# hazard_scoreboard

`src/rtl/hazard_scoreboard_pkg.sv`:
```
// rtl/hazard_scoreboard_pkg.sv - shared constants for the ID-stage hazard scoreboard
package hazard_scoreboard_pkg;

    localparam logic [4:0] REG_ZERO      = 5'd0;
    localparam int         DEFAULT_DEPTH = 4;

    // Consumer stall cycles owed to each producer class
    typedef enum logic [2:0] {
        LAT_ALU    = 3'd0,
        LAT_LOAD   = 3'd1,
        LAT_MULDIV = 3'd4
    } lat_class_e;

endpackage

```
`src/rtl/hazard_sb_entry.sv`:
```
// rtl/hazard_sb_entry.sv - one scoreboard slot: pending destination register and remaining latency
module hazard_sb_entry
    import hazard_scoreboard_pkg::*;
#(
    parameter int REG_W = 5,
    parameter int LAT_W = 3
) (
    input  logic             clk,
    input  logic             rst,
    input  logic             load,
    input  logic [REG_W-1:0] load_rd,
    input  logic [LAT_W-1:0] load_lat,
    input  logic [REG_W-1:0] probe_a,
    input  logic [REG_W-1:0] probe_b,
    output logic             valid,
    output logic             match_a,
    output logic             match_b
);

    logic [REG_W-1:0] rd;
    logic [LAT_W-1:0] cnt;

    // Loading only ever targets a free slot, so load and countdown never collide
    always_ff @(posedge clk) begin
        if (rst) begin
            valid <= 1'b0;
            rd    <= '0;
            cnt   <= '0;
        end else if (load) begin
            valid <= 1'b1;
            rd    <= load_rd;
            cnt   <= load_lat;
        end else if (valid) begin
            if (cnt > LAT_W'(1)) begin
                cnt <= cnt - LAT_W'(1);
            end else begin
                valid <= 1'b0;
            end
        end
    end

    assign match_a = valid && (rd == probe_a) && (probe_a != REG_W'(REG_ZERO));
    assign match_b = valid && (rd == probe_b) && (probe_b != REG_W'(REG_ZERO));

endmodule

```
`src/rtl/hazard_scoreboard.sv`:
```
// rtl/hazard_scoreboard.sv - ID-stage stall/flush control over a table of in-flight long-latency producers
// Optional stall-cycle statistics counter enabled by defining HAZARD_STATS_EN.
module hazard_scoreboard
    import hazard_scoreboard_pkg::*;
#(
    parameter int REG_W = 5,
    parameter int DEPTH = DEFAULT_DEPTH,
    parameter int LAT_W = 3
) (
    input  logic             clk,
    input  logic             rst,
    input  logic             id_valid,
    input  logic [REG_W-1:0] id_rs,
    input  logic [REG_W-1:0] id_rt,
    input  logic             id_uses_rt,
    input  logic             id_regwrite,
    input  logic [REG_W-1:0] id_rd,
    input  logic [LAT_W-1:0] id_latency,
    input  logic             branch_taken,
    output logic             pc_write,
    output logic             ifid_write,
    output logic             idex_bubble,
    output logic             ifid_flush,
    output logic             sb_full,
    output logic [31:0]      stall_cycles
);

    logic [DEPTH-1:0] ent_valid;
    logic [DEPTH-1:0] hit_rs;
    logic [DEPTH-1:0] hit_rt;
    logic [DEPTH-1:0] alloc_sel;
    logic             raw_hit;
    logic             need_alloc;
    logic             stall;
    logic             issue;

    assign raw_hit    = id_valid && ((|hit_rs) || (id_uses_rt && (|hit_rt)));
    assign need_alloc = id_valid && id_regwrite && (id_rd != REG_W'(REG_ZERO))
                        && (id_latency != LAT_W'(LAT_ALU));
    assign sb_full    = &ent_valid;

    // A taken branch squashes the ID instruction, so it can neither stall nor allocate
    assign stall = !branch_taken && (raw_hit || (need_alloc && sb_full));
    assign issue = need_alloc && !stall && !branch_taken;

    assign pc_write    = !stall;
    assign ifid_write  = !stall;
    assign idex_bubble = stall || branch_taken;
    assign ifid_flush  = branch_taken;

    // Lowest-index free slot wins; based on start-of-cycle state only
    always_comb begin
        alloc_sel = '0;
        for (int i = DEPTH - 1; i >= 0; i--) begin
            if (!ent_valid[i]) begin
                alloc_sel    = '0;
                alloc_sel[i] = 1'b1;
            end
        end
    end

    for (genvar g = 0; g < DEPTH; g++) begin : g_entry
        hazard_sb_entry #(
            .REG_W (REG_W),
            .LAT_W (LAT_W)
        ) u_entry (
            .clk      (clk),
            .rst      (rst),
            .load     (issue && alloc_sel[g]),
            .load_rd  (id_rd),
            .load_lat (id_latency),
            .probe_a  (id_rs),
            .probe_b  (id_rt),
            .valid    (ent_valid[g]),
            .match_a  (hit_rs[g]),
            .match_b  (hit_rt[g])
        );
    end

`ifdef HAZARD_STATS_EN
    logic [31:0] stall_cnt;

    always_ff @(posedge clk) begin
        if (rst) begin
            stall_cnt <= '0;
        end else if (stall && (stall_cnt != 32'hFFFF_FFFF)) begin
            stall_cnt <= stall_cnt + 32'd1;
        end
    end

    assign stall_cycles = stall_cnt;
`else
    assign stall_cycles = '0;
`endif

endmodule

```
`config.mk`:
```
export PLATFORM = sky130hd
export DESIGN_NAME = hazard_scoreboard
export DESIGN_NICKNAME = d
export VERILOG_FILES = /design/src/rtl/hazard_scoreboard_pkg.sv /design/src/rtl/hazard_sb_entry.sv /design/src/rtl/hazard_scoreboard.sv
export SDC_FILE = /design/constraint.sdc
export NUM_CORES = 1
export LEC_CHECK = 0
export ABC_AREA = 0
export CAP_MARGIN = 20
export CORE_AREA = 2 2 76 78
export DETAILED_ROUTE_END_ITERATION = 10
export DIE_AREA = 0 0 78 80
export PLACE_DENSITY = 0.75
export REMOVE_ABC_BUFFERS = 1
export SLEW_MARGIN = 0
export SYNTH_ARGS = -nofsm -noshare
export SYNTH_HDL_FRONTEND = slang
export SYNTH_SLANG_ARGS = --single-unit
```
`constraint.sdc`:
```
create_clock -name clk -period 3.5 [get_ports clk]
set_clock_uncertainty 0.15 [all_clocks]
set_input_delay 0.7 -clock clk [delete_from_list [all_inputs] [get_ports clk]]
set_output_delay 0.7 -clock clk [all_outputs]
set_load 0.02 [all_outputs]
```
# call_stack

### src/rtl/call_stack.sv
// call_stack: hardware return-address stack.
// A call pushes the return address and a RET pops it. The top of the stack is
// available combinationally so the PC mux can use it in the same cycle as the
// pop. Refused pushes and pops set sticky error flags that only reset clears.
module call_stack #(
    parameter int DEPTH  = 8,
    parameter int ADDR_W = 12,
    parameter int PTR_W  = 4
) (
    input  logic              clk,
    input  logic              rst,
    input  logic              push,
    input  logic              pop,
    input  logic [ADDR_W-1:0] pcIn,
    output logic [ADDR_W-1:0] top,
    output logic              empty,
    output logic              full,
    output logic [PTR_W-1:0]  count,
    output logic              overflow,
    output logic              underflow
);

    localparam int IDX_W = (DEPTH > 1) ? $clog2(DEPTH) : 1;

    // The write port has no reset because its contents are don't-care after reset.
    logic [ADDR_W-1:0] mem [DEPTH];

    logic [PTR_W-1:0] sp_reg;
    logic [PTR_W-1:0] sp_next;
    logic             overflow_reg;
    logic             overflow_next;
    logic             underflow_reg;
    logic             underflow_next;

    logic             wr_en;
    logic [IDX_W-1:0] wr_idx;
    logic [IDX_W-1:0] top_idx;

    // sp always equals the number of valid entries.
    // The top entry is at sp-1.
    assign top_idx   = IDX_W'(sp_reg - 1'b1);
    assign empty     = (sp_reg == '0);
    assign full      = (sp_reg == PTR_W'(DEPTH));
    assign count     = sp_reg;
    assign overflow  = overflow_reg;
    assign underflow = underflow_reg;
    assign top       = empty ? '0 : mem[top_idx];

    // Decode push/pop into a storage write and the next pointer and flag values.
    always_comb begin
        sp_next        = sp_reg;
        overflow_next  = overflow_reg;
        underflow_next = underflow_reg;
        wr_en          = 1'b0;
        wr_idx         = '0;
        if (push && pop) begin
            // Push and pop together replace the top entry.
            // When the stack is empty, this behaves like a plain push.
            wr_en = 1'b1;
            if (empty) begin
                wr_idx  = '0;
                sp_next = PTR_W'(1);
            end else begin
                wr_idx = top_idx;
            end
        end else if (push) begin
            if (full) begin
                overflow_next = 1'b1;
            end else begin
                wr_en   = 1'b1;
                wr_idx  = IDX_W'(sp_reg);
                sp_next = sp_reg + 1'b1;
            end
        end else if (pop) begin
            // Popped data stays in the array and is simply no longer referenced.
            if (empty) begin
                underflow_next = 1'b1;
            end else begin
                sp_next = sp_reg - 1'b1;
            end
        end
    end

    // Pointer and sticky error flags, cleared asynchronously by reset.
    always_ff @(posedge clk or negedge rst) begin
        if (!rst) begin
            sp_reg        <= '0;
            overflow_reg  <= 1'b0;
            underflow_reg <= 1'b0;
        end else begin
            sp_reg        <= sp_next;
            overflow_reg  <= overflow_next;
            underflow_reg <= underflow_next;
        end
    end

    // Return-address storage write port.
    always_ff @(posedge clk) begin
        if (rst && wr_en) begin
            mem[wr_idx] <= pcIn;
        end
    end

endmodule

### config.mk
export PLATFORM = sky130hd
export DESIGN_NAME = call_stack
export DESIGN_NICKNAME = d
export VERILOG_FILES = /design/src/rtl/call_stack.sv
export SDC_FILE = /design/constraint.sdc
export NUM_CORES = 1
export LEC_CHECK = 0
export CORE_UTILIZATION = 45
export DETAILED_ROUTE_END_ITERATION = 6
export PLACE_DENSITY_LB_ADDON = 0.3
export SETUP_SLACK_MARGIN = 0.2
export SLEW_MARGIN = 20
export SYNTH_ARGS = -nofsm -noshare
export SYNTH_HDL_FRONTEND = slang
export SYNTH_SLANG_ARGS = --single-unit
### constraint.sdc
create_clock -name clk -period 2.68 [get_ports clk]
set_input_delay 0.402 -clock clk [delete_from_list [all_inputs] [get_ports clk]]
set_output_delay 0.402 -clock clk [all_outputs]
set_load 0.1 [all_outputs]
# bus_arbiter_flat

--- config.mk ---
export PLATFORM = sky130hd
export DESIGN_NAME = bus_arbiter_flat
export DESIGN_NICKNAME = d
export VERILOG_FILES = /design/src/rtl/bus_arbiter_if.sv /design/src/rtl/bus_arbiter.sv /design/src/flat_wrapper.sv
export SDC_FILE = /design/constraint.sdc
export NUM_CORES = 1
export LEC_CHECK = 0
export CAP_MARGIN = 20
export CORE_ASPECT_RATIO = 1.75
export CORE_MARGIN = 2
export CORE_UTILIZATION = 51
export DETAILED_ROUTE_END_ITERATION = 8
export GPL_ROUTABILITY_DRIVEN = 0
export PLACE_DENSITY = 0.86
export SYNTH_ARGS = -nofsm -noshare
export SYNTH_HDL_FRONTEND = slang
export SYNTH_SLANG_ARGS = --single-unit
--- constraint.sdc ---
create_clock -name clk -period 5.8 [get_ports clk]
set_clock_uncertainty 0.2 [all_clocks]
set_input_delay 1.45 -clock clk [delete_from_list [all_inputs] [get_ports clk]]
set_output_delay 1.45 -clock clk [all_outputs]
set_load 0.05 [all_outputs]
--- src/rtl/bus_arbiter_if.sv ---
// bus_arbiter_if: request/grant bundle between the datapath sources, the
// round-robin arbiter and the bus select encoder.
//   req        per-source drive request (sources -> arbiter)
//   grant      one-hot out-enables (arbiter -> encoder)
//   grant_idx  binary index of the current owner
//   busy       arbiter holds a grant
//   conflict   two or more requests were seen at a decision
//   timeout    forced release by the watchdog
// Modports: master = arbiter side, slave = sources/encoder side.
interface bus_arbiter_if #(
   parameter int unsigned N_SRC = 24,
   parameter int unsigned IDX_W = 5
);
   logic [N_SRC-1:0] req;
   logic [N_SRC-1:0] grant;
   logic [IDX_W-1:0] grant_idx;
   logic             busy;
   logic             conflict;
   logic             timeout;

   modport master (
      input  req,
      output grant, grant_idx, busy, conflict, timeout
   );

   modport slave (
      output req,
      input  grant, grant_idx, busy, conflict, timeout
   );
endinterface

--- src/rtl/bus_arbiter.sv ---
// bus_arbiter: registered round-robin arbiter feeding the bus select encoder.
// Issues at most one one-hot out-enable per cycle, holds each grant for at
// least HOLD_MIN cycles, and inserts a one-cycle all-zero turnaround between
// owners so the encoder never sees overlapping enables.
// Ports:
//   clk  system clock, rising edge
//   clr  synchronous active-high reset
//   bus  bus_arbiter_if.master (req in; grant, grant_idx, busy, conflict,
//        timeout out)
// Optional feature: define BUS_ARB_TIMEOUT_EN to enable the MAX_HOLD watchdog;
// without it timeout is tied low and an owner keeps the bus while req stays high.
module bus_arbiter #(
   parameter int unsigned N_SRC    = 24,
   parameter int unsigned IDX_W    = 5,
   parameter int unsigned HOLD_MIN = 1,
   parameter int unsigned MAX_HOLD = 16
) (
   input logic           clk,
   input logic           clr,
   bus_arbiter_if.master bus
);

   localparam logic [1:0] StIdle  = 2'd0;
   localparam logic [1:0] StGrant = 2'd1;
   localparam logic [1:0] StTurn  = 2'd2;

   // One extra bit so last_idx + 1 + offset never overflows before the wrap.
   localparam int unsigned     SW       = IDX_W + 1;
   localparam logic [SW-1:0]   NSrcW    = SW'(N_SRC);
   localparam logic [7:0]      HoldMinC = 8'(HOLD_MIN);

   if (N_SRC < 1 || N_SRC > 32 || (2 ** IDX_W) < N_SRC || HOLD_MIN < 1 || HOLD_MIN > 255 ||
       MAX_HOLD < 1 || MAX_HOLD > 255) begin : gen_bad_params
      $error("bus_arbiter: illegal parameter set");
   end

   logic [1:0]       state_q, state_d;
   logic [N_SRC-1:0] grant_q, grant_d;
   logic [IDX_W-1:0] idx_q, idx_d;
   logic [IDX_W-1:0] last_q, last_d;
   logic [7:0]       cnt_q, cnt_d;
   logic             conflict_q, conflict_d;
`ifdef BUS_ARB_TIMEOUT_EN
   localparam logic [7:0] MaxHoldC = 8'(MAX_HOLD);
   logic             timeout_q, timeout_d;
`endif

   logic [N_SRC-1:0] req_rot;
   logic [SW-1:0]    start, off, sum;
   logic [IDX_W-1:0] pick;
   logic             multi_req;
   logic             owner_req;

   // Round-robin pick: rotate req so bit 0 is last_idx+1, take the lowest
   // set bit, then map the offset back modulo N_SRC.
   always_comb begin
      start   = {1'b0, last_q} + SW'(1);
      req_rot = N_SRC'({bus.req, bus.req} >> start);
      off     = '0;
      for (int j = N_SRC - 1; j >= 0; j--) begin
         if (req_rot[j]) off = SW'(j);
      end
      sum = start + off;
      if (sum >= NSrcW) sum = sum - NSrcW;
      pick = sum[IDX_W-1:0];
   end

   // Clearing the lowest set bit leaves something only if two or more were set.
   assign multi_req = |(bus.req & (bus.req - N_SRC'(1)));
   assign owner_req = |(grant_q & bus.req);

   always_comb begin
      state_d    = state_q;
      grant_d    = grant_q;
      idx_d      = idx_q;
      last_d     = last_q;
      cnt_d      = cnt_q;
      conflict_d = 1'b0;
`ifdef BUS_ARB_TIMEOUT_EN
      timeout_d  = 1'b0;
`endif
      unique case (state_q)
         StIdle: begin
            if (bus.req != '0) begin
               grant_d    = N_SRC'(1) << pick;
               idx_d      = pick;
               last_d     = pick;
               cnt_d      = 8'd1;
               conflict_d = multi_req;
               state_d    = StGrant;
            end
         end
         StGrant: begin
            if (!owner_req && cnt_q >= HoldMinC) begin
               grant_d = '0;
               idx_d   = '0;
               state_d = StTurn;
`ifdef BUS_ARB_TIMEOUT_EN
            end else if (owner_req && cnt_q >= MaxHoldC) begin
               grant_d   = '0;
               idx_d     = '0;
               timeout_d = 1'b1;
               state_d   = StTurn;
`endif
            end else if (cnt_q != 8'hff) begin
               cnt_d = cnt_q + 8'd1;
            end
         end
         StTurn: begin
            state_d = StIdle;
         end
         default: begin
            state_d = StIdle;
            grant_d = '0;
            idx_d   = '0;
         end
      endcase
   end

   always_ff @(posedge clk) begin
      if (clr) begin
         state_q    <= StIdle;
         grant_q    <= '0;
         idx_q      <= '0;
         last_q     <= IDX_W'(N_SRC - 1);
         cnt_q      <= '0;
         conflict_q <= 1'b0;
`ifdef BUS_ARB_TIMEOUT_EN
         timeout_q  <= 1'b0;
`endif
      end else begin
         state_q    <= state_d;
         grant_q    <= grant_d;
         idx_q      <= idx_d;
         last_q     <= last_d;
         cnt_q      <= cnt_d;
         conflict_q <= conflict_d;
`ifdef BUS_ARB_TIMEOUT_EN
         timeout_q  <= timeout_d;
`endif
      end
   end

   assign bus.grant     = grant_q;
   assign bus.grant_idx = idx_q;
   assign bus.busy      = (state_q == StGrant);
   assign bus.conflict  = conflict_q;
`ifdef BUS_ARB_TIMEOUT_EN
   assign bus.timeout   = timeout_q;
`else
   assign bus.timeout   = 1'b0;
`endif

endmodule

--- src/flat_wrapper.sv ---
// flat-port wrapper written by rule: the top's interface ports become plain ports
module bus_arbiter_flat 
#(
   parameter int unsigned N_SRC    = 24,
   parameter int unsigned IDX_W    = 5,
   parameter int unsigned HOLD_MIN = 1,
   parameter int unsigned MAX_HOLD = 16
)
  (clk, clr, bus_req, bus_grant, bus_grant_idx, bus_busy, bus_conflict, bus_timeout);
  bus_arbiter_if #(.N_SRC(N_SRC), .IDX_W(IDX_W)) bus_i ();
  input logic clk;
  input logic clr;
  input wire logic [$bits(bus_i.req)-1:0] bus_req;
  output wire logic [$bits(bus_i.grant)-1:0] bus_grant;
  output wire logic [$bits(bus_i.grant_idx)-1:0] bus_grant_idx;
  output wire logic [$bits(bus_i.busy)-1:0] bus_busy;
  output wire logic [$bits(bus_i.conflict)-1:0] bus_conflict;
  output wire logic [$bits(bus_i.timeout)-1:0] bus_timeout;
  assign bus_i.req = bus_req;
  assign bus_grant = bus_i.grant;
  assign bus_grant_idx = bus_i.grant_idx;
  assign bus_busy = bus_i.busy;
  assign bus_conflict = bus_i.conflict;
  assign bus_timeout = bus_i.timeout;
  bus_arbiter #(.N_SRC(N_SRC), .IDX_W(IDX_W), .HOLD_MIN(HOLD_MIN), .MAX_HOLD(MAX_HOLD)) u_core (.clk(clk), .clr(clr), .bus(bus_i));
endmodule
# game_ctrl

<file path="src/rtl/game_pkg.sv">
// Shared types and encodings for the quiz-game controller.
// Holds the FSM state enum, checker verdict codes and lamp display codes.
package game_pkg;

    typedef enum logic [2:0] {
        S_IDLE,
        S_PLAY,
        S_JUDGE,
        S_SHOW,
        S_OVER
    } state_t;

    localparam logic [1:0] RES_NONE    = 2'b00;
    localparam logic [1:0] RES_CORRECT = 2'b01;
    localparam logic [1:0] RES_WRONG   = 2'b10;

    localparam logic [1:0] LAMP_OFF     = 2'b00;
    localparam logic [1:0] LAMP_CORRECT = 2'b01;
    localparam logic [1:0] LAMP_WRONG   = 2'b10;
    localparam logic [1:0] LAMP_TIMEOUT = 2'b11;

    function automatic logic [3:0] sat_inc(input logic [3:0] v);
        return (v == 4'hF) ? v : v + 4'd1;
    endfunction

endpackage

</file>
<file path="src/rtl/game_timer.sv">
// Loadable down-counter for the per-problem time budget.
// Holds at zero rather than wrapping; load has priority over the tick.
module game_timer #(
    parameter int unsigned W = 6
) (
    input  logic         clk,
    input  logic         rst,
    input  logic         load,
    input  logic [W-1:0] load_val,
    input  logic         tick_en,
    output logic [W-1:0] count,
    output logic         zero
);

    always_ff @(posedge clk) begin
        if (!rst) begin
            count <= '0;
        end else if (load) begin
            count <= load_val;
        end else if (tick_en && (count != '0)) begin
            count <= count - W'(1);
        end
    end

    assign zero = (count == '0);

endmodule

</file>
<file path="src/rtl/game_ctrl.sv">
// Quiz-game sequencer: problem index, per-problem timer, checker handshake,
// verdict lamp with hold time, and score keeping. All outputs are registered.
module game_ctrl
    import game_pkg::*;
#(
    parameter int unsigned NUM_PROB    = 10,
    parameter int unsigned TIME_LIMIT  = 30,
    parameter int unsigned RESULT_HOLD = 3,
    parameter int unsigned JUDGE_WAIT  = 16
) (
    input  logic       CLK,
    input  logic       RST,
    input  logic       START,
    input  logic       SUBMIT,
    input  logic       TICK,
    input  logic [1:0] RESULT,
    output logic [3:0] PROB_IDX,
    output logic       INPUT_EN,
    output logic       CHECK_REQ,
    output logic [3:0] SCORE,
    output logic [5:0] TIME_LEFT,
    output logic [1:0] LAMP,
    output logic       DONE
);

    localparam int unsigned WAIT_W = (JUDGE_WAIT > 1) ? $clog2(JUDGE_WAIT) : 1;

    state_t            state, state_nxt;
    logic [3:0]        prob_nxt, score_nxt, hold_cnt, hold_nxt;
    logic [1:0]        lamp_nxt;
    logic [WAIT_W-1:0] wait_cnt, wait_nxt;
    logic              check_nxt, tmr_load, tmr_tick, tmr_zero, expire;

    game_timer #(.W(6)) u_timer (
        .clk      (CLK),
        .rst      (RST),
        .load     (tmr_load),
        .load_val (6'(TIME_LIMIT)),
        .tick_en  (tmr_tick),
        .count    (TIME_LEFT),
        .zero     (tmr_zero)
    );

    // SUBMIT outranks the expiring tick, so expiry is only acted on when SUBMIT is low.
    assign expire = TICK && ((TIME_LEFT == 6'd1) || tmr_zero);

    always_ff @(posedge CLK) begin
        if (!RST) begin
            state     <= S_IDLE;
            PROB_IDX  <= '0;
            SCORE     <= '0;
            LAMP      <= '0;
            DONE      <= 1'b0;
            CHECK_REQ <= 1'b0;
            INPUT_EN  <= 1'b0;
            hold_cnt  <= '0;
            wait_cnt  <= '0;
        end else begin
            state     <= state_nxt;
            PROB_IDX  <= prob_nxt;
            SCORE     <= score_nxt;
            LAMP      <= lamp_nxt;
            DONE      <= (state_nxt == S_OVER);
            CHECK_REQ <= check_nxt;
            INPUT_EN  <= (state_nxt == S_PLAY);
            hold_cnt  <= hold_nxt;
            wait_cnt  <= wait_nxt;
        end
    end

    always_comb begin
        state_nxt = state;
        prob_nxt  = PROB_IDX;
        score_nxt = SCORE;
        lamp_nxt  = LAMP;
        hold_nxt  = hold_cnt;
        wait_nxt  = wait_cnt;
        check_nxt = 1'b0;
        tmr_load  = 1'b0;
        tmr_tick  = 1'b0;

        case (state)
            S_IDLE, S_OVER: begin
                if (START) begin
                    state_nxt = S_PLAY;
                    prob_nxt  = '0;
                    score_nxt = '0;
                    lamp_nxt  = LAMP_OFF;
                    tmr_load  = 1'b1;
                end
            end
            S_PLAY: begin
                if (SUBMIT) begin
                    state_nxt = S_JUDGE;
                    check_nxt = 1'b1;
                    wait_nxt  = '0;
                end else if (TICK) begin
                    tmr_tick = 1'b1;
                    if (expire) begin
                        state_nxt = S_SHOW;
                        lamp_nxt  = LAMP_TIMEOUT;
                        hold_nxt  = '0;
                    end
                end
            end
            S_JUDGE: begin
                if (RESULT != RES_NONE) begin
                    state_nxt = S_SHOW;
                    hold_nxt  = '0;
                    if (RESULT == RES_CORRECT) begin
                        lamp_nxt  = LAMP_CORRECT;
                        score_nxt = sat_inc(SCORE);
                    end else begin
                        lamp_nxt = LAMP_WRONG;
                    end
                end else if (wait_cnt == WAIT_W'(JUDGE_WAIT - 1)) begin
                    state_nxt = S_SHOW;
                    hold_nxt  = '0;
                    lamp_nxt  = LAMP_WRONG;
                end else begin
                    wait_nxt = wait_cnt + WAIT_W'(1);
                end
            end
            S_SHOW: begin
                if (TICK) begin
                    if (hold_cnt == 4'(RESULT_HOLD - 1)) begin
                        if (PROB_IDX == 4'(NUM_PROB - 1)) begin
                            state_nxt = S_OVER;
                        end else begin
                            state_nxt = S_PLAY;
                            prob_nxt  = PROB_IDX + 4'd1;
                            lamp_nxt  = LAMP_OFF;
                            tmr_load  = 1'b1;
                        end
                    end else begin
                        hold_nxt = hold_cnt + 4'd1;
                    end
                end
            end
            default: state_nxt = S_IDLE;
        endcase
    end

endmodule

</file>
<file path="config.mk">
export PLATFORM = sky130hd
export DESIGN_NAME = game_ctrl
export DESIGN_NICKNAME = d
export VERILOG_FILES = /design/src/rtl/game_pkg.sv /design/src/rtl/game_timer.sv /design/src/rtl/game_ctrl.sv
export SDC_FILE = /design/constraint.sdc
export NUM_CORES = 1
export LEC_CHECK = 0
export ABC_AREA = 1
export CAP_MARGIN = 20
export CELL_PAD_IN_SITES_DETAIL_PLACEMENT = 0
export CELL_PAD_IN_SITES_GLOBAL_PLACEMENT = 1
export CORE_ASPECT_RATIO = 1.5
export CORE_MARGIN = 10
export CORE_UTILIZATION = 35
export DETAILED_ROUTE_END_ITERATION = 7
export PLACE_DENSITY = 0.82
export SYNTH_ARGS = -nofsm -noshare
export SYNTH_HDL_FRONTEND = slang
export SYNTH_SLANG_ARGS = --single-unit
</file>
<file path="constraint.sdc">
create_clock -name CLK -period 2.4 [get_ports CLK]
set_clock_uncertainty 0.05 [all_clocks]
set_input_delay 0.48 -clock CLK [delete_from_list [all_inputs] [get_ports CLK]]
set_output_delay 0.48 -clock CLK [all_outputs]
set_load 0.01 [all_outputs]
</file>
**hazard_scoreboard: sequential cells coloured by netlist name**

Scale bar: 20 um.
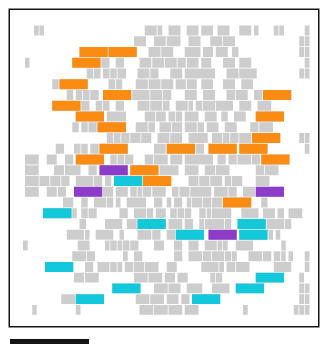
Key: cyan = g_entry.u_entry.cnt [sequential cells 12]; purple = g_entry.u_entry.valid [sequential cells 4]; orange = g_entry.u_entry.rd [sequential cells 20]
Core Util, Final: 0.568

==> results.ini, hazard_scoreboard <==
[layout]
layout.cells.non_filler = 421
postLayoutCellArea_um2 = 3070
layout-drive-gt1-share = 0.146
comb_area_um2 = 1640
nNonClkBuffers = 56
antenna_cells = 0
lay_top_cells = 36 x dfxtp_1, 34 x xor2_1, 32 x conb_1
largest_cell_class = multi-input combinational cells
nets = 380
seqCellArea_um2 = 721
seq_cells = 36
buf_share = 0.154

[die]
die_w_um = 78

[cts]
htreeDepth = 2
cts_buffer_depth = 2
cts_hold_buffers = 0

[grt]
top_usage_layer = met2
antenna_found_initial = 0

[final_timing]
holdWs_ps = 366
relSlewSlack = 0.610
tns_ps = 0

[worst_setup_path]
path_cells = dlygate4sd2_1, or4_1, o21ai_2, o22ai_4, or3_1, clkdlybuf4s15_2
crit_arrival_ps = 2550

[placed_design]
gp_congestion = 0.956
placed_cell_area_um2 = 2940
io_buffers = 28

[drt]
vias_per_cell = 4.97
wl_met1_um = 2570
drc_errors = 0
avgRoutedWirePerCell_um = 13.7

[synthesis]
top_cells_by_area = dfxtp_1 27%, xor2_1 11%, buf_4 9.7%
syn_inst = 308
top_cells_by_count = 36 x dfxtp_1, 34 x buf_4, 34 x xor2_1
flop_cell = dfxtp_1
xor_share = 0.157

[status]
status = finished clean

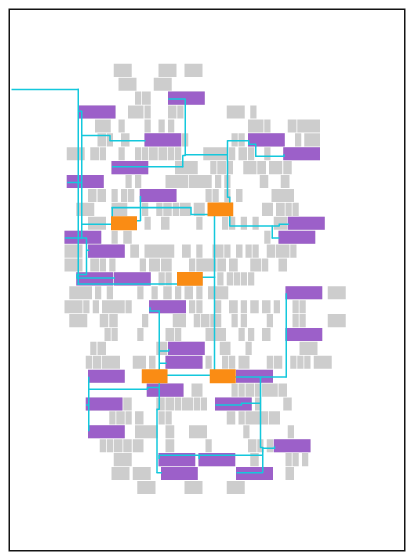
**Above:** game_ctrl (routed clock nets over the placement).
Key: orange = clock drivers [count 5]; cyan = clock wires [length 464 um]; purple = flip-flops [count 30]
There are 6 routed clock nets.
Clk Latency, worst-skew pair: 280 ps

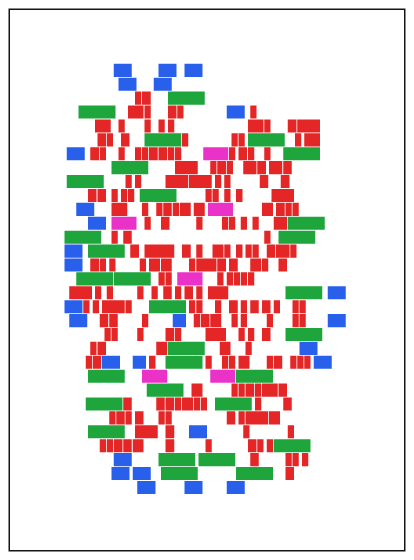
**Above:** game_ctrl (cells coloured by class).
Key: magenta = clock drivers and dummy loads [cells 6, share of their area 4.0%]; red = combinational and other logic [cells 223, share of their area 54%]; green = flops [cells 30, share of their area 29%]; blue = other buffers and delay cells [cells 27, share of their area 13%]
core area: 4770 um2
cell area after layout: 2130 um2
row count: 31

==> results.ini, game_ctrl <==
[grt]
top_usage_layer = met2

[worst_setup_path]
cp_slowest_cell = dfxtp_1
reg2reg_from = PROB_IDX[0]
cp-end-kind = register

[layout]
antenna_cells = 0
n_all_inverters = 29
sh_seq_area = 0.281
largest_cell_class = multi-input combinational cells
nets = 303
comb_share = 0.466

[synthesis]
ys_ff = 30
logic_family = simple AND/OR/NAND/NOR gates
synth_area_leader_cell = dfxtp_1

[drt]
top_layer = met4
dr.first_iter.drc_count = 83
wl_met1_um = 1780

[final_timing]
layout_setup_ws_ps = 527
fmax_mhz = 534
relSlewSlack = 0.726

[status]
status = finished clean

[cts]
cts_buffer_depth = 2
cts_hold_buffers = 0

[die]
fp-utilization = 0.359

[placed_design]
dp.cells = 346

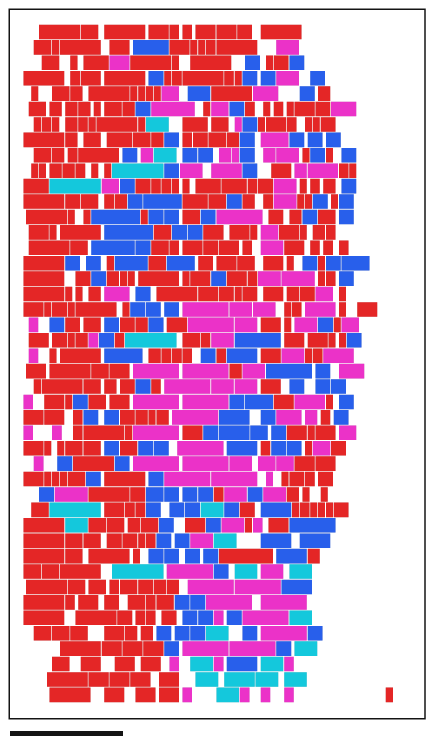
**Above:** bus_arbiter_flat (cell sizes after repair).
Scale bar: 20 um.
Key: magenta = _2 cells [cells 96]; red = _0 and _1 cells [cells 372]; cyan = _6 and larger [cells 22]; blue = _3 and _4 cells [cells 134]
final setup margin: -476 ps
Layout area overhead: 40.9%
count of non-CTS buffers in the layout: 173
cell area after layout: 6000 um2

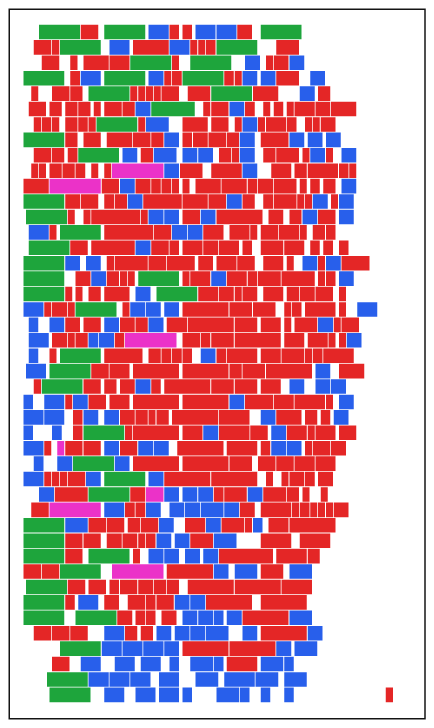
**Above:** bus_arbiter_flat (cells coloured by class).
Key: green = flops [cells 45, share of their area 15%]; blue = other buffers and delay cells [cells 173, share of their area 24%]; magenta = clock drivers and dummy loads [cells 7, share of their area 2.3%]; red = combinational and other logic [cells 399, share of their area 58%]
row count: 44
Core Util, Final: 0.732
core area: 8200 um2
sequential share of cell area: 0.150

==> results.ini, bus_arbiter_flat <==
[die]
die_y_um = 125
n_tap_cell = 92

[synthesis]
syn_inst = 479
ys_ff = 45
mux_area_frac = 0.290
top_cells_by_count = 49 x nor2_1, 45 x dfxtp_1, 34 x nand2_1
synthAdderAreaFrac = 0.0329

[grt]
grt_max_degree = 40
antenna_found_initial = 0

[drt]
wl_met1_um = 5340

[cts]
clk_pin_slew_worst_paths_ps = 60
cts-root-buf = clkbuf_16
clock-sinks = 45

[layout]
fill_cells = 480
comb_share = 0.567
layout.cells.non_filler = 716
layout-drive-gt1-share = 0.404
seq_cells = 45

[final_timing]
layout_setup_ws_ps = -476
finalSetupViolCount = 27
relSlewSlack = 0.238
tns_ps = -10260

[status]
violations = negative setup slack
status = finished, violations left

[flow_run]
cap_violations = 0

[worst_setup_path]
crit_family = AND-OR/OR-AND gates
worstSetupStartpoint = bus_req[11]
reg2reg_from = u_core.last_q[1]

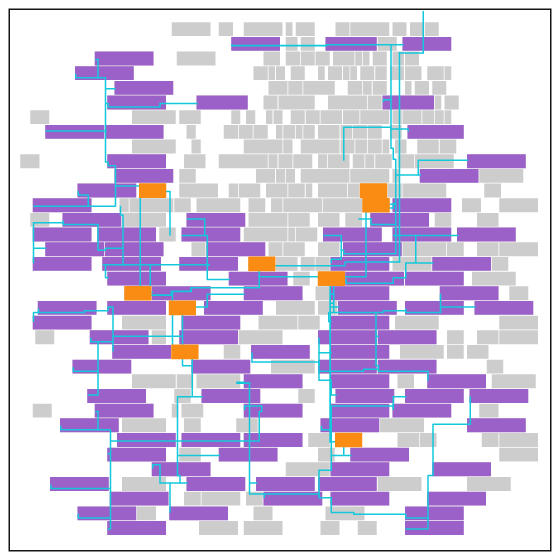
**Above:** call_stack (routed clock nets over the placement).
Key: cyan = clock wires [length 1,080 um]; orange = clock drivers [count 9]; purple = flip-flops [count 102]
Position of the flops: widely spread. There are 10 routed clock nets.
Clk Latency, worst-skew pair: 360 ps
final setup skew: 11.2 ps

==> results.ini, call_stack <==
[synthesis]
syn_avg_cell_area_um2 = 16.7
ys_warn_count = 0
mux_area_frac = 0.127
ys_types = 37
syn-num-nets = 278
synthArstFlopShare = 0.0588
top_area_frac = 0.666
syn_inst = 260
yosysChipArea_um2 = 4330

[cts]
cts_tree = done
cts_hold_buffers = 0
cts-root-buf = clkbuf_8

[worst_setup_path]
reg2reg_from = count[0]
crit_family = simple AND/OR/NAND/NOR gates
worstPathRequired_ps = 2690
crit_arrival_ps = 2480
cp_slowest_stage_delay_ps = 520
cp-end-kind = register
rr_worst_depth = 7
critical_path_buf_inv_count = 2

[grt]
grt_max_degree = 27
use_met2 = 0.318
top_usage_layer = met2
grtUsageMet1 = 0.275
overflow = 0
grt_pass1_vias = 2572

[drt]
wl_met1_um = 3900
drc_errors = 0
wl_met3_um = 517

[layout]
area_delta_synth_final_pct = 33.9
n_all_inverters = 6
largest_reg_flops = 96
clkCellAreaFrac = 0.0298
seqCellArea_um2 = 3040

[status]
status = finished clean

[placed_design]
gp_congestion = 0.874

[final_timing]
relSlewSlack = 0.591
finalCriticalPeriod_ps = 2470


# mem_word_responder

**mem_word_responder: clock nets**

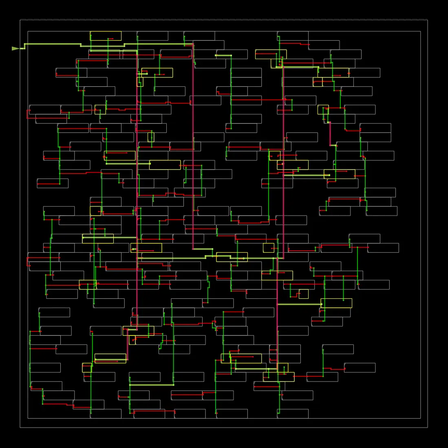

### src/rtl/mem_word_responder.sv
// Word-memory responder: captures one request, waits a fixed number of cycles,
// then performs the access and acknowledges over a four-phase req/ack handshake.
module mem_word_responder #(
  parameter int unsigned ADDR_W      = 3,
  parameter int unsigned DATA_W      = 24,
  parameter int unsigned DEPTH       = 5,
  parameter int unsigned WAIT_CYCLES = 2
) (
  input  logic              clk,
  input  logic              reset_n,
  input  logic              req,
  input  logic              write_n,
  input  logic [ADDR_W-1:0] addr,
  input  logic [DATA_W-1:0] wdata,
  output logic              ack,
  output logic [DATA_W-1:0] rdata,
  output logic              err,
  output logic              busy
);

  localparam int unsigned CNT_W = 4;

  typedef enum logic [1:0] {ST_IDLE, ST_WAIT, ST_ACK} state_e;

  // Wait-state count must fit the 4-bit counter.
  if (WAIT_CYCLES > 15) begin : g_bad_wait
    $error("mem_word_responder: WAIT_CYCLES=%0d exceeds 15", WAIT_CYCLES);
  end

  state_e              state_q, state_d;
  logic [CNT_W-1:0]    cnt_q, cnt_d;
  logic [ADDR_W-1:0]   addr_q, addr_d;
  logic [DATA_W-1:0]   wdata_q, wdata_d;
  logic                write_n_q, write_n_d;
  logic [DATA_W-1:0]   rdata_q, rdata_d;
  logic                ack_q, ack_d;
  logic                err_q, err_d;
  logic                busy_q, busy_d;
  logic [DATA_W-1:0]   mem_q [DEPTH];
  logic                mem_we;
  logic                in_range;

  assign in_range = (32'(addr_q) < DEPTH);

  // Next-state and access decode.
  always_comb begin
    state_d   = state_q;
    cnt_d     = cnt_q;
    addr_d    = addr_q;
    wdata_d   = wdata_q;
    write_n_d = write_n_q;
    rdata_d   = rdata_q;
    ack_d     = ack_q;
    err_d     = err_q;
    mem_we    = 1'b0;
    case (state_q)
      ST_IDLE: begin
        if (req) begin
          addr_d    = addr;
          wdata_d   = wdata;
          write_n_d = write_n;
          cnt_d     = CNT_W'(WAIT_CYCLES);
          state_d   = ST_WAIT;
        end
      end
      ST_WAIT: begin
        if (!req) begin
          state_d = ST_IDLE;
        end else if (cnt_q == '0) begin
          state_d = ST_ACK;
          ack_d   = 1'b1;
          if (!in_range) begin
            rdata_d = '0;
            err_d   = 1'b1;
          end else if (!write_n_q) begin
            mem_we  = 1'b1;
            rdata_d = wdata_q;
            err_d   = 1'b0;
          end else begin
            rdata_d = mem_q[addr_q];
            err_d   = 1'b0;
          end
        end else begin
          cnt_d = cnt_q - CNT_W'(1);
        end
      end
      ST_ACK: begin
        // rdata deliberately keeps its last value after the handshake closes.
        if (!req) begin
          ack_d   = 1'b0;
          err_d   = 1'b0;
          state_d = ST_IDLE;
        end
      end
      default: state_d = ST_IDLE;
    endcase
    busy_d = (state_d != ST_IDLE);
  end

  always_ff @(posedge clk or negedge reset_n) begin
    if (!reset_n) begin
      state_q   <= ST_IDLE;
      cnt_q     <= '0;
      addr_q    <= '0;
      wdata_q   <= '0;
      write_n_q <= 1'b1;
      rdata_q   <= '0;
      ack_q     <= 1'b0;
      err_q     <= 1'b0;
      busy_q    <= 1'b0;
      for (int unsigned i = 0; i < DEPTH; i++) begin
        mem_q[i] <= '0;
      end
    end else begin
      state_q   <= state_d;
      cnt_q     <= cnt_d;
      addr_q    <= addr_d;
      wdata_q   <= wdata_d;
      write_n_q <= write_n_d;
      rdata_q   <= rdata_d;
      ack_q     <= ack_d;
      err_q     <= err_d;
      busy_q    <= busy_d;
      if (mem_we) begin
        mem_q[addr_q] <= wdata_q;
      end
    end
  end

  assign ack   = ack_q;
  assign rdata = rdata_q;
  assign err   = err_q;
  assign busy  = busy_q;

endmodule

### config.mk
export PLATFORM = sky130hd
export DESIGN_NAME = mem_word_responder
export DESIGN_NICKNAME = d
export VERILOG_FILES = /design/src/rtl/mem_word_responder.sv
export SDC_FILE = /design/constraint.sdc
export NUM_CORES = 1
export LEC_CHECK = 0
export CAP_MARGIN = 0
export CORE_MARGIN = 2
export CORE_UTILIZATION = 60
export DETAILED_ROUTE_END_ITERATION = 8
export GPL_TIMING_DRIVEN = 0
export PLACE_DENSITY = 0.9
export RECOVER_POWER = 100
export SLEW_MARGIN = 20
export SYNTH_ARGS = -nofsm -noshare
export SYNTH_HDL_FRONTEND = slang
export SYNTH_SLANG_ARGS = --single-unit
### constraint.sdc
create_clock -name clk -period 3.67 [get_ports clk]
set_input_delay 0.734 -clock clk [delete_from_list [all_inputs] [get_ports clk]]
set_output_delay 0.734 -clock clk [all_outputs]
set_load 0.02 [all_outputs]
# ccc_lock_monitor

File: src/rtl/ccc_mon_pkg.sv
// Shared types and constants for the MSS clock lock monitor.
package ccc_mon_pkg;

  typedef enum logic [1:0] {
    IDLE    = 2'd0,
    ARM     = 2'd1,
    MEASURE = 2'd2
  } mon_state_e;

  // Cycles spent flushing the synchroniser before the first window opens.
  localparam int ARM_CYCLES = 3;

  localparam int FERR_FAST = 1;
  localparam int FERR_SLOW = 0;

endpackage

File: src/rtl/ccc_mon_sync_edge.sv
// Two-flop synchroniser plus rising-edge detector for an asynchronous strobe.
// A rise on i_async shows up on o_rise as a one-cycle pulse 2-3 cycles later.
module ccc_mon_sync_edge (
  input  logic i_clk,
  input  logic i_rst,
  input  logic i_async,
  output logic o_rise
);

  logic r_s1;
  logic r_s2;
  logic r_s3;

  always_ff @(posedge i_clk) begin
    if (i_rst) begin
      r_s1 <= 1'b0;
      r_s2 <= 1'b0;
      r_s3 <= 1'b0;
    end else begin
      r_s1 <= i_async;
      r_s2 <= r_s1;
      r_s3 <= r_s2;
    end
  end

  assign o_rise = r_s2 & ~r_s3;

endmodule

File: src/rtl/ccc_lock_monitor.sv
// Qualifies a CCC-generated clock: counts MON_CLK edges per FAB_CLK window and
// asserts LOCK after LOCK_COUNT consecutive in-tolerance windows.
module ccc_lock_monitor
  import ccc_mon_pkg::*;
#(
  parameter int CNT_W         = 16,
  parameter int WINDOW_CYCLES = 1000,
  parameter int EXPECTED      = 500,
  parameter int TOLERANCE     = 4,
  parameter int LOCK_COUNT    = 4
) (
  input  logic             FAB_CLK,
  input  logic             RESET,
  input  logic             ENABLE,
  input  logic             MON_CLK,
  output logic             LOCK,
  output logic             LOCK_LOST,
  output logic [CNT_W-1:0] MEAS_COUNT,
  output logic             MEAS_VALID,
  output logic [1:0]       FREQ_ERR
);

  localparam logic [CNT_W-1:0]    WIN_LAST    = CNT_W'(WINDOW_CYCLES - 1);
  localparam logic [CNT_W-1:0]    CNT_MAX     = '1;
  localparam logic [CNT_W-1:0]    STREAK_FULL = CNT_W'(LOCK_COUNT);
  localparam logic [1:0]          ARM_LAST    = 2'(ARM_CYCLES - 1);
  // Signed bounds one bit wider than the count so a negative low bound never wraps.
  localparam logic signed [CNT_W:0] LO_BOUND  = (CNT_W + 1)'(EXPECTED - TOLERANCE);
  localparam logic signed [CNT_W:0] HI_BOUND  = (CNT_W + 1)'(EXPECTED + TOLERANCE);

  mon_state_e r_state;
  mon_state_e w_state_nxt;

  logic                    w_edge_p;
  logic [1:0]              r_arm_cnt;
  logic [CNT_W-1:0]        r_win_cnt;
  logic [CNT_W-1:0]        r_edge_cnt;
  logic [CNT_W-1:0]        w_cap;
  logic signed [CNT_W:0]   w_cap_s;
  logic                    w_win_end;
  logic                    w_eval;
  logic                    w_fast;
  logic                    w_slow;
  logic                    w_good;
  logic [CNT_W-1:0]        r_streak;
  logic [CNT_W-1:0]        w_streak_nxt;

  logic                    r_lock;
  logic                    r_lock_lost;
  logic [CNT_W-1:0]        r_meas_count;
  logic                    r_meas_valid;
  logic [1:0]              r_freq_err;

  ccc_mon_sync_edge u_sync (
    .i_clk   (FAB_CLK),
    .i_rst   (RESET),
    .i_async (MON_CLK),
    .o_rise  (w_edge_p)
  );

  always_ff @(posedge FAB_CLK) begin
    if (RESET) begin
      r_state <= IDLE;
    end else begin
      r_state <= w_state_nxt;
    end
  end

  always_comb begin
    w_state_nxt = r_state;
    if (!ENABLE) begin
      w_state_nxt = IDLE;
    end else begin
      case (r_state)
        IDLE:    w_state_nxt = ARM;
        ARM:     if (r_arm_cnt == ARM_LAST) w_state_nxt = MEASURE;
        MEASURE: w_state_nxt = MEASURE;
        default: w_state_nxt = IDLE;
      endcase
    end
  end

  always_ff @(posedge FAB_CLK) begin
    if (RESET || r_state != ARM) begin
      r_arm_cnt <= 2'd0;
    end else begin
      r_arm_cnt <= r_arm_cnt + 2'd1;
    end
  end

  assign w_win_end = (r_state == MEASURE) && (r_win_cnt == WIN_LAST);
  assign w_eval    = w_win_end && ENABLE;

  // The closing cycle's edge belongs to the window being captured.
  assign w_cap   = (r_edge_cnt == CNT_MAX) ? CNT_MAX : r_edge_cnt + CNT_W'(w_edge_p);
  assign w_cap_s = $signed({1'b0, w_cap});
  assign w_fast  = w_cap_s > HI_BOUND;
  assign w_slow  = w_cap_s < LO_BOUND;
  assign w_good  = !w_fast && !w_slow;

  assign w_streak_nxt = (r_streak >= STREAK_FULL) ? STREAK_FULL : r_streak + 1'b1;

  always_ff @(posedge FAB_CLK) begin
    if (RESET || !ENABLE || r_state != MEASURE || w_win_end) begin
      r_win_cnt  <= '0;
      r_edge_cnt <= '0;
    end else begin
      r_win_cnt <= r_win_cnt + 1'b1;
      if (w_edge_p && r_edge_cnt != CNT_MAX) begin
        r_edge_cnt <= r_edge_cnt + 1'b1;
      end
    end
  end

  always_ff @(posedge FAB_CLK) begin
    if (RESET) begin
      r_lock       <= 1'b0;
      r_lock_lost  <= 1'b0;
      r_meas_count <= '0;
      r_meas_valid <= 1'b0;
      r_freq_err   <= 2'b00;
      r_streak     <= '0;
    end else begin
      r_meas_valid <= 1'b0;
      r_lock_lost  <= 1'b0;
      if (!ENABLE) begin
        r_lock     <= 1'b0;
        r_streak   <= '0;
        r_freq_err <= 2'b00;
      end else if (w_eval) begin
        r_meas_count          <= w_cap;
        r_meas_valid          <= 1'b1;
        r_freq_err[FERR_FAST] <= w_fast;
        r_freq_err[FERR_SLOW] <= w_slow;
        if (w_good) begin
          r_streak <= w_streak_nxt;
          if (w_streak_nxt == STREAK_FULL) r_lock <= 1'b1;
        end else begin
          r_streak    <= '0;
          r_lock      <= 1'b0;
          r_lock_lost <= r_lock;
        end
      end
    end
  end

  assign LOCK       = r_lock;
  assign LOCK_LOST  = r_lock_lost;
  assign MEAS_COUNT = r_meas_count;
  assign MEAS_VALID = r_meas_valid;
  assign FREQ_ERR   = r_freq_err;

endmodule

File: config.mk
export PLATFORM = sky130hd
export DESIGN_NAME = ccc_lock_monitor
export DESIGN_NICKNAME = d
export VERILOG_FILES = /design/src/rtl/ccc_mon_pkg.sv /design/src/rtl/ccc_mon_sync_edge.sv /design/src/rtl/ccc_lock_monitor.sv
export SDC_FILE = /design/constraint.sdc
export NUM_CORES = 1
export LEC_CHECK = 0
export CAP_MARGIN = 15
export CORE_MARGIN = 5
export CORE_UTILIZATION = 50
export DETAILED_ROUTE_END_ITERATION = 12
export GPL_TIMING_DRIVEN = 0
export PLACE_DENSITY = 0.78
export SLEW_MARGIN = 15
export SYNTH_ARGS = -nofsm -noshare
export SYNTH_HDL_FRONTEND = slang
export SYNTH_SLANG_ARGS = --single-unit
File: constraint.sdc
create_clock -name FAB_CLK -period 3.4 [get_ports FAB_CLK]
set_input_delay 0.68 -clock FAB_CLK [delete_from_list [all_inputs] [get_ports FAB_CLK]]
set_output_delay 0.68 -clock FAB_CLK [all_outputs]
set_load 0.05 [all_outputs]

==> notes/layouts.md <==
Pictures saved along the way, in no particular order.

Cell sizes after repair.
Scale bar: 20 um.
panel A
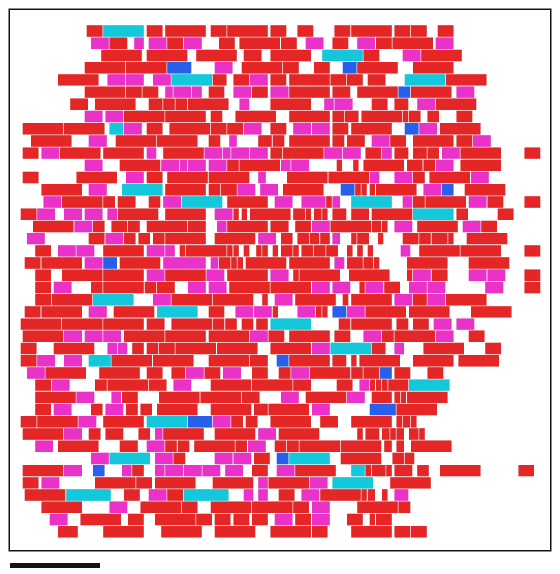
panel B
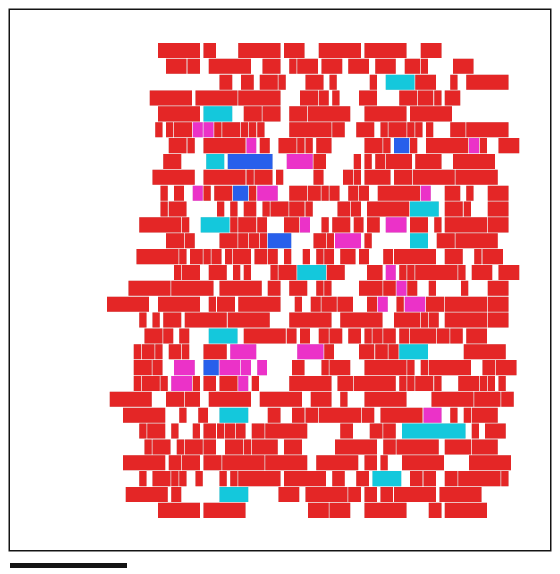
| from | picture |
|---|---|
| ccc_lock_monitor | panel B |
| mem_word_responder | panel A |

Key to panel B:
Key: red = _0 and _1 cells [cells 380]; cyan = _6 and larger [cells 13]; magenta = _2 cells [cells 24]; blue = _3 and _4 cells [cells 5]

**ccc_lock_monitor: cells coloured by class**

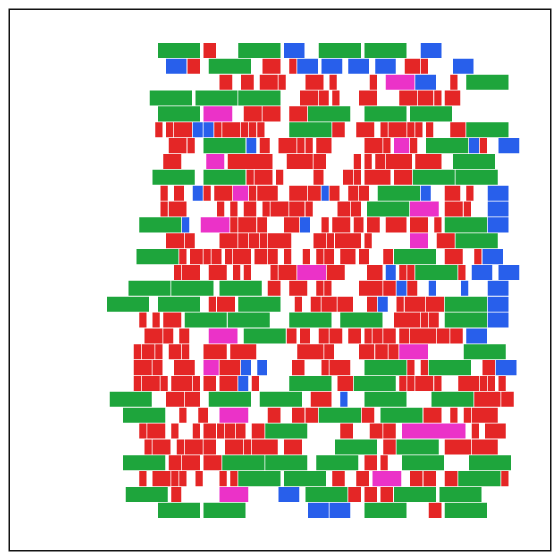
Key: magenta = clock drivers and dummy loads [cells 16, share of their area 5.4%]; red = combinational and other logic [cells 288, share of their area 47%]; blue = other buffers and delay cells [cells 42, share of their area 8.4%]; green = flops [cells 76, share of their area 39%]
Core Util, Final: 0.590
row count: 30
core area: 6720 um2
sequential share of cell area: 0.384
cell area after layout: 3960 um2

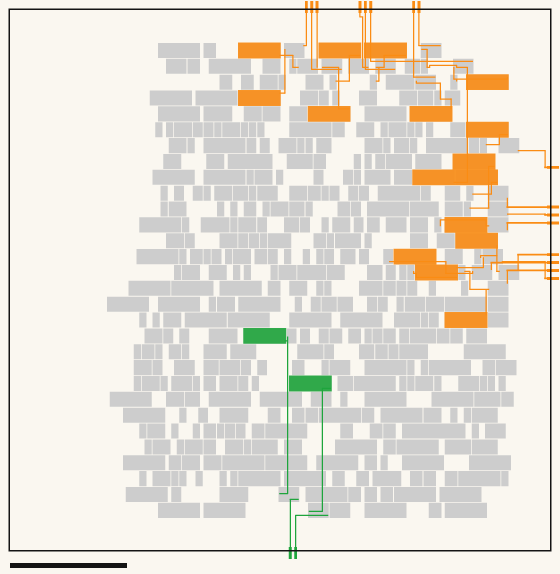
**Above:** ccc_lock_monitor (port wiring).
Scale bar: 20 um.
Key: green = FREQ_ERR [direction output, end cells 2, buffers 2, wire 74.3 um]; orange = MEAS_COUNT [direction output, end cells 16, buffers 16, wire 361 um]
I/O Pins: 25
Port Buffers: 24

==> results.ini, ccc_lock_monitor <==
[status]
status = finished clean

[layout]
fill_cells = 576

[die]
n_tap_cell = 80
fp-utilization = 0.508

[power_and_ir_drop]
top_power_group = sequential cells
p_clk_frac = 0.434
combPwrFrac = 0.018

[worst_setup_path]
cp-end-kind = register
r2r_slack_ps = 380
cp_common_cell = ha_1
path_cells = nand2b_1, inv_1, ha_1, ha_1, nand3_1, xor2_1, a211oi_1, or2b_1, o41a_1, and3b_1
crit_end = LOCK_LOST

[final_timing]
relSlewSlack = 0.514
tns_ps = 0
worstMarginPinSlew_ps = 724
holdWs_ps = 419
rsz0062_at_grt = no

[synthesis]
yosysChipArea_um2 = 3410
syn_area_um2 = 3410
logic_family = simple AND/OR/NAND/NOR gates
syn_avg_cell_area_um2 = 8.94
ys_ff = 76
ys_types = 49

[grt]
top_usage_layer = met2

[drt]
totalWireLength_um = 6960
wl_met1_um = 3320

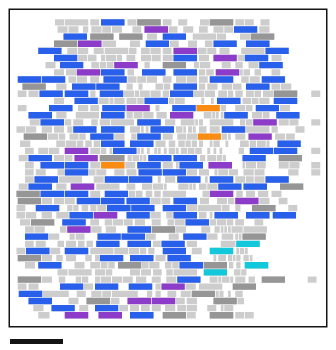
**Above:** mem_word_responder (sequential cells coloured by netlist name).
Scale bar: 20 um.
Key: purple = rdata [sequential cells 24]; blue = mem_q [sequential cells 120, where widely spread]; cyan = cnt_q [sequential cells 4]; orange = addr_q [sequential cells 3]
Another 30 sequential cells are not coloured.
sequential share of cell area: 0.483
Core Util, Final: 0.709
Seq group: 3130 uW
register area: 4530 um2

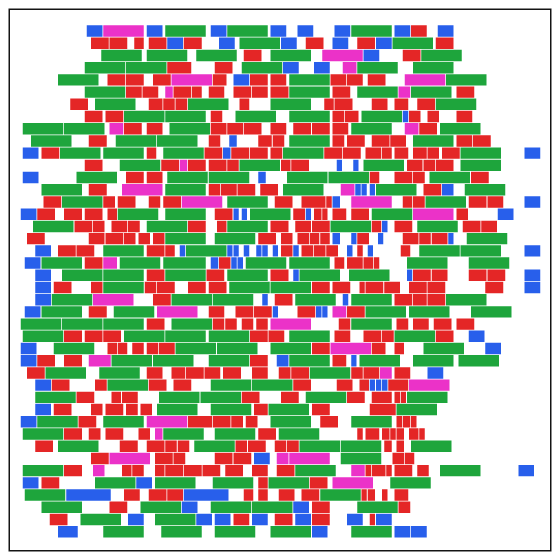
**Above:** mem_word_responder (cells coloured by class).
Key: blue = other buffers and delay cells [cells 103, share of their area 8.8%]; green = flops [cells 181, share of their area 49%]; magenta = clock drivers and dummy loads [cells 32, share of their area 6.0%]; red = combinational and other logic [cells 349, share of their area 36%]
cell area after layout: 9390 um2
row count: 42
core area: 13,200 um2

## Picture notes: 'clock nets' of mem_word_responder
Clk power: 1680 uW
Clock Sinks: 181
CTS buffer count: 17
num sequential: 181
Clk Latency, worst-skew pair: 440 ps

==> results.ini, mem_word_responder <==
[status]
status = finished, violations left
violations = max-capacitance violations, max-slew violations

[drt]
ant_nets = 0
wl_met1_um = 7830
wl_met3_um = 1290

[final_timing]
tns_ps = 0
fmax_mhz = 315
slew_violations = 58

[layout]
comb_area_um2 = 3270
comb_cells = 346
fill_cells = 880

[synthesis]
synthAdderAreaFrac = 0.00308
syn-num-nets = 607
syn_inst = 574

[worst_setup_path]
cp-end-kind = register
worstSetupStartpoint = req
cp_common_cell = clkbuf_1

[power_and_ir_drop]
combPwrFrac = 0.304

[min_path]
hold_path_depth = 2
worstHoldStart = ack

[flow_run]
cap_violations = 1

[grt]
grt_pass1_vias = 5739


# mem_stage_hs

**mem_stage_hs: sequential cells coloured by netlist name**

Scale bar: 20 um.
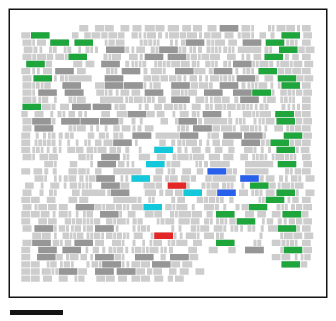

## config.mk

```make
export PLATFORM = sky130hd
export DESIGN_NAME = mem_stage_hs
export DESIGN_NICKNAME = d
export VERILOG_FILES = /design/src/rtl/mem_pkg.sv /design/src/rtl/mem_align.sv /design/src/rtl/mem_stage_hs.sv
export SDC_FILE = /design/constraint.sdc
export NUM_CORES = 1
export LEC_CHECK = 0
export CORE_ASPECT_RATIO = 0.9
export CORE_MARGIN = 4
export CORE_UTILIZATION = 48
export CTS_CLUSTER_SIZE = 14
export DETAILED_ROUTE_END_ITERATION = 8
export GPL_TIMING_DRIVEN = 0
export PLACE_DENSITY = 0.92
export SETUP_SLACK_MARGIN = 0.5
export SYNTH_ARGS = -nofsm -noshare
export SYNTH_HDL_FRONTEND = slang
export SYNTH_SLANG_ARGS = --single-unit
export TNS_END_PERCENT = 30
```

## constraint.sdc

```tcl
create_clock -name clk -period 5.9 [get_ports clk]
set_input_delay 1.18 -clock clk [delete_from_list [all_inputs] [get_ports clk]]
set_output_delay 1.18 -clock clk [all_outputs]
set_load 0.05 [all_outputs]
```

## src/rtl/mem_pkg.sv

```systemverilog
// Shared constants for the memory stage: FSM encoding, access-size codes
// and helpers that derive lane geometry from the data width.
package mem_pkg;

    localparam logic [1:0] ST_IDLE = 2'd0;
    localparam logic [1:0] ST_REQ  = 2'd1;
    localparam logic [1:0] ST_RSP  = 2'd2;

    // funct3[1:0] encodes the access size; funct3[2] selects zero-extension
    localparam logic [1:0] SZ_B = 2'd0;
    localparam logic [1:0] SZ_H = 2'd1;
    localparam logic [1:0] SZ_W = 2'd2;
    localparam logic [1:0] SZ_D = 2'd3;

    localparam logic [2:0] F3_LB  = 3'b000;
    localparam logic [2:0] F3_LH  = 3'b001;
    localparam logic [2:0] F3_LW  = 3'b010;
    localparam logic [2:0] F3_LD  = 3'b011;
    localparam logic [2:0] F3_LBU = 3'b100;
    localparam logic [2:0] F3_LHU = 3'b101;
    localparam logic [2:0] F3_LWU = 3'b110;

    function automatic int lanes(input int dw);
        return dw / 8;
    endfunction

    function automatic int lane_bits(input int dw);
        return $clog2(dw / 8);
    endfunction

endpackage

```

## src/rtl/mem_align.sv

```systemverilog
// Combinational lane logic: alignment check, byte-enable mask, store-data
// replication and load-data extraction with sign/zero extension.
module mem_align
    import mem_pkg::*;
#(
    parameter  int DW = 32,
    localparam int NL = lanes(DW),
    localparam int LB = lane_bits(DW)
) (
    input  logic [2:0]    funct3,
    input  logic [2:0]    addr_lo,
    input  logic [DW-1:0] wdata,
    input  logic [DW-1:0] rdata,
    output logic          aligned,
    output logic [NL-1:0] mask,
    output logic [DW-1:0] wdata_rep,
    output logic [DW-1:0] ldata
);

    logic [LB-1:0] off;
    logic [DW-1:0] rep_b;
    logic [DW-1:0] rep_h;
    logic [DW-1:0] rep_w;
    logic [DW-1:0] shifted;

    assign off     = addr_lo[LB-1:0];
    assign shifted = rdata >> {off, 3'b000};

    always_comb begin
        case (funct3[1:0])
            SZ_B:    aligned = 1'b1;
            SZ_H:    aligned = ~addr_lo[0];
            SZ_W:    aligned = (addr_lo[1:0] == 2'b00);
            default: aligned = (addr_lo == 3'b000);
        endcase
    end

    always_comb begin
        case (funct3[1:0])
            SZ_B:    mask = NL'(1) << off;
            SZ_H:    mask = NL'(3) << off;
            SZ_W:    mask = NL'(15) << off;
            default: mask = '1;
        endcase
    end

    for (genvar gi = 0; gi < NL; gi++) begin : g_rep_b
        assign rep_b[gi*8 +: 8] = wdata[7:0];
    end
    for (genvar gi = 0; gi < NL / 2; gi++) begin : g_rep_h
        assign rep_h[gi*16 +: 16] = wdata[15:0];
    end
    for (genvar gi = 0; gi < DW / 32; gi++) begin : g_rep_w
        assign rep_w[gi*32 +: 32] = wdata[31:0];
    end

    always_comb begin
        case (funct3[1:0])
            SZ_B:    wdata_rep = rep_b;
            SZ_H:    wdata_rep = rep_h;
            SZ_W:    wdata_rep = rep_w;
            default: wdata_rep = wdata;
        endcase
    end

    always_comb begin
        case (funct3)
            F3_LB:   ldata = DW'($signed(shifted[7:0]));
            F3_LH:   ldata = DW'($signed(shifted[15:0]));
            F3_LW:   ldata = DW'($signed(shifted[31:0]));
            F3_LBU:  ldata = DW'(shifted[7:0]);
            F3_LHU:  ldata = DW'(shifted[15:0]);
            F3_LWU:  ldata = DW'(shifted[31:0]);
            default: ldata = shifted;
        endcase
    end

endmodule

```

## src/rtl/mem_stage_hs.sv

```systemverilog
// Pipeline memory stage: accepts one load/store, runs a req/gnt then rvalid
// bus handshake with a timeout, and returns the extended load result.
module mem_stage_hs
    import mem_pkg::*;
#(
    parameter int DW  = 32,
    parameter int AW  = 32,
    parameter int TMO = 16
) (
    input  logic              clk,
    input  logic              rst,
    input  logic              valid_i,
    input  logic              load_i,
    input  logic              store_i,
    input  logic [2:0]        funct3_i,
    input  logic [AW-1:0]     addr_i,
    input  logic [DW-1:0]     wdata_i,
    output logic              stall_o,
    output logic              done_o,
    output logic [DW-1:0]     rdata_o,
    output logic              misalign_o,
    output logic              fault_o,
    output logic              mem_req_o,
    output logic              mem_we_o,
    output logic [AW-1:0]     mem_addr_o,
    output logic [DW-1:0]     mem_wdata_o,
    output logic [DW/8-1:0]   mem_mask_o,
    input  logic              mem_gnt_i,
    input  logic              mem_rvalid_i,
    input  logic [DW-1:0]     mem_rdata_i
);

    localparam int NL = lanes(DW);
    localparam int LB = lane_bits(DW);
    localparam int CW = $clog2(TMO + 1);

    logic [1:0]    state_reg, state_next;
    logic [CW-1:0] cnt_reg, cnt_next;
    logic [AW-1:0] addr_reg;
    logic [2:0]    funct3_reg;
    logic [DW-1:0] wdata_reg;
    logic          store_reg;
    logic          done_reg, done_next;
    logic          fault_reg, fault_next;
    logic [DW-1:0] rdata_reg;

    logic          idle;
    logic          open;
    logic          is_mem;
    logic          accept;
    logic          timeout;
    logic [2:0]    sel_funct3;
    logic [2:0]    sel_addr_lo;
    logic          aligned;
    logic [NL-1:0] mask;
    logic [DW-1:0] wdata_rep;
    logic [DW-1:0] ldata;

    assign idle    = (state_reg == ST_IDLE);
    // The completing (or faulting) instruction is still presented during the
    // pulse cycle, so it must not be accepted a second time.
    assign open    = idle & ~done_reg & ~fault_reg;
    assign is_mem  = valid_i & (load_i | store_i);
    assign accept  = open & is_mem & aligned;
    assign timeout = (cnt_reg == CW'(TMO - 2));

    assign sel_funct3  = idle ? funct3_i    : funct3_reg;
    assign sel_addr_lo = idle ? addr_i[2:0] : addr_reg[2:0];

    mem_align #(.DW(DW)) u_align (
        .funct3    (sel_funct3),
        .addr_lo   (sel_addr_lo),
        .wdata     (wdata_reg),
        .rdata     (mem_rdata_i),
        .aligned   (aligned),
        .mask      (mask),
        .wdata_rep (wdata_rep),
        .ldata     (ldata)
    );

    always_comb begin
        state_next = state_reg;
        cnt_next   = cnt_reg;
        done_next  = 1'b0;
        fault_next = 1'b0;
        case (state_reg)
            ST_IDLE: begin
                if (accept) begin
                    state_next = ST_REQ;
                    cnt_next   = '0;
                end
            end
            ST_REQ: begin
                cnt_next = cnt_reg + CW'(1);
                if (timeout) begin
                    state_next = ST_IDLE;
                    fault_next = 1'b1;
                end else if (mem_gnt_i) begin
                    state_next = ST_RSP;
                end
            end
            ST_RSP: begin
                cnt_next = cnt_reg + CW'(1);
                if (mem_rvalid_i) begin
                    state_next = ST_IDLE;
                    done_next  = 1'b1;
                end else if (timeout) begin
                    state_next = ST_IDLE;
                    fault_next = 1'b1;
                end
            end
            default: state_next = ST_IDLE;
        endcase
    end

    always_ff @(posedge clk) begin
        if (rst) begin
            state_reg  <= ST_IDLE;
            cnt_reg    <= '0;
            addr_reg   <= '0;
            funct3_reg <= '0;
            wdata_reg  <= '0;
            store_reg  <= 1'b0;
            done_reg   <= 1'b0;
            fault_reg  <= 1'b0;
            rdata_reg  <= '0;
        end else begin
            state_reg <= state_next;
            cnt_reg   <= cnt_next;
            done_reg  <= done_next;
            fault_reg <= fault_next;
            if (accept) begin
                addr_reg   <= addr_i;
                funct3_reg <= funct3_i;
                wdata_reg  <= wdata_i;
                store_reg  <= store_i;
            end
            if (done_next && !store_reg) begin
                rdata_reg <= ldata;
            end
        end
    end

    assign stall_o     = accept | ~idle;
    assign misalign_o  = open & is_mem & ~aligned;
    assign done_o      = done_reg;
    assign fault_o     = fault_reg;
    assign rdata_o     = rdata_reg;
    assign mem_req_o   = (state_reg == ST_REQ);
    assign mem_we_o    = mem_req_o & store_reg;
    assign mem_mask_o  = mem_req_o ? mask : '0;
    assign mem_addr_o  = {addr_reg[AW-1:LB], {LB{1'b0}}};
    assign mem_wdata_o = wdata_rep;

endmodule
```

# led_pattern_divider

**config.mk**
```make
export PLATFORM = sky130hd
export DESIGN_NAME = led_pattern_divider
export DESIGN_NICKNAME = d
export VERILOG_FILES = /design/src/rtl/led_pattern_divider.sv
export SDC_FILE = /design/constraint.sdc
export NUM_CORES = 1
export LEC_CHECK = 0
export ABC_AREA = 1
export CELL_PAD_IN_SITES_DETAIL_PLACEMENT = 1
export CELL_PAD_IN_SITES_GLOBAL_PLACEMENT = 2
export CORE_MARGIN = 5
export CORE_UTILIZATION = 34
export DETAILED_ROUTE_END_ITERATION = 12
export GPL_TIMING_DRIVEN = 0
export PLACE_DENSITY = 0.82
export SYNTH_ARGS = -nofsm -noshare
export SYNTH_HDL_FRONTEND = slang
export SYNTH_SLANG_ARGS = --single-unit
```
**constraint.sdc**
```tcl
create_clock -name CLK -period 3 [get_ports CLK]
set_input_delay 0.75 -clock CLK [delete_from_list [all_inputs] [get_ports CLK]]
set_output_delay 0.75 -clock CLK [all_outputs]
set_load 0.005 [all_outputs]
```
**src/rtl/led_pattern_divider.sv**
```systemverilog
// LED pattern driver: programmable prescaler plus four-mode pattern engine.
// Binary count, rotating light, bouncing light and blink, one step per tick.
module led_pattern_divider #(
  parameter int DIV_W = 24,
  parameter int N_LED = 8
) (
  input  logic             CLK,
  input  logic             RESET,
  input  logic             EN,
  input  logic [DIV_W-1:0] DIV_MAX,
  input  logic [1:0]       MODE,
  output logic [N_LED-1:0] LED,
  output logic             TICK
);

  localparam logic [1:0] M_BIN = 2'd0;
  localparam logic [1:0] M_ROT = 2'd1;
  localparam logic [1:0] M_BNC = 2'd2;
  localparam logic [1:0] M_BLK = 2'd3;

  localparam logic [N_LED-1:0] ONE =
    {{(N_LED-1){1'b0}}, 1'b1};

  logic [DIV_W-1:0] cnt, cnt_d;
  logic [1:0]       mode_q;
  logic             dir, dir_d;
  logic [N_LED-1:0] led_d;
  logic             tick_d;
  logic [N_LED-1:0] init_pat, step_pat;
  logic             step_dir;
  logic             mode_chg;

  assign mode_chg = (MODE != mode_q);

  // state register
  always_ff @(posedge CLK or negedge RESET) begin
    if (!RESET) begin
      cnt    <= '0;
      mode_q <= M_BIN;
      dir    <= 1'b0;
      LED    <= '0;
      TICK   <= 1'b0;
    end else begin
      cnt    <= cnt_d;
      mode_q <= MODE;
      dir    <= dir_d;
      LED    <= led_d;
      TICK   <= tick_d;
    end
  end

  always_comb begin
    init_pat = '0;
    unique case (MODE)
      M_ROT,
      M_BNC:   init_pat = ONE;
      default: init_pat = '0;
    endcase
  end

  // bounce flips direction on the same edge it lands on an end bit
  always_comb begin
    step_pat = LED;
    step_dir = dir;
    unique case (mode_q)
      M_BIN: step_pat = LED + ONE;
      M_ROT: step_pat = {LED[N_LED-2:0], LED[N_LED-1]};
      M_BNC: begin
        if (!dir) begin
          step_pat = LED << 1;
          step_dir = step_pat[N_LED-1];
        end else begin
          step_pat = LED >> 1;
          step_dir = ~step_pat[0];
        end
      end
      M_BLK: step_pat = ~LED;
    endcase
  end

  // next-state selection; mode change outranks enable and tick
  always_comb begin
    cnt_d  = cnt;
    dir_d  = dir;
    led_d  = LED;
    tick_d = 1'b0;
    if (mode_chg) begin
      cnt_d = '0;
      dir_d = 1'b0;
      led_d = init_pat;
    end else if (!EN) begin
      cnt_d = cnt;
    end else if (cnt >= DIV_MAX) begin
      cnt_d  = '0;
      tick_d = 1'b1;
      led_d  = step_pat;
      dir_d  = step_dir;
    end else begin
      cnt_d = cnt + {{(DIV_W-1){1'b0}}, 1'b1};
    end
  end

endmodule

```
# approx_adder_mse_pipe

<file path="src/rtl/approx_adder_pkg.sv">
// rtl/approx_adder_pkg.sv - full-adder cell models and width helpers for the approximate adder
//
// Purpose : shared cell functions used by every segment, plus the error-square width helper.
// Contents: approx_fa / exact_fa return {S, Cout}; err_sq_width(w) gives the bit width of out_err squared.
package approx_adder_pkg;

    // Approximate cell: the sum ignores most of the carry logic and the carry out is always set.
    function automatic logic [1:0] approx_fa(input logic x, input logic y, input logic z);
        return {~z & (~x | y), 1'b1};
    endfunction

    function automatic logic [1:0] exact_fa(input logic x, input logic y, input logic z);
        return {x ^ y ^ z, (x & y) | (x & z) | (y & z)};
    endfunction

    // |out_err| fits in w+1 bits; the square is kept with two bits of headroom.
    function automatic int err_sq_width(input int w);
        return 2 * w + 4;
    endfunction

endpackage

</file>
<file path="src/rtl/approx_rc_segment.sv">
// rtl/approx_rc_segment.sv - combinational SEG-bit ripple segment computing approximate and exact sums
//
// Purpose : one pipeline slice of both adders. Bit (base+j) uses the approximate cell when it is below k.
// Ports   : a, b            - operand bits of this segment
//           c_apx_in/c_ex_in - carries from the previous segment (approximate / exact chain)
//           base            - absolute index of bit 0 of this segment
//           k               - approximate bit count (already clamped to W)
//           s_apx/s_ex      - segment sum bits for each chain
//           c_apx_out/c_ex_out - carries out of the segment
module approx_rc_segment #(
    parameter int SEG = 4,
    parameter int KW  = 5
) (
    input  logic [SEG-1:0] a,
    input  logic [SEG-1:0] b,
    input  logic           c_apx_in,
    input  logic           c_ex_in,
    input  logic [KW-1:0]  base,
    input  logic [KW-1:0]  k,
    output logic [SEG-1:0] s_apx,
    output logic [SEG-1:0] s_ex,
    output logic           c_apx_out,
    output logic           c_ex_out
);
    import approx_adder_pkg::*;

    logic          c_apx;
    logic          c_ex;
    logic [1:0]    r_apx;
    logic [1:0]    r_ex;
    logic [KW-1:0] idx;

    always_comb begin
        s_apx = '0;
        s_ex  = '0;
        c_apx = c_apx_in;
        c_ex  = c_ex_in;
        r_apx = '0;
        r_ex  = '0;
        idx   = '0;
        for (int j = 0; j < SEG; j++) begin
            idx = base + KW'(j);
            if (idx < k) begin
                r_apx = approx_fa(a[j], b[j], c_apx);
            end else begin
                r_apx = exact_fa(a[j], b[j], c_apx);
            end
            s_apx[j] = r_apx[1];
            c_apx    = r_apx[0];
            r_ex     = exact_fa(a[j], b[j], c_ex);
            s_ex[j]  = r_ex[1];
            c_ex     = r_ex[0];
        end
        c_apx_out = c_apx;
        c_ex_out  = c_ex;
    end

endmodule

</file>
<file path="src/rtl/approx_adder_mse_pipe.sv">
// rtl/approx_adder_mse_pipe.sv - pipelined approximate adder with exact reference and error statistics
//
// Purpose : W/SEG-stage ripple adder; each pair carries its own approximation depth k.
// Ports   : clk, rst (sync, active-high)
//           in_valid/in_ready, in_a, in_b, in_k   - operand stream (k > W treated as W)
//           out_valid/out_ready, out_sum, out_exact, out_err - result stream
//           clr_stats                              - clear statistics (a same-cycle handshake is loaded)
//           sample_cnt, sse, max_abs_err           - saturating statistics over consumed results
module approx_adder_mse_pipe #(
    parameter int W     = 16,
    parameter int SEG   = 4,
    parameter int ACC_W = 48
) (
    input  logic                   clk,
    input  logic                   rst,
    input  logic                   in_valid,
    output logic                   in_ready,
    input  logic [W-1:0]           in_a,
    input  logic [W-1:0]           in_b,
    input  logic [$clog2(W+1)-1:0] in_k,
    output logic                   out_valid,
    input  logic                   out_ready,
    output logic [W:0]             out_sum,
    output logic [W:0]             out_exact,
    output logic signed [W+1:0]    out_err,
    input  logic                   clr_stats,
    output logic [31:0]            sample_cnt,
    output logic [ACC_W-1:0]       sse,
    output logic [W:0]             max_abs_err
);
    import approx_adder_pkg::*;

    localparam int NSTAGE = W / SEG;
    localparam int KW     = $clog2(W + 1);
    localparam int SQ_W   = err_sq_width(W);
    localparam int SUM_W  = ((ACC_W > SQ_W) ? ACC_W : SQ_W) + 1;
    localparam logic [KW-1:0]    K_MAX   = KW'(W);
    localparam logic [SUM_W-1:0] SSE_MAX = SUM_W'({ACC_W{1'b1}});

    // Each stage carries the full operands and k so later segments can read their slice.
    typedef struct packed {
        logic          vld;
        logic [W-1:0]  a;
        logic [W-1:0]  b;
        logic [KW-1:0] k;
        logic [W-1:0]  s_apx;
        logic [W-1:0]  s_ex;
        logic          c_apx;
        logic          c_ex;
    } stage_t;

    stage_t stage_q [NSTAGE];
    stage_t stage_d [NSTAGE];

    logic [SEG-1:0] seg_a     [NSTAGE];
    logic [SEG-1:0] seg_b     [NSTAGE];
    logic [KW-1:0]  seg_k     [NSTAGE];
    logic           seg_ci_apx[NSTAGE];
    logic           seg_ci_ex [NSTAGE];
    logic [SEG-1:0] seg_s_apx [NSTAGE];
    logic [SEG-1:0] seg_s_ex  [NSTAGE];
    logic           seg_co_apx[NSTAGE];
    logic           seg_co_ex [NSTAGE];

    logic [KW-1:0]          k_in;
    logic                   stall;
    logic                   hs;
    logic signed [W+1:0]    neg_err;
    logic [W:0]             abs_err;
    logic [SQ_W-1:0]        err_sq;

    logic [31:0]      cnt_q, cnt_d, cnt_base;
    logic [ACC_W-1:0] sse_q, sse_d, sse_base;
    logic [W:0]       max_q, max_d, max_base;
    logic [SUM_W-1:0] sse_sum;

    assign k_in = (in_k > K_MAX) ? K_MAX : in_k;

    // Segment 0 works on the incoming pair; segment s works on stage s-1 registers.
    for (genvar s = 0; s < NSTAGE; s++) begin : g_seg
        if (s == 0) begin : g_first
            assign seg_a[s]      = in_a[SEG-1:0];
            assign seg_b[s]      = in_b[SEG-1:0];
            assign seg_k[s]      = k_in;
            assign seg_ci_apx[s] = 1'b0;
            assign seg_ci_ex[s]  = 1'b0;
        end else begin : g_rest
            assign seg_a[s]      = stage_q[s-1].a[s*SEG +: SEG];
            assign seg_b[s]      = stage_q[s-1].b[s*SEG +: SEG];
            assign seg_k[s]      = stage_q[s-1].k;
            assign seg_ci_apx[s] = stage_q[s-1].c_apx;
            assign seg_ci_ex[s]  = stage_q[s-1].c_ex;
        end

        approx_rc_segment #(
            .SEG (SEG),
            .KW  (KW)
        ) u_seg (
            .a         (seg_a[s]),
            .b         (seg_b[s]),
            .c_apx_in  (seg_ci_apx[s]),
            .c_ex_in   (seg_ci_ex[s]),
            .base      (KW'(s * SEG)),
            .k         (seg_k[s]),
            .s_apx     (seg_s_apx[s]),
            .s_ex      (seg_s_ex[s]),
            .c_apx_out (seg_co_apx[s]),
            .c_ex_out  (seg_co_ex[s])
        );
    end

    assign out_valid = stage_q[NSTAGE-1].vld;
    assign stall     = out_valid & ~out_ready;
    assign in_ready  = ~stall;
    assign hs        = out_valid & out_ready;

    assign out_sum   = {stage_q[NSTAGE-1].c_apx, stage_q[NSTAGE-1].s_apx};
    assign out_exact = {stage_q[NSTAGE-1].c_ex, stage_q[NSTAGE-1].s_ex};
    assign out_err   = $signed({1'b0, out_sum}) - $signed({1'b0, out_exact});
    assign neg_err   = -out_err;
    assign abs_err   = out_err[W+1] ? neg_err[W:0] : out_err[W:0];
    assign err_sq    = SQ_W'(abs_err) * SQ_W'(abs_err);

    // Global stall: the whole pipe holds, so results never reorder or compact.
    always_comb begin
        for (int s = 0; s < NSTAGE; s++) begin
            stage_d[s] = stage_q[s];
        end
        if (!stall) begin
            stage_d[0].vld               = in_valid;
            stage_d[0].a                 = in_a;
            stage_d[0].b                 = in_b;
            stage_d[0].k                 = k_in;
            stage_d[0].s_apx             = '0;
            stage_d[0].s_ex              = '0;
            stage_d[0].s_apx[SEG-1:0]    = seg_s_apx[0];
            stage_d[0].s_ex[SEG-1:0]     = seg_s_ex[0];
            stage_d[0].c_apx             = seg_co_apx[0];
            stage_d[0].c_ex              = seg_co_ex[0];
            for (int s = 1; s < NSTAGE; s++) begin
                stage_d[s]                       = stage_q[s-1];
                stage_d[s].s_apx[s*SEG +: SEG]   = seg_s_apx[s];
                stage_d[s].s_ex[s*SEG +: SEG]    = seg_s_ex[s];
                stage_d[s].c_apx                 = seg_co_apx[s];
                stage_d[s].c_ex                  = seg_co_ex[s];
            end
        end
    end

    // Clearing selects a zero base, so a same-cycle handshake is loaded on top of it.
    always_comb begin
        cnt_base = clr_stats ? '0 : cnt_q;
        sse_base = clr_stats ? '0 : sse_q;
        max_base = clr_stats ? '0 : max_q;
        cnt_d    = cnt_base;
        sse_d    = sse_base;
        max_d    = max_base;
        sse_sum  = SUM_W'(sse_base) + SUM_W'(err_sq);
        if (hs) begin
            if (cnt_base != '1) begin
                cnt_d = cnt_base + 32'd1;
            end
            sse_d = (sse_sum > SSE_MAX) ? '1 : sse_sum[ACC_W-1:0];
            if (abs_err > max_base) begin
                max_d = abs_err;
            end
        end
    end

    always_ff @(posedge clk) begin
        if (rst) begin
            for (int s = 0; s < NSTAGE; s++) begin
                stage_q[s] <= '0;
            end
            cnt_q <= '0;
            sse_q <= '0;
            max_q <= '0;
        end else begin
            for (int s = 0; s < NSTAGE; s++) begin
                stage_q[s] <= stage_d[s];
            end
            cnt_q <= cnt_d;
            sse_q <= sse_d;
            max_q <= max_d;
        end
    end

    assign sample_cnt  = cnt_q;
    assign sse         = sse_q;
    assign max_abs_err = max_q;

endmodule

</file>
<file path="config.mk">
export PLATFORM = sky130hd
export DESIGN_NAME = approx_adder_mse_pipe
export DESIGN_NICKNAME = d
export VERILOG_FILES = /design/src/rtl/approx_adder_pkg.sv /design/src/rtl/approx_rc_segment.sv /design/src/rtl/approx_adder_mse_pipe.sv
export SDC_FILE = /design/constraint.sdc
export NUM_CORES = 1
export LEC_CHECK = 0
export CORE_UTILIZATION = 54
export DETAILED_ROUTE_END_ITERATION = 6
export GPL_TIMING_DRIVEN = 0
export HOLD_SLACK_MARGIN = 0.02
export PLACE_DENSITY = 0.78
export SYNTH_ARGS = -nofsm -noshare
export SYNTH_HDL_FRONTEND = slang
export SYNTH_SLANG_ARGS = --single-unit
</file>
<file path="constraint.sdc">
create_clock -name clk -period 9.5 [get_ports clk]
set_clock_uncertainty 0.2 [all_clocks]
set_input_delay 0.95 -clock clk [delete_from_list [all_inputs] [get_ports clk]]
set_output_delay 0.95 -clock clk [all_outputs]
set_load 0.01 [all_outputs]
</file>
# testbus_arbiter_flat

File: src/rtl/testbus_arbiter_if.sv
`default_nettype none
// +-----------------------------------------------------------------------+
// | testbus_arbiter_if : request/data/force inputs and grant/bus/LED out  |
// | Rev 1.0                                                               |
// +-----------------------------------------------------------------------+
interface testbus_arbiter_if #(
  parameter int NUM_SRC = 4
);
  logic [NUM_SRC-1:0]   iv_REQ;
  logic [8*NUM_SRC-1:0] iv_TEST_DATA;
  logic                 i_FORCE_EN;
  logic [2:0]           iv_FORCE_SEL;
  logic [NUM_SRC-1:0]   ov_GRANT;
  logic [7:0]           ov_FPGA_TEST;
  logic                 o_LED;

  modport master (
    output iv_REQ, iv_TEST_DATA, i_FORCE_EN, iv_FORCE_SEL,
    input  ov_GRANT, ov_FPGA_TEST, o_LED
  );

  modport slave (
    input  iv_REQ, iv_TEST_DATA, i_FORCE_EN, iv_FORCE_SEL,
    output ov_GRANT, ov_FPGA_TEST, o_LED
  );
endinterface
`default_nettype wire

File: src/rtl/testbus_arbiter.sv
`default_nettype none
// +-----------------------------------------------------------------------+
// | testbus_arbiter : round-robin owner of the FPGA test bus and LED      |
// | Rev 1.0                                                               |
// +-----------------------------------------------------------------------+
module testbus_arbiter #(
  parameter int NUM_SRC      = 4,
  parameter int DWELL_CYCLES = 1024,
  parameter int LED_TICK     = 200000
) (
  input  logic              i_CLK,
  input  logic              i_RESET,
  testbus_arbiter_if.slave  bus
);
  localparam int DW_W = $clog2(DWELL_CYCLES + 1);
  localparam int TK_W = (LED_TICK > 1) ? $clog2(LED_TICK) : 1;
  localparam logic [DW_W-1:0] DWELL_MAX = DW_W'(DWELL_CYCLES);
  localparam logic [TK_W-1:0] TICK_LAST = TK_W'(LED_TICK - 1);
  localparam logic [3:0]      NSRC      = 4'(NUM_SRC);

  typedef enum logic [0:0] {
    IDLE  = 1'b0,
    GRANT = 1'b1
  } state_e;

  state_e             state_q, state_d;
  logic [NUM_SRC-1:0] grant_q, grant_d;
  logic [2:0]         owner_q, owner_d;
  logic [2:0]         rr_q, rr_d;
  logic [DW_W-1:0]    dwell_q, dwell_d;
  logic [TK_W-1:0]    tick_q, tick_d;
  logic [3:0]         slot_q, slot_d;
  logic               force_q;
  logic [7:0]         bus_q, bus_d;
  logic               led_q, led_d;

  logic [NUM_SRC-1:0] w_cand, w_rot;
  logic [2:0]         w_off, w_pick, w_rr_next;
  logic [3:0]         w_sum;
  logic               w_found, w_owner_req, w_force_ok;
  logic [4:0]         w_led_lim;

  function automatic logic [NUM_SRC-1:0] onehot(input logic [2:0] idx);
    logic [NUM_SRC-1:0] v;
    v = '0;
    for (int i = 0; i < NUM_SRC; i++) v[i] = (idx == 3'(i));
    return v;
  endfunction

  // Candidates exclude the current owner, so one scan from rr_q serves both
  // the idle pick and the "next after owner" handover.
  always_comb begin
    w_cand  = bus.iv_REQ & ~grant_q;
    w_rot   = NUM_SRC'({w_cand, w_cand} >> rr_q);
    w_found = 1'b0;
    w_off   = 3'd0;
    for (int i = 0; i < NUM_SRC; i++) begin
      if (!w_found && w_rot[i]) begin
        w_found = 1'b1;
        w_off   = 3'(i);
      end
    end
    w_sum       = {1'b0, rr_q} + {1'b0, w_off};
    w_pick      = (w_sum >= NSRC) ? 3'(w_sum - NSRC) : w_sum[2:0];
    w_rr_next   = (({1'b0, w_pick} + 4'd1) == NSRC) ? 3'd0 : w_pick + 3'd1;
    w_owner_req = |(bus.iv_REQ & grant_q);
    w_force_ok  = ({1'b0, bus.iv_FORCE_SEL} < NSRC);
  end

  always_comb begin
    state_d = state_q;
    grant_d = grant_q;
    owner_d = owner_q;
    rr_d    = rr_q;
    dwell_d = dwell_q;
    if (bus.i_FORCE_EN) begin
      state_d = IDLE;
      dwell_d = '0;
      grant_d = w_force_ok ? onehot(bus.iv_FORCE_SEL) : '0;
    end else if (force_q) begin
      state_d = IDLE;
      dwell_d = '0;
      grant_d = '0;
    end else begin
      case (state_q)
        IDLE: begin
          if (w_found) begin
            state_d = GRANT;
            grant_d = onehot(w_pick);
            owner_d = w_pick;
            rr_d    = w_rr_next;
            dwell_d = '0;
          end
        end
        GRANT: begin
          dwell_d = (dwell_q == DWELL_MAX) ? dwell_q : dwell_q + DW_W'(1);
          if (w_found && (!w_owner_req || dwell_q == DWELL_MAX)) begin
            grant_d = onehot(w_pick);
            owner_d = w_pick;
            rr_d    = w_rr_next;
            dwell_d = '0;
          end else if (!w_owner_req) begin
            state_d = IDLE;
            grant_d = '0;
          end
        end
        default: state_d = IDLE;
      endcase
    end
  end

  // Restarting on any grant change makes every owner's pattern begin at pulse 1.
  always_comb begin
    tick_d = tick_q + TK_W'(1);
    slot_d = slot_q;
    if (grant_d != grant_q) begin
      tick_d = '0;
      slot_d = '0;
    end else if (tick_q == TICK_LAST) begin
      tick_d = '0;
      slot_d = slot_q + 4'd1;
    end
  end

  always_comb begin
    bus_d = 8'h00;
    for (int i = 0; i < NUM_SRC; i++) begin
      if (grant_q[i]) bus_d = bus_d | bus.iv_TEST_DATA[8*i +: 8];
    end
    w_led_lim = {1'b0, owner_q, 1'b0} + 5'd2;
    led_d     = force_q ||
                (state_q == GRANT && !slot_q[0] && ({1'b0, slot_q} < w_led_lim));
  end

  always_ff @(posedge i_CLK) begin
    if (i_RESET) begin
      state_q <= IDLE;
      grant_q <= '0;
      owner_q <= 3'd0;
      rr_q    <= 3'd0;
      dwell_q <= '0;
      tick_q  <= '0;
      slot_q  <= 4'd0;
      force_q <= 1'b0;
      bus_q   <= 8'h00;
      led_q   <= 1'b0;
    end else begin
      state_q <= state_d;
      grant_q <= grant_d;
      owner_q <= owner_d;
      rr_q    <= rr_d;
      dwell_q <= dwell_d;
      tick_q  <= tick_d;
      slot_q  <= slot_d;
      force_q <= bus.i_FORCE_EN;
      bus_q   <= bus_d;
      led_q   <= led_d;
    end
  end

  assign bus.ov_GRANT     = grant_q;
  assign bus.ov_FPGA_TEST = bus_q;
  assign bus.o_LED        = led_q;
endmodule
`default_nettype wire
File: src/flat_wrapper.sv
// flat-port wrapper written by rule: the top's interface ports become plain ports
module testbus_arbiter_flat 
#(
  parameter int NUM_SRC      = 4,
  parameter int DWELL_CYCLES = 1024,
  parameter int LED_TICK     = 200000
)
  (i_CLK, i_RESET, bus_iv_REQ, bus_iv_TEST_DATA, bus_i_FORCE_EN, bus_iv_FORCE_SEL, bus_ov_GRANT, bus_ov_FPGA_TEST, bus_o_LED);
  testbus_arbiter_if #(.NUM_SRC(NUM_SRC)) bus_i ();
  input  logic i_CLK;
  input  logic i_RESET;
  input wire logic [$bits(bus_i.iv_REQ)-1:0] bus_iv_REQ;
  input wire logic [$bits(bus_i.iv_TEST_DATA)-1:0] bus_iv_TEST_DATA;
  input wire logic [$bits(bus_i.i_FORCE_EN)-1:0] bus_i_FORCE_EN;
  input wire logic [$bits(bus_i.iv_FORCE_SEL)-1:0] bus_iv_FORCE_SEL;
  output wire logic [$bits(bus_i.ov_GRANT)-1:0] bus_ov_GRANT;
  output wire logic [$bits(bus_i.ov_FPGA_TEST)-1:0] bus_ov_FPGA_TEST;
  output wire logic [$bits(bus_i.o_LED)-1:0] bus_o_LED;
  assign bus_i.iv_REQ = bus_iv_REQ;
  assign bus_i.iv_TEST_DATA = bus_iv_TEST_DATA;
  assign bus_i.i_FORCE_EN = bus_i_FORCE_EN;
  assign bus_i.iv_FORCE_SEL = bus_iv_FORCE_SEL;
  assign bus_ov_GRANT = bus_i.ov_GRANT;
  assign bus_ov_FPGA_TEST = bus_i.ov_FPGA_TEST;
  assign bus_o_LED = bus_i.o_LED;
  testbus_arbiter #(.NUM_SRC(NUM_SRC), .DWELL_CYCLES(DWELL_CYCLES), .LED_TICK(LED_TICK)) u_core (.i_CLK(i_CLK), .i_RESET(i_RESET), .bus(bus_i));
endmodule
File: config.mk
export PLATFORM = sky130hd
export DESIGN_NAME = testbus_arbiter_flat
export DESIGN_NICKNAME = d
export VERILOG_FILES = /design/src/rtl/testbus_arbiter_if.sv /design/src/rtl/testbus_arbiter.sv /design/src/flat_wrapper.sv
export SDC_FILE = /design/constraint.sdc
export NUM_CORES = 1
export LEC_CHECK = 0
export CORE_MARGIN = 2
export CORE_UTILIZATION = 58
export DETAILED_ROUTE_END_ITERATION = 7
export PLACE_DENSITY = 0.82
export SLEW_MARGIN = 20
export SYNTH_ARGS = -nofsm -noshare
export SYNTH_HDL_FRONTEND = slang
export SYNTH_SLANG_ARGS = --single-unit
File: constraint.sdc
create_clock -name i_CLK -period 9.5 [get_ports i_CLK]
set_input_delay 0.95 -clock i_CLK [delete_from_list [all_inputs] [get_ports i_CLK]]
set_output_delay 0.95 -clock i_CLK [all_outputs]
set_load 0.03 [all_outputs]
**mem_stage_hs: cells coloured by class**

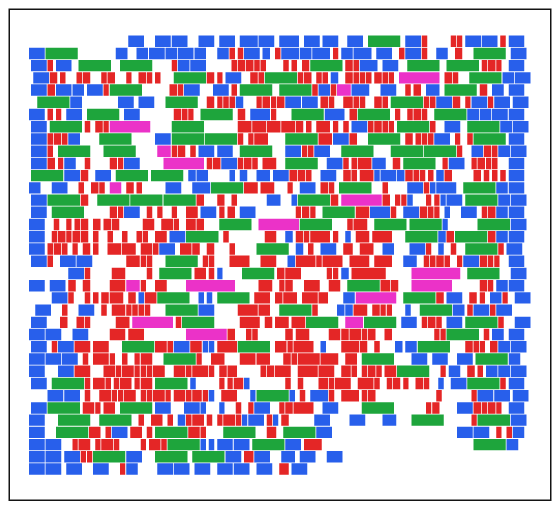
Key: blue = other buffers and delay cells [cells 296, share of their area 33%]; red = combinational and other logic [cells 525, share of their area 35%]; green = flops [cells 109, share of their area 28%]; magenta = clock drivers and dummy loads [cells 16, share of their area 4.2%]
row count: 36
cell area after layout: 8060 um2

Notes on 'sequential cells coloured by netlist name' of mem_stage_hs above:
Key: green = addr_reg [sequential cells 32, where widely spread]; blue = funct3_reg [sequential cells 3]; cyan = cnt_reg [sequential cells 5, where centre]; red = state_reg [sequential cells 2]
Another 67 sequential cells are not coloured.
sequential share of cell area: 0.271
Core Util, Final: 0.736

==> results.ini, mem_stage_hs <==
[synthesis]
top_cell = nand2_1
synth-compound-area-share = 0.199
synth_area_leader_cell = dfxtp_1
mux_area_frac = 0.0329
top_cells_by_area = dfxtp_1 40%, nand2_1 15%, a21oi_1 7.7%
syn_area_um2 = 5430
top_cells_by_count = 216 x nand2_1, 109 x dfxtp_1, 84 x a21oi_1
yosysSeqAreaShare = 0.402
flop_cell = dfxtp_1
ys_warn_count = 0

[final_timing]
clock_skew_ps = 8.06
worstMarginPinSlew_ps = 876
finalCriticalPeriod_ps = 5560
relSlewSlack = 0.413
layout_setup_ws_ps = 340
holdWs_ps = 455
slew_violations = 0

[placed_design]
dp.cells = 1082

[flow_run]
warnings = 35

[layout]
layout-drive-gt1-share = 0.0994
nNonClkBuffers = 296
lay_top_cells = 216 x nand2_1, 188 x clkdlybuf4s50_1, 109 x dfxtp_1

[worst_setup_path]
crit_cells = 10
worstSetupStartpoint = funct3_i[1]
cp-end-kind = output pin

[grt]
grtUsageMet1 = 0.343
grt_pass1_vias = 5564
use_met2 = 0.452

[drt]
dr_wl_met2_um = 8400
ant_nets = 0
avgRoutedWirePerCell_um = 16.9

[min_path]
hold_end = addr_reg[29]

[status]
status = finished clean

[cts]
post_cts_buffers = 0

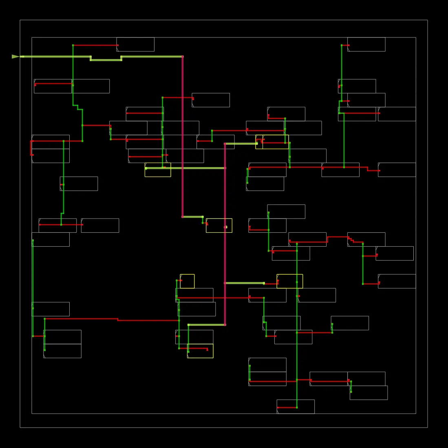
**Above:** testbus_arbiter_flat (clock nets).
final setup skew: 4.79 ps
num sequential: 54
Clk Latency, worst-skew pair: 300 ps

==> results.ini, testbus_arbiter_flat <==
[drt]
vias_per_cell = 5.78
wl_met3_um = 216
top_layer = met4
drc_errors = 0
dr.first_iter.drc_count = 158

[layout]
comb_area_um2 = 2060
antenna_cells = 0
seqCellArea_um2 = 1080
layout-drive-gt1-share = 0.0968
max_flop_register = u_core.tick_q

[placed_design]
dp.cells = 499

[status]
status = finished clean

[worst_setup_path]
crit_end = u_core.tick_q[1]
critPathKind = in2reg
worstPathRequired_ps = 9730
timing.rr.end = u_core.tick_q[1]
crit_family = AND-OR/OR-AND gates

[synthesis]
synth-edff-count = 0
flop_cell = dfxtp_1
synthArstFlopShare = 0
top_area_frac = 0.326
ys_cells = 395
synthAdderAreaFrac = 0.0589

[cts]
numCtsBuffers = 5
cts-root-buf = clkbuf_8

[die]
die-area_um2 = 6330

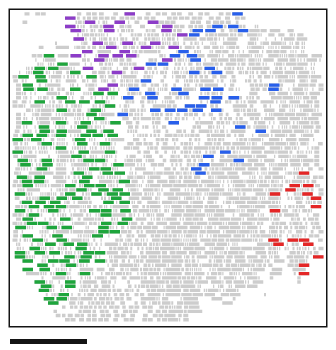
**Above:** approx_adder_mse_pipe (sequential cells coloured by netlist name).
Scale bar: 50 um.
Key: green = stage_q [sequential cells 155]; blue = sse [sequential cells 48]; purple = sample_cnt [sequential cells 32]; red = max_abs_err [sequential cells 17]
sequential share of cell area: 0.183
Core Util, Final: 0.677

==> results.ini, approx_adder_mse_pipe <==
[synthesis]
top_cell = inv_1
ys_warn_count = 0
top_area_frac = 0.228
synthAdderAreaFrac = 0.314
synth-edff-count = 0

[drt]
totalWireLength_um = 69900
drc_errors = 3
wl_met1_um = 25600

[status]
status = finished, violations left
violations = design-rule violations

[layout]
layout.cells.non_filler = 3519
buf_share = 0.128

[placed_design]
dp.cells = 3396

[final_timing]
fmax_mhz = 106

[flow_run]
warnings = 32

[min_path]
hold_class = reg2reg

[cts]
ctsResizeCount = 93

[die]
fp-utilization = 0.547

[grt]
globalRouteMet3Util = 0.0481

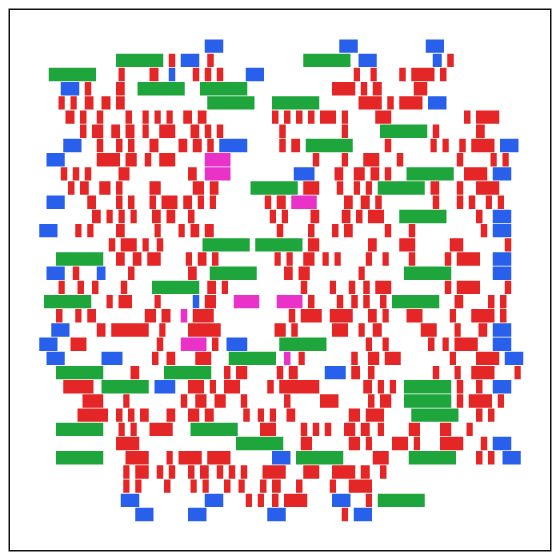
**Above:** led_pattern_divider (cells coloured by class).
Key: red = combinational and other logic [cells 364, share of their area 58%]; green = flops [cells 36, share of their area 26%]; magenta = clock drivers and dummy loads [cells 8, share of their area 2.6%]; blue = other buffers and delay cells [cells 46, share of their area 13%]
cell area after layout: 3560 um2
sequential share of cell area: 0.253
core area: 8640 um2

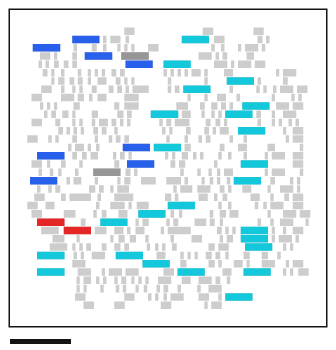
**Above:** led_pattern_divider (sequential cells coloured by netlist name).
Scale bar: 20 um.
Key: cyan = cnt [sequential cells 24]; blue = LED [sequential cells 8]; red = mode_q [sequential cells 2]
Another 2 sequential cells are not coloured.
register area: 901 um2
Core Util, Final: 0.412

==> results.ini, led_pattern_divider <==
[worst_setup_path]
crit_family = simple AND/OR/NAND/NOR gates
cp_slowest_stage_delay_ps = 450
startpoint_type = primary input

[final_timing]
holdWs_ps = 562
layout_setup_ws_ps = 279

[synthesis]
ys_ff = 36
flop_cell = dfrtp_1
syn_inst = 409
yosysSeqAreaShare = 0.303
ys_types = 39
syn-num-nets = 464
top_area_frac = 0.303

[drt]
drc_errors = 0
dr_wl_met2_um = 3910

[cts]
cts_hold_buffers = 0
ctsResizeCount = 0
htreeDepth = 2

[placed_design]
place_hpwl_um = 6270

[layout]
lay_top_count = nand2_1
fill_cells = 1089
largest_cell_class = multi-input combinational cells

[flow_run]
cap_violations = 0

[grt]
groute.usage.overall = 0.162

[die]
die-area_um2 = 10700
n_tap_cell = 108

[status]
status = finished clean

[min_path]
hold_end = cnt[1]


==> gallery <==
Routed clock nets over the placement.
(a)
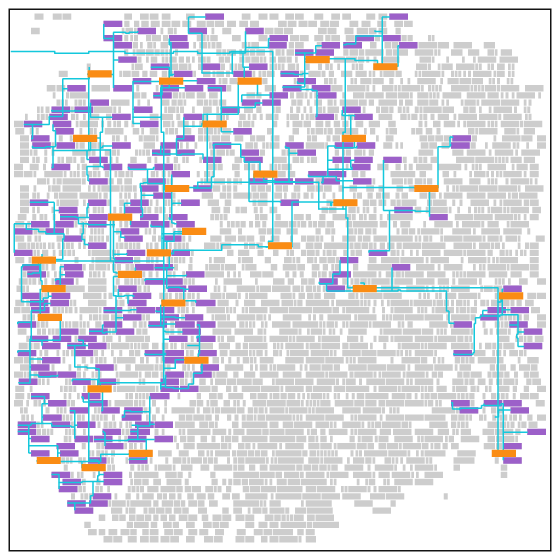
(b)
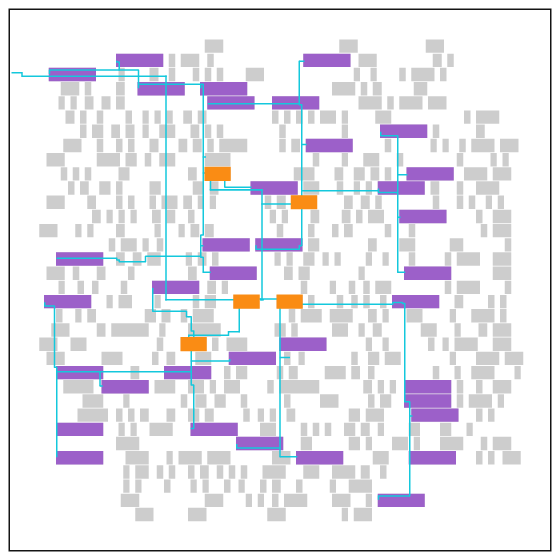
(c)
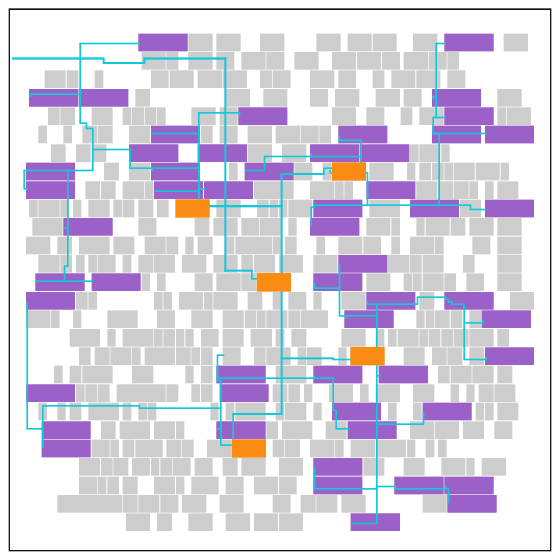
(d)
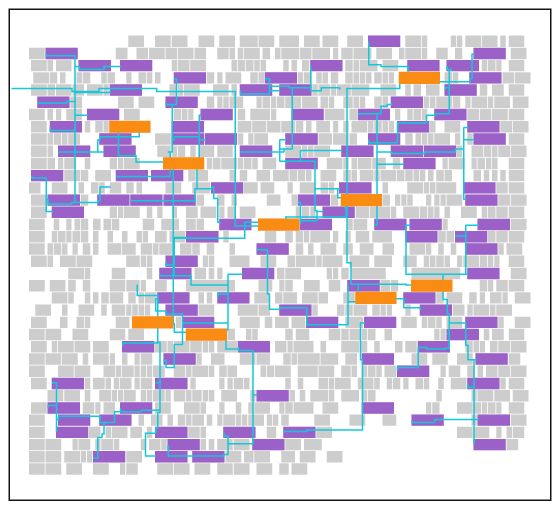
For testbus_arbiter_flat, see (c).
For mem_stage_hs, see (d).
For led_pattern_divider, see (b).
For approx_adder_mse_pipe, see (a).
Of these, most sequential cells: (a)

Key to (c):
Key: purple = flip-flops [count 54]; cyan = clock wires [length 611 um]; orange = clock drivers [count 5]
Position of the flops: widely spread. There are 6 routed clock nets.



==> layout pictures side by side <==
Cell sizes after repair.
picture 1
Scale bar: 20 um.
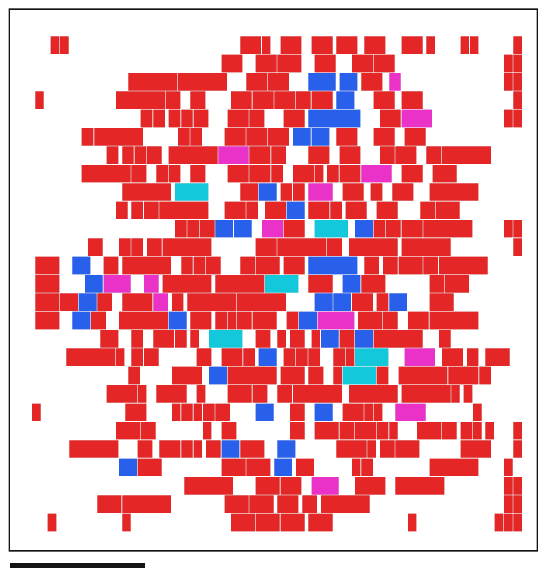
picture 2
Scale bar: 20 um.
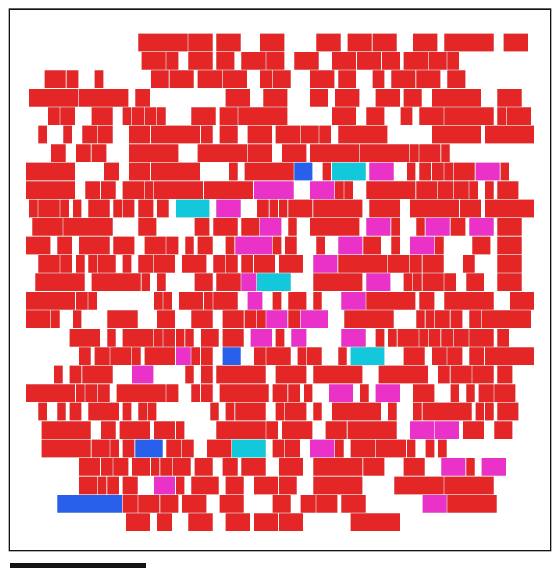
picture 3
Scale bar: 50 um.
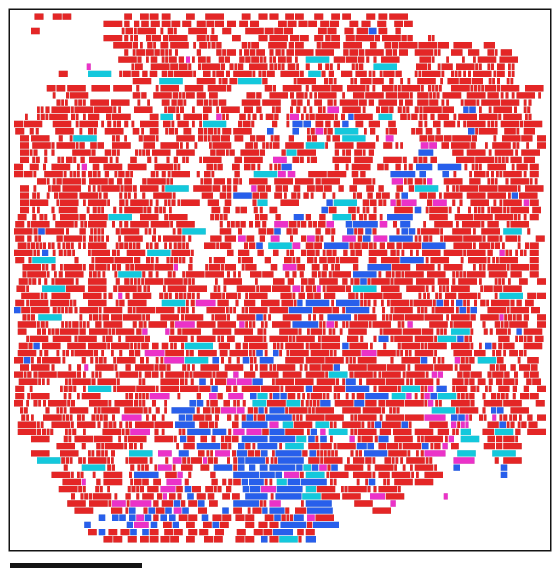
picture 4
Scale bar: 20 um.
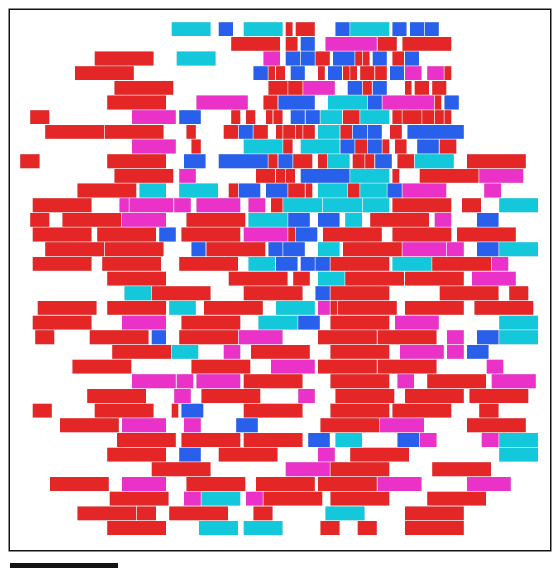
picture 5
Scale bar: 20 um.
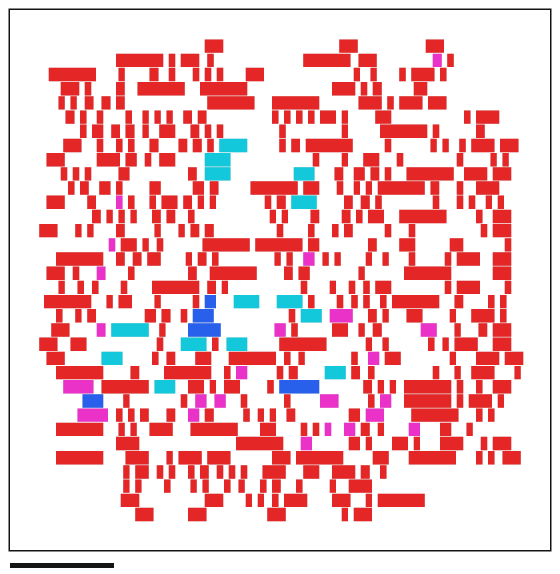
picture 6
Scale bar: 20 um.
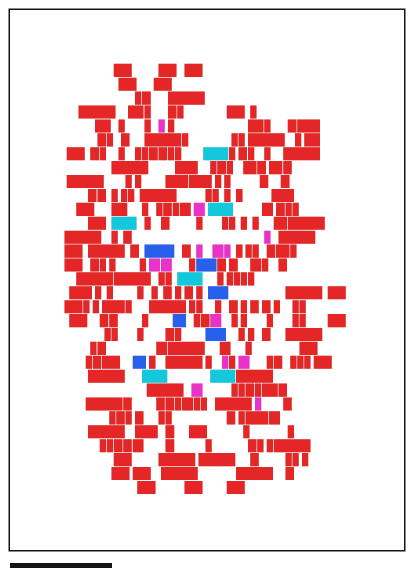
Of these, most cells: picture 3
Picture 6 comes from game_ctrl.
Picture 2 comes from testbus_arbiter_flat.
Picture 4 comes from call_stack.
Picture 3 comes from approx_adder_mse_pipe.
Picture 1 comes from hazard_scoreboard.
Picture 5 comes from led_pattern_divider.

Key to picture 4:
Key: blue = _3 and _4 cells [cells 60]; cyan = _6 and larger [cells 42]; red = _0 and _1 cells [cells 178]; magenta = _2 cells [cells 54]


==> gallery <==
Sequential cells coloured by netlist name.
Scale bar: 20 um.
Plate I
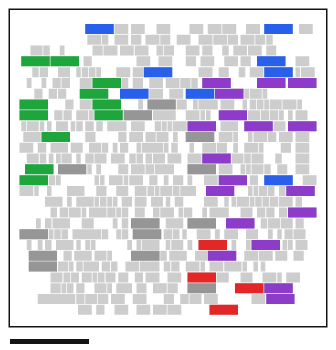
Plate II
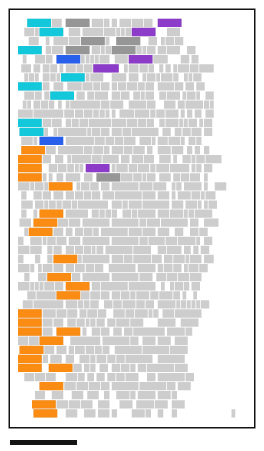
Plate III
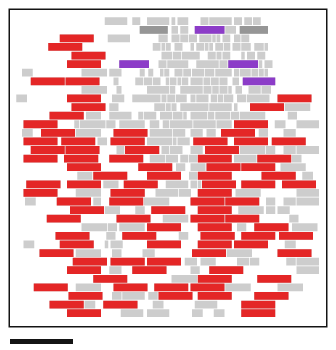
Plate IV
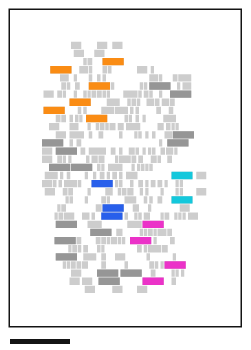
| from | picture |
|---|---|
| testbus_arbiter_flat | Plate I |
| bus_arbiter_flat | Plate II |
| game_ctrl | Plate IV |
| call_stack | Plate III |
The one with the smallest die is Plate I.
The one with the fewest cells is Plate IV.

Power figures rest on the tool's default switching activity, not on a simulated workload.
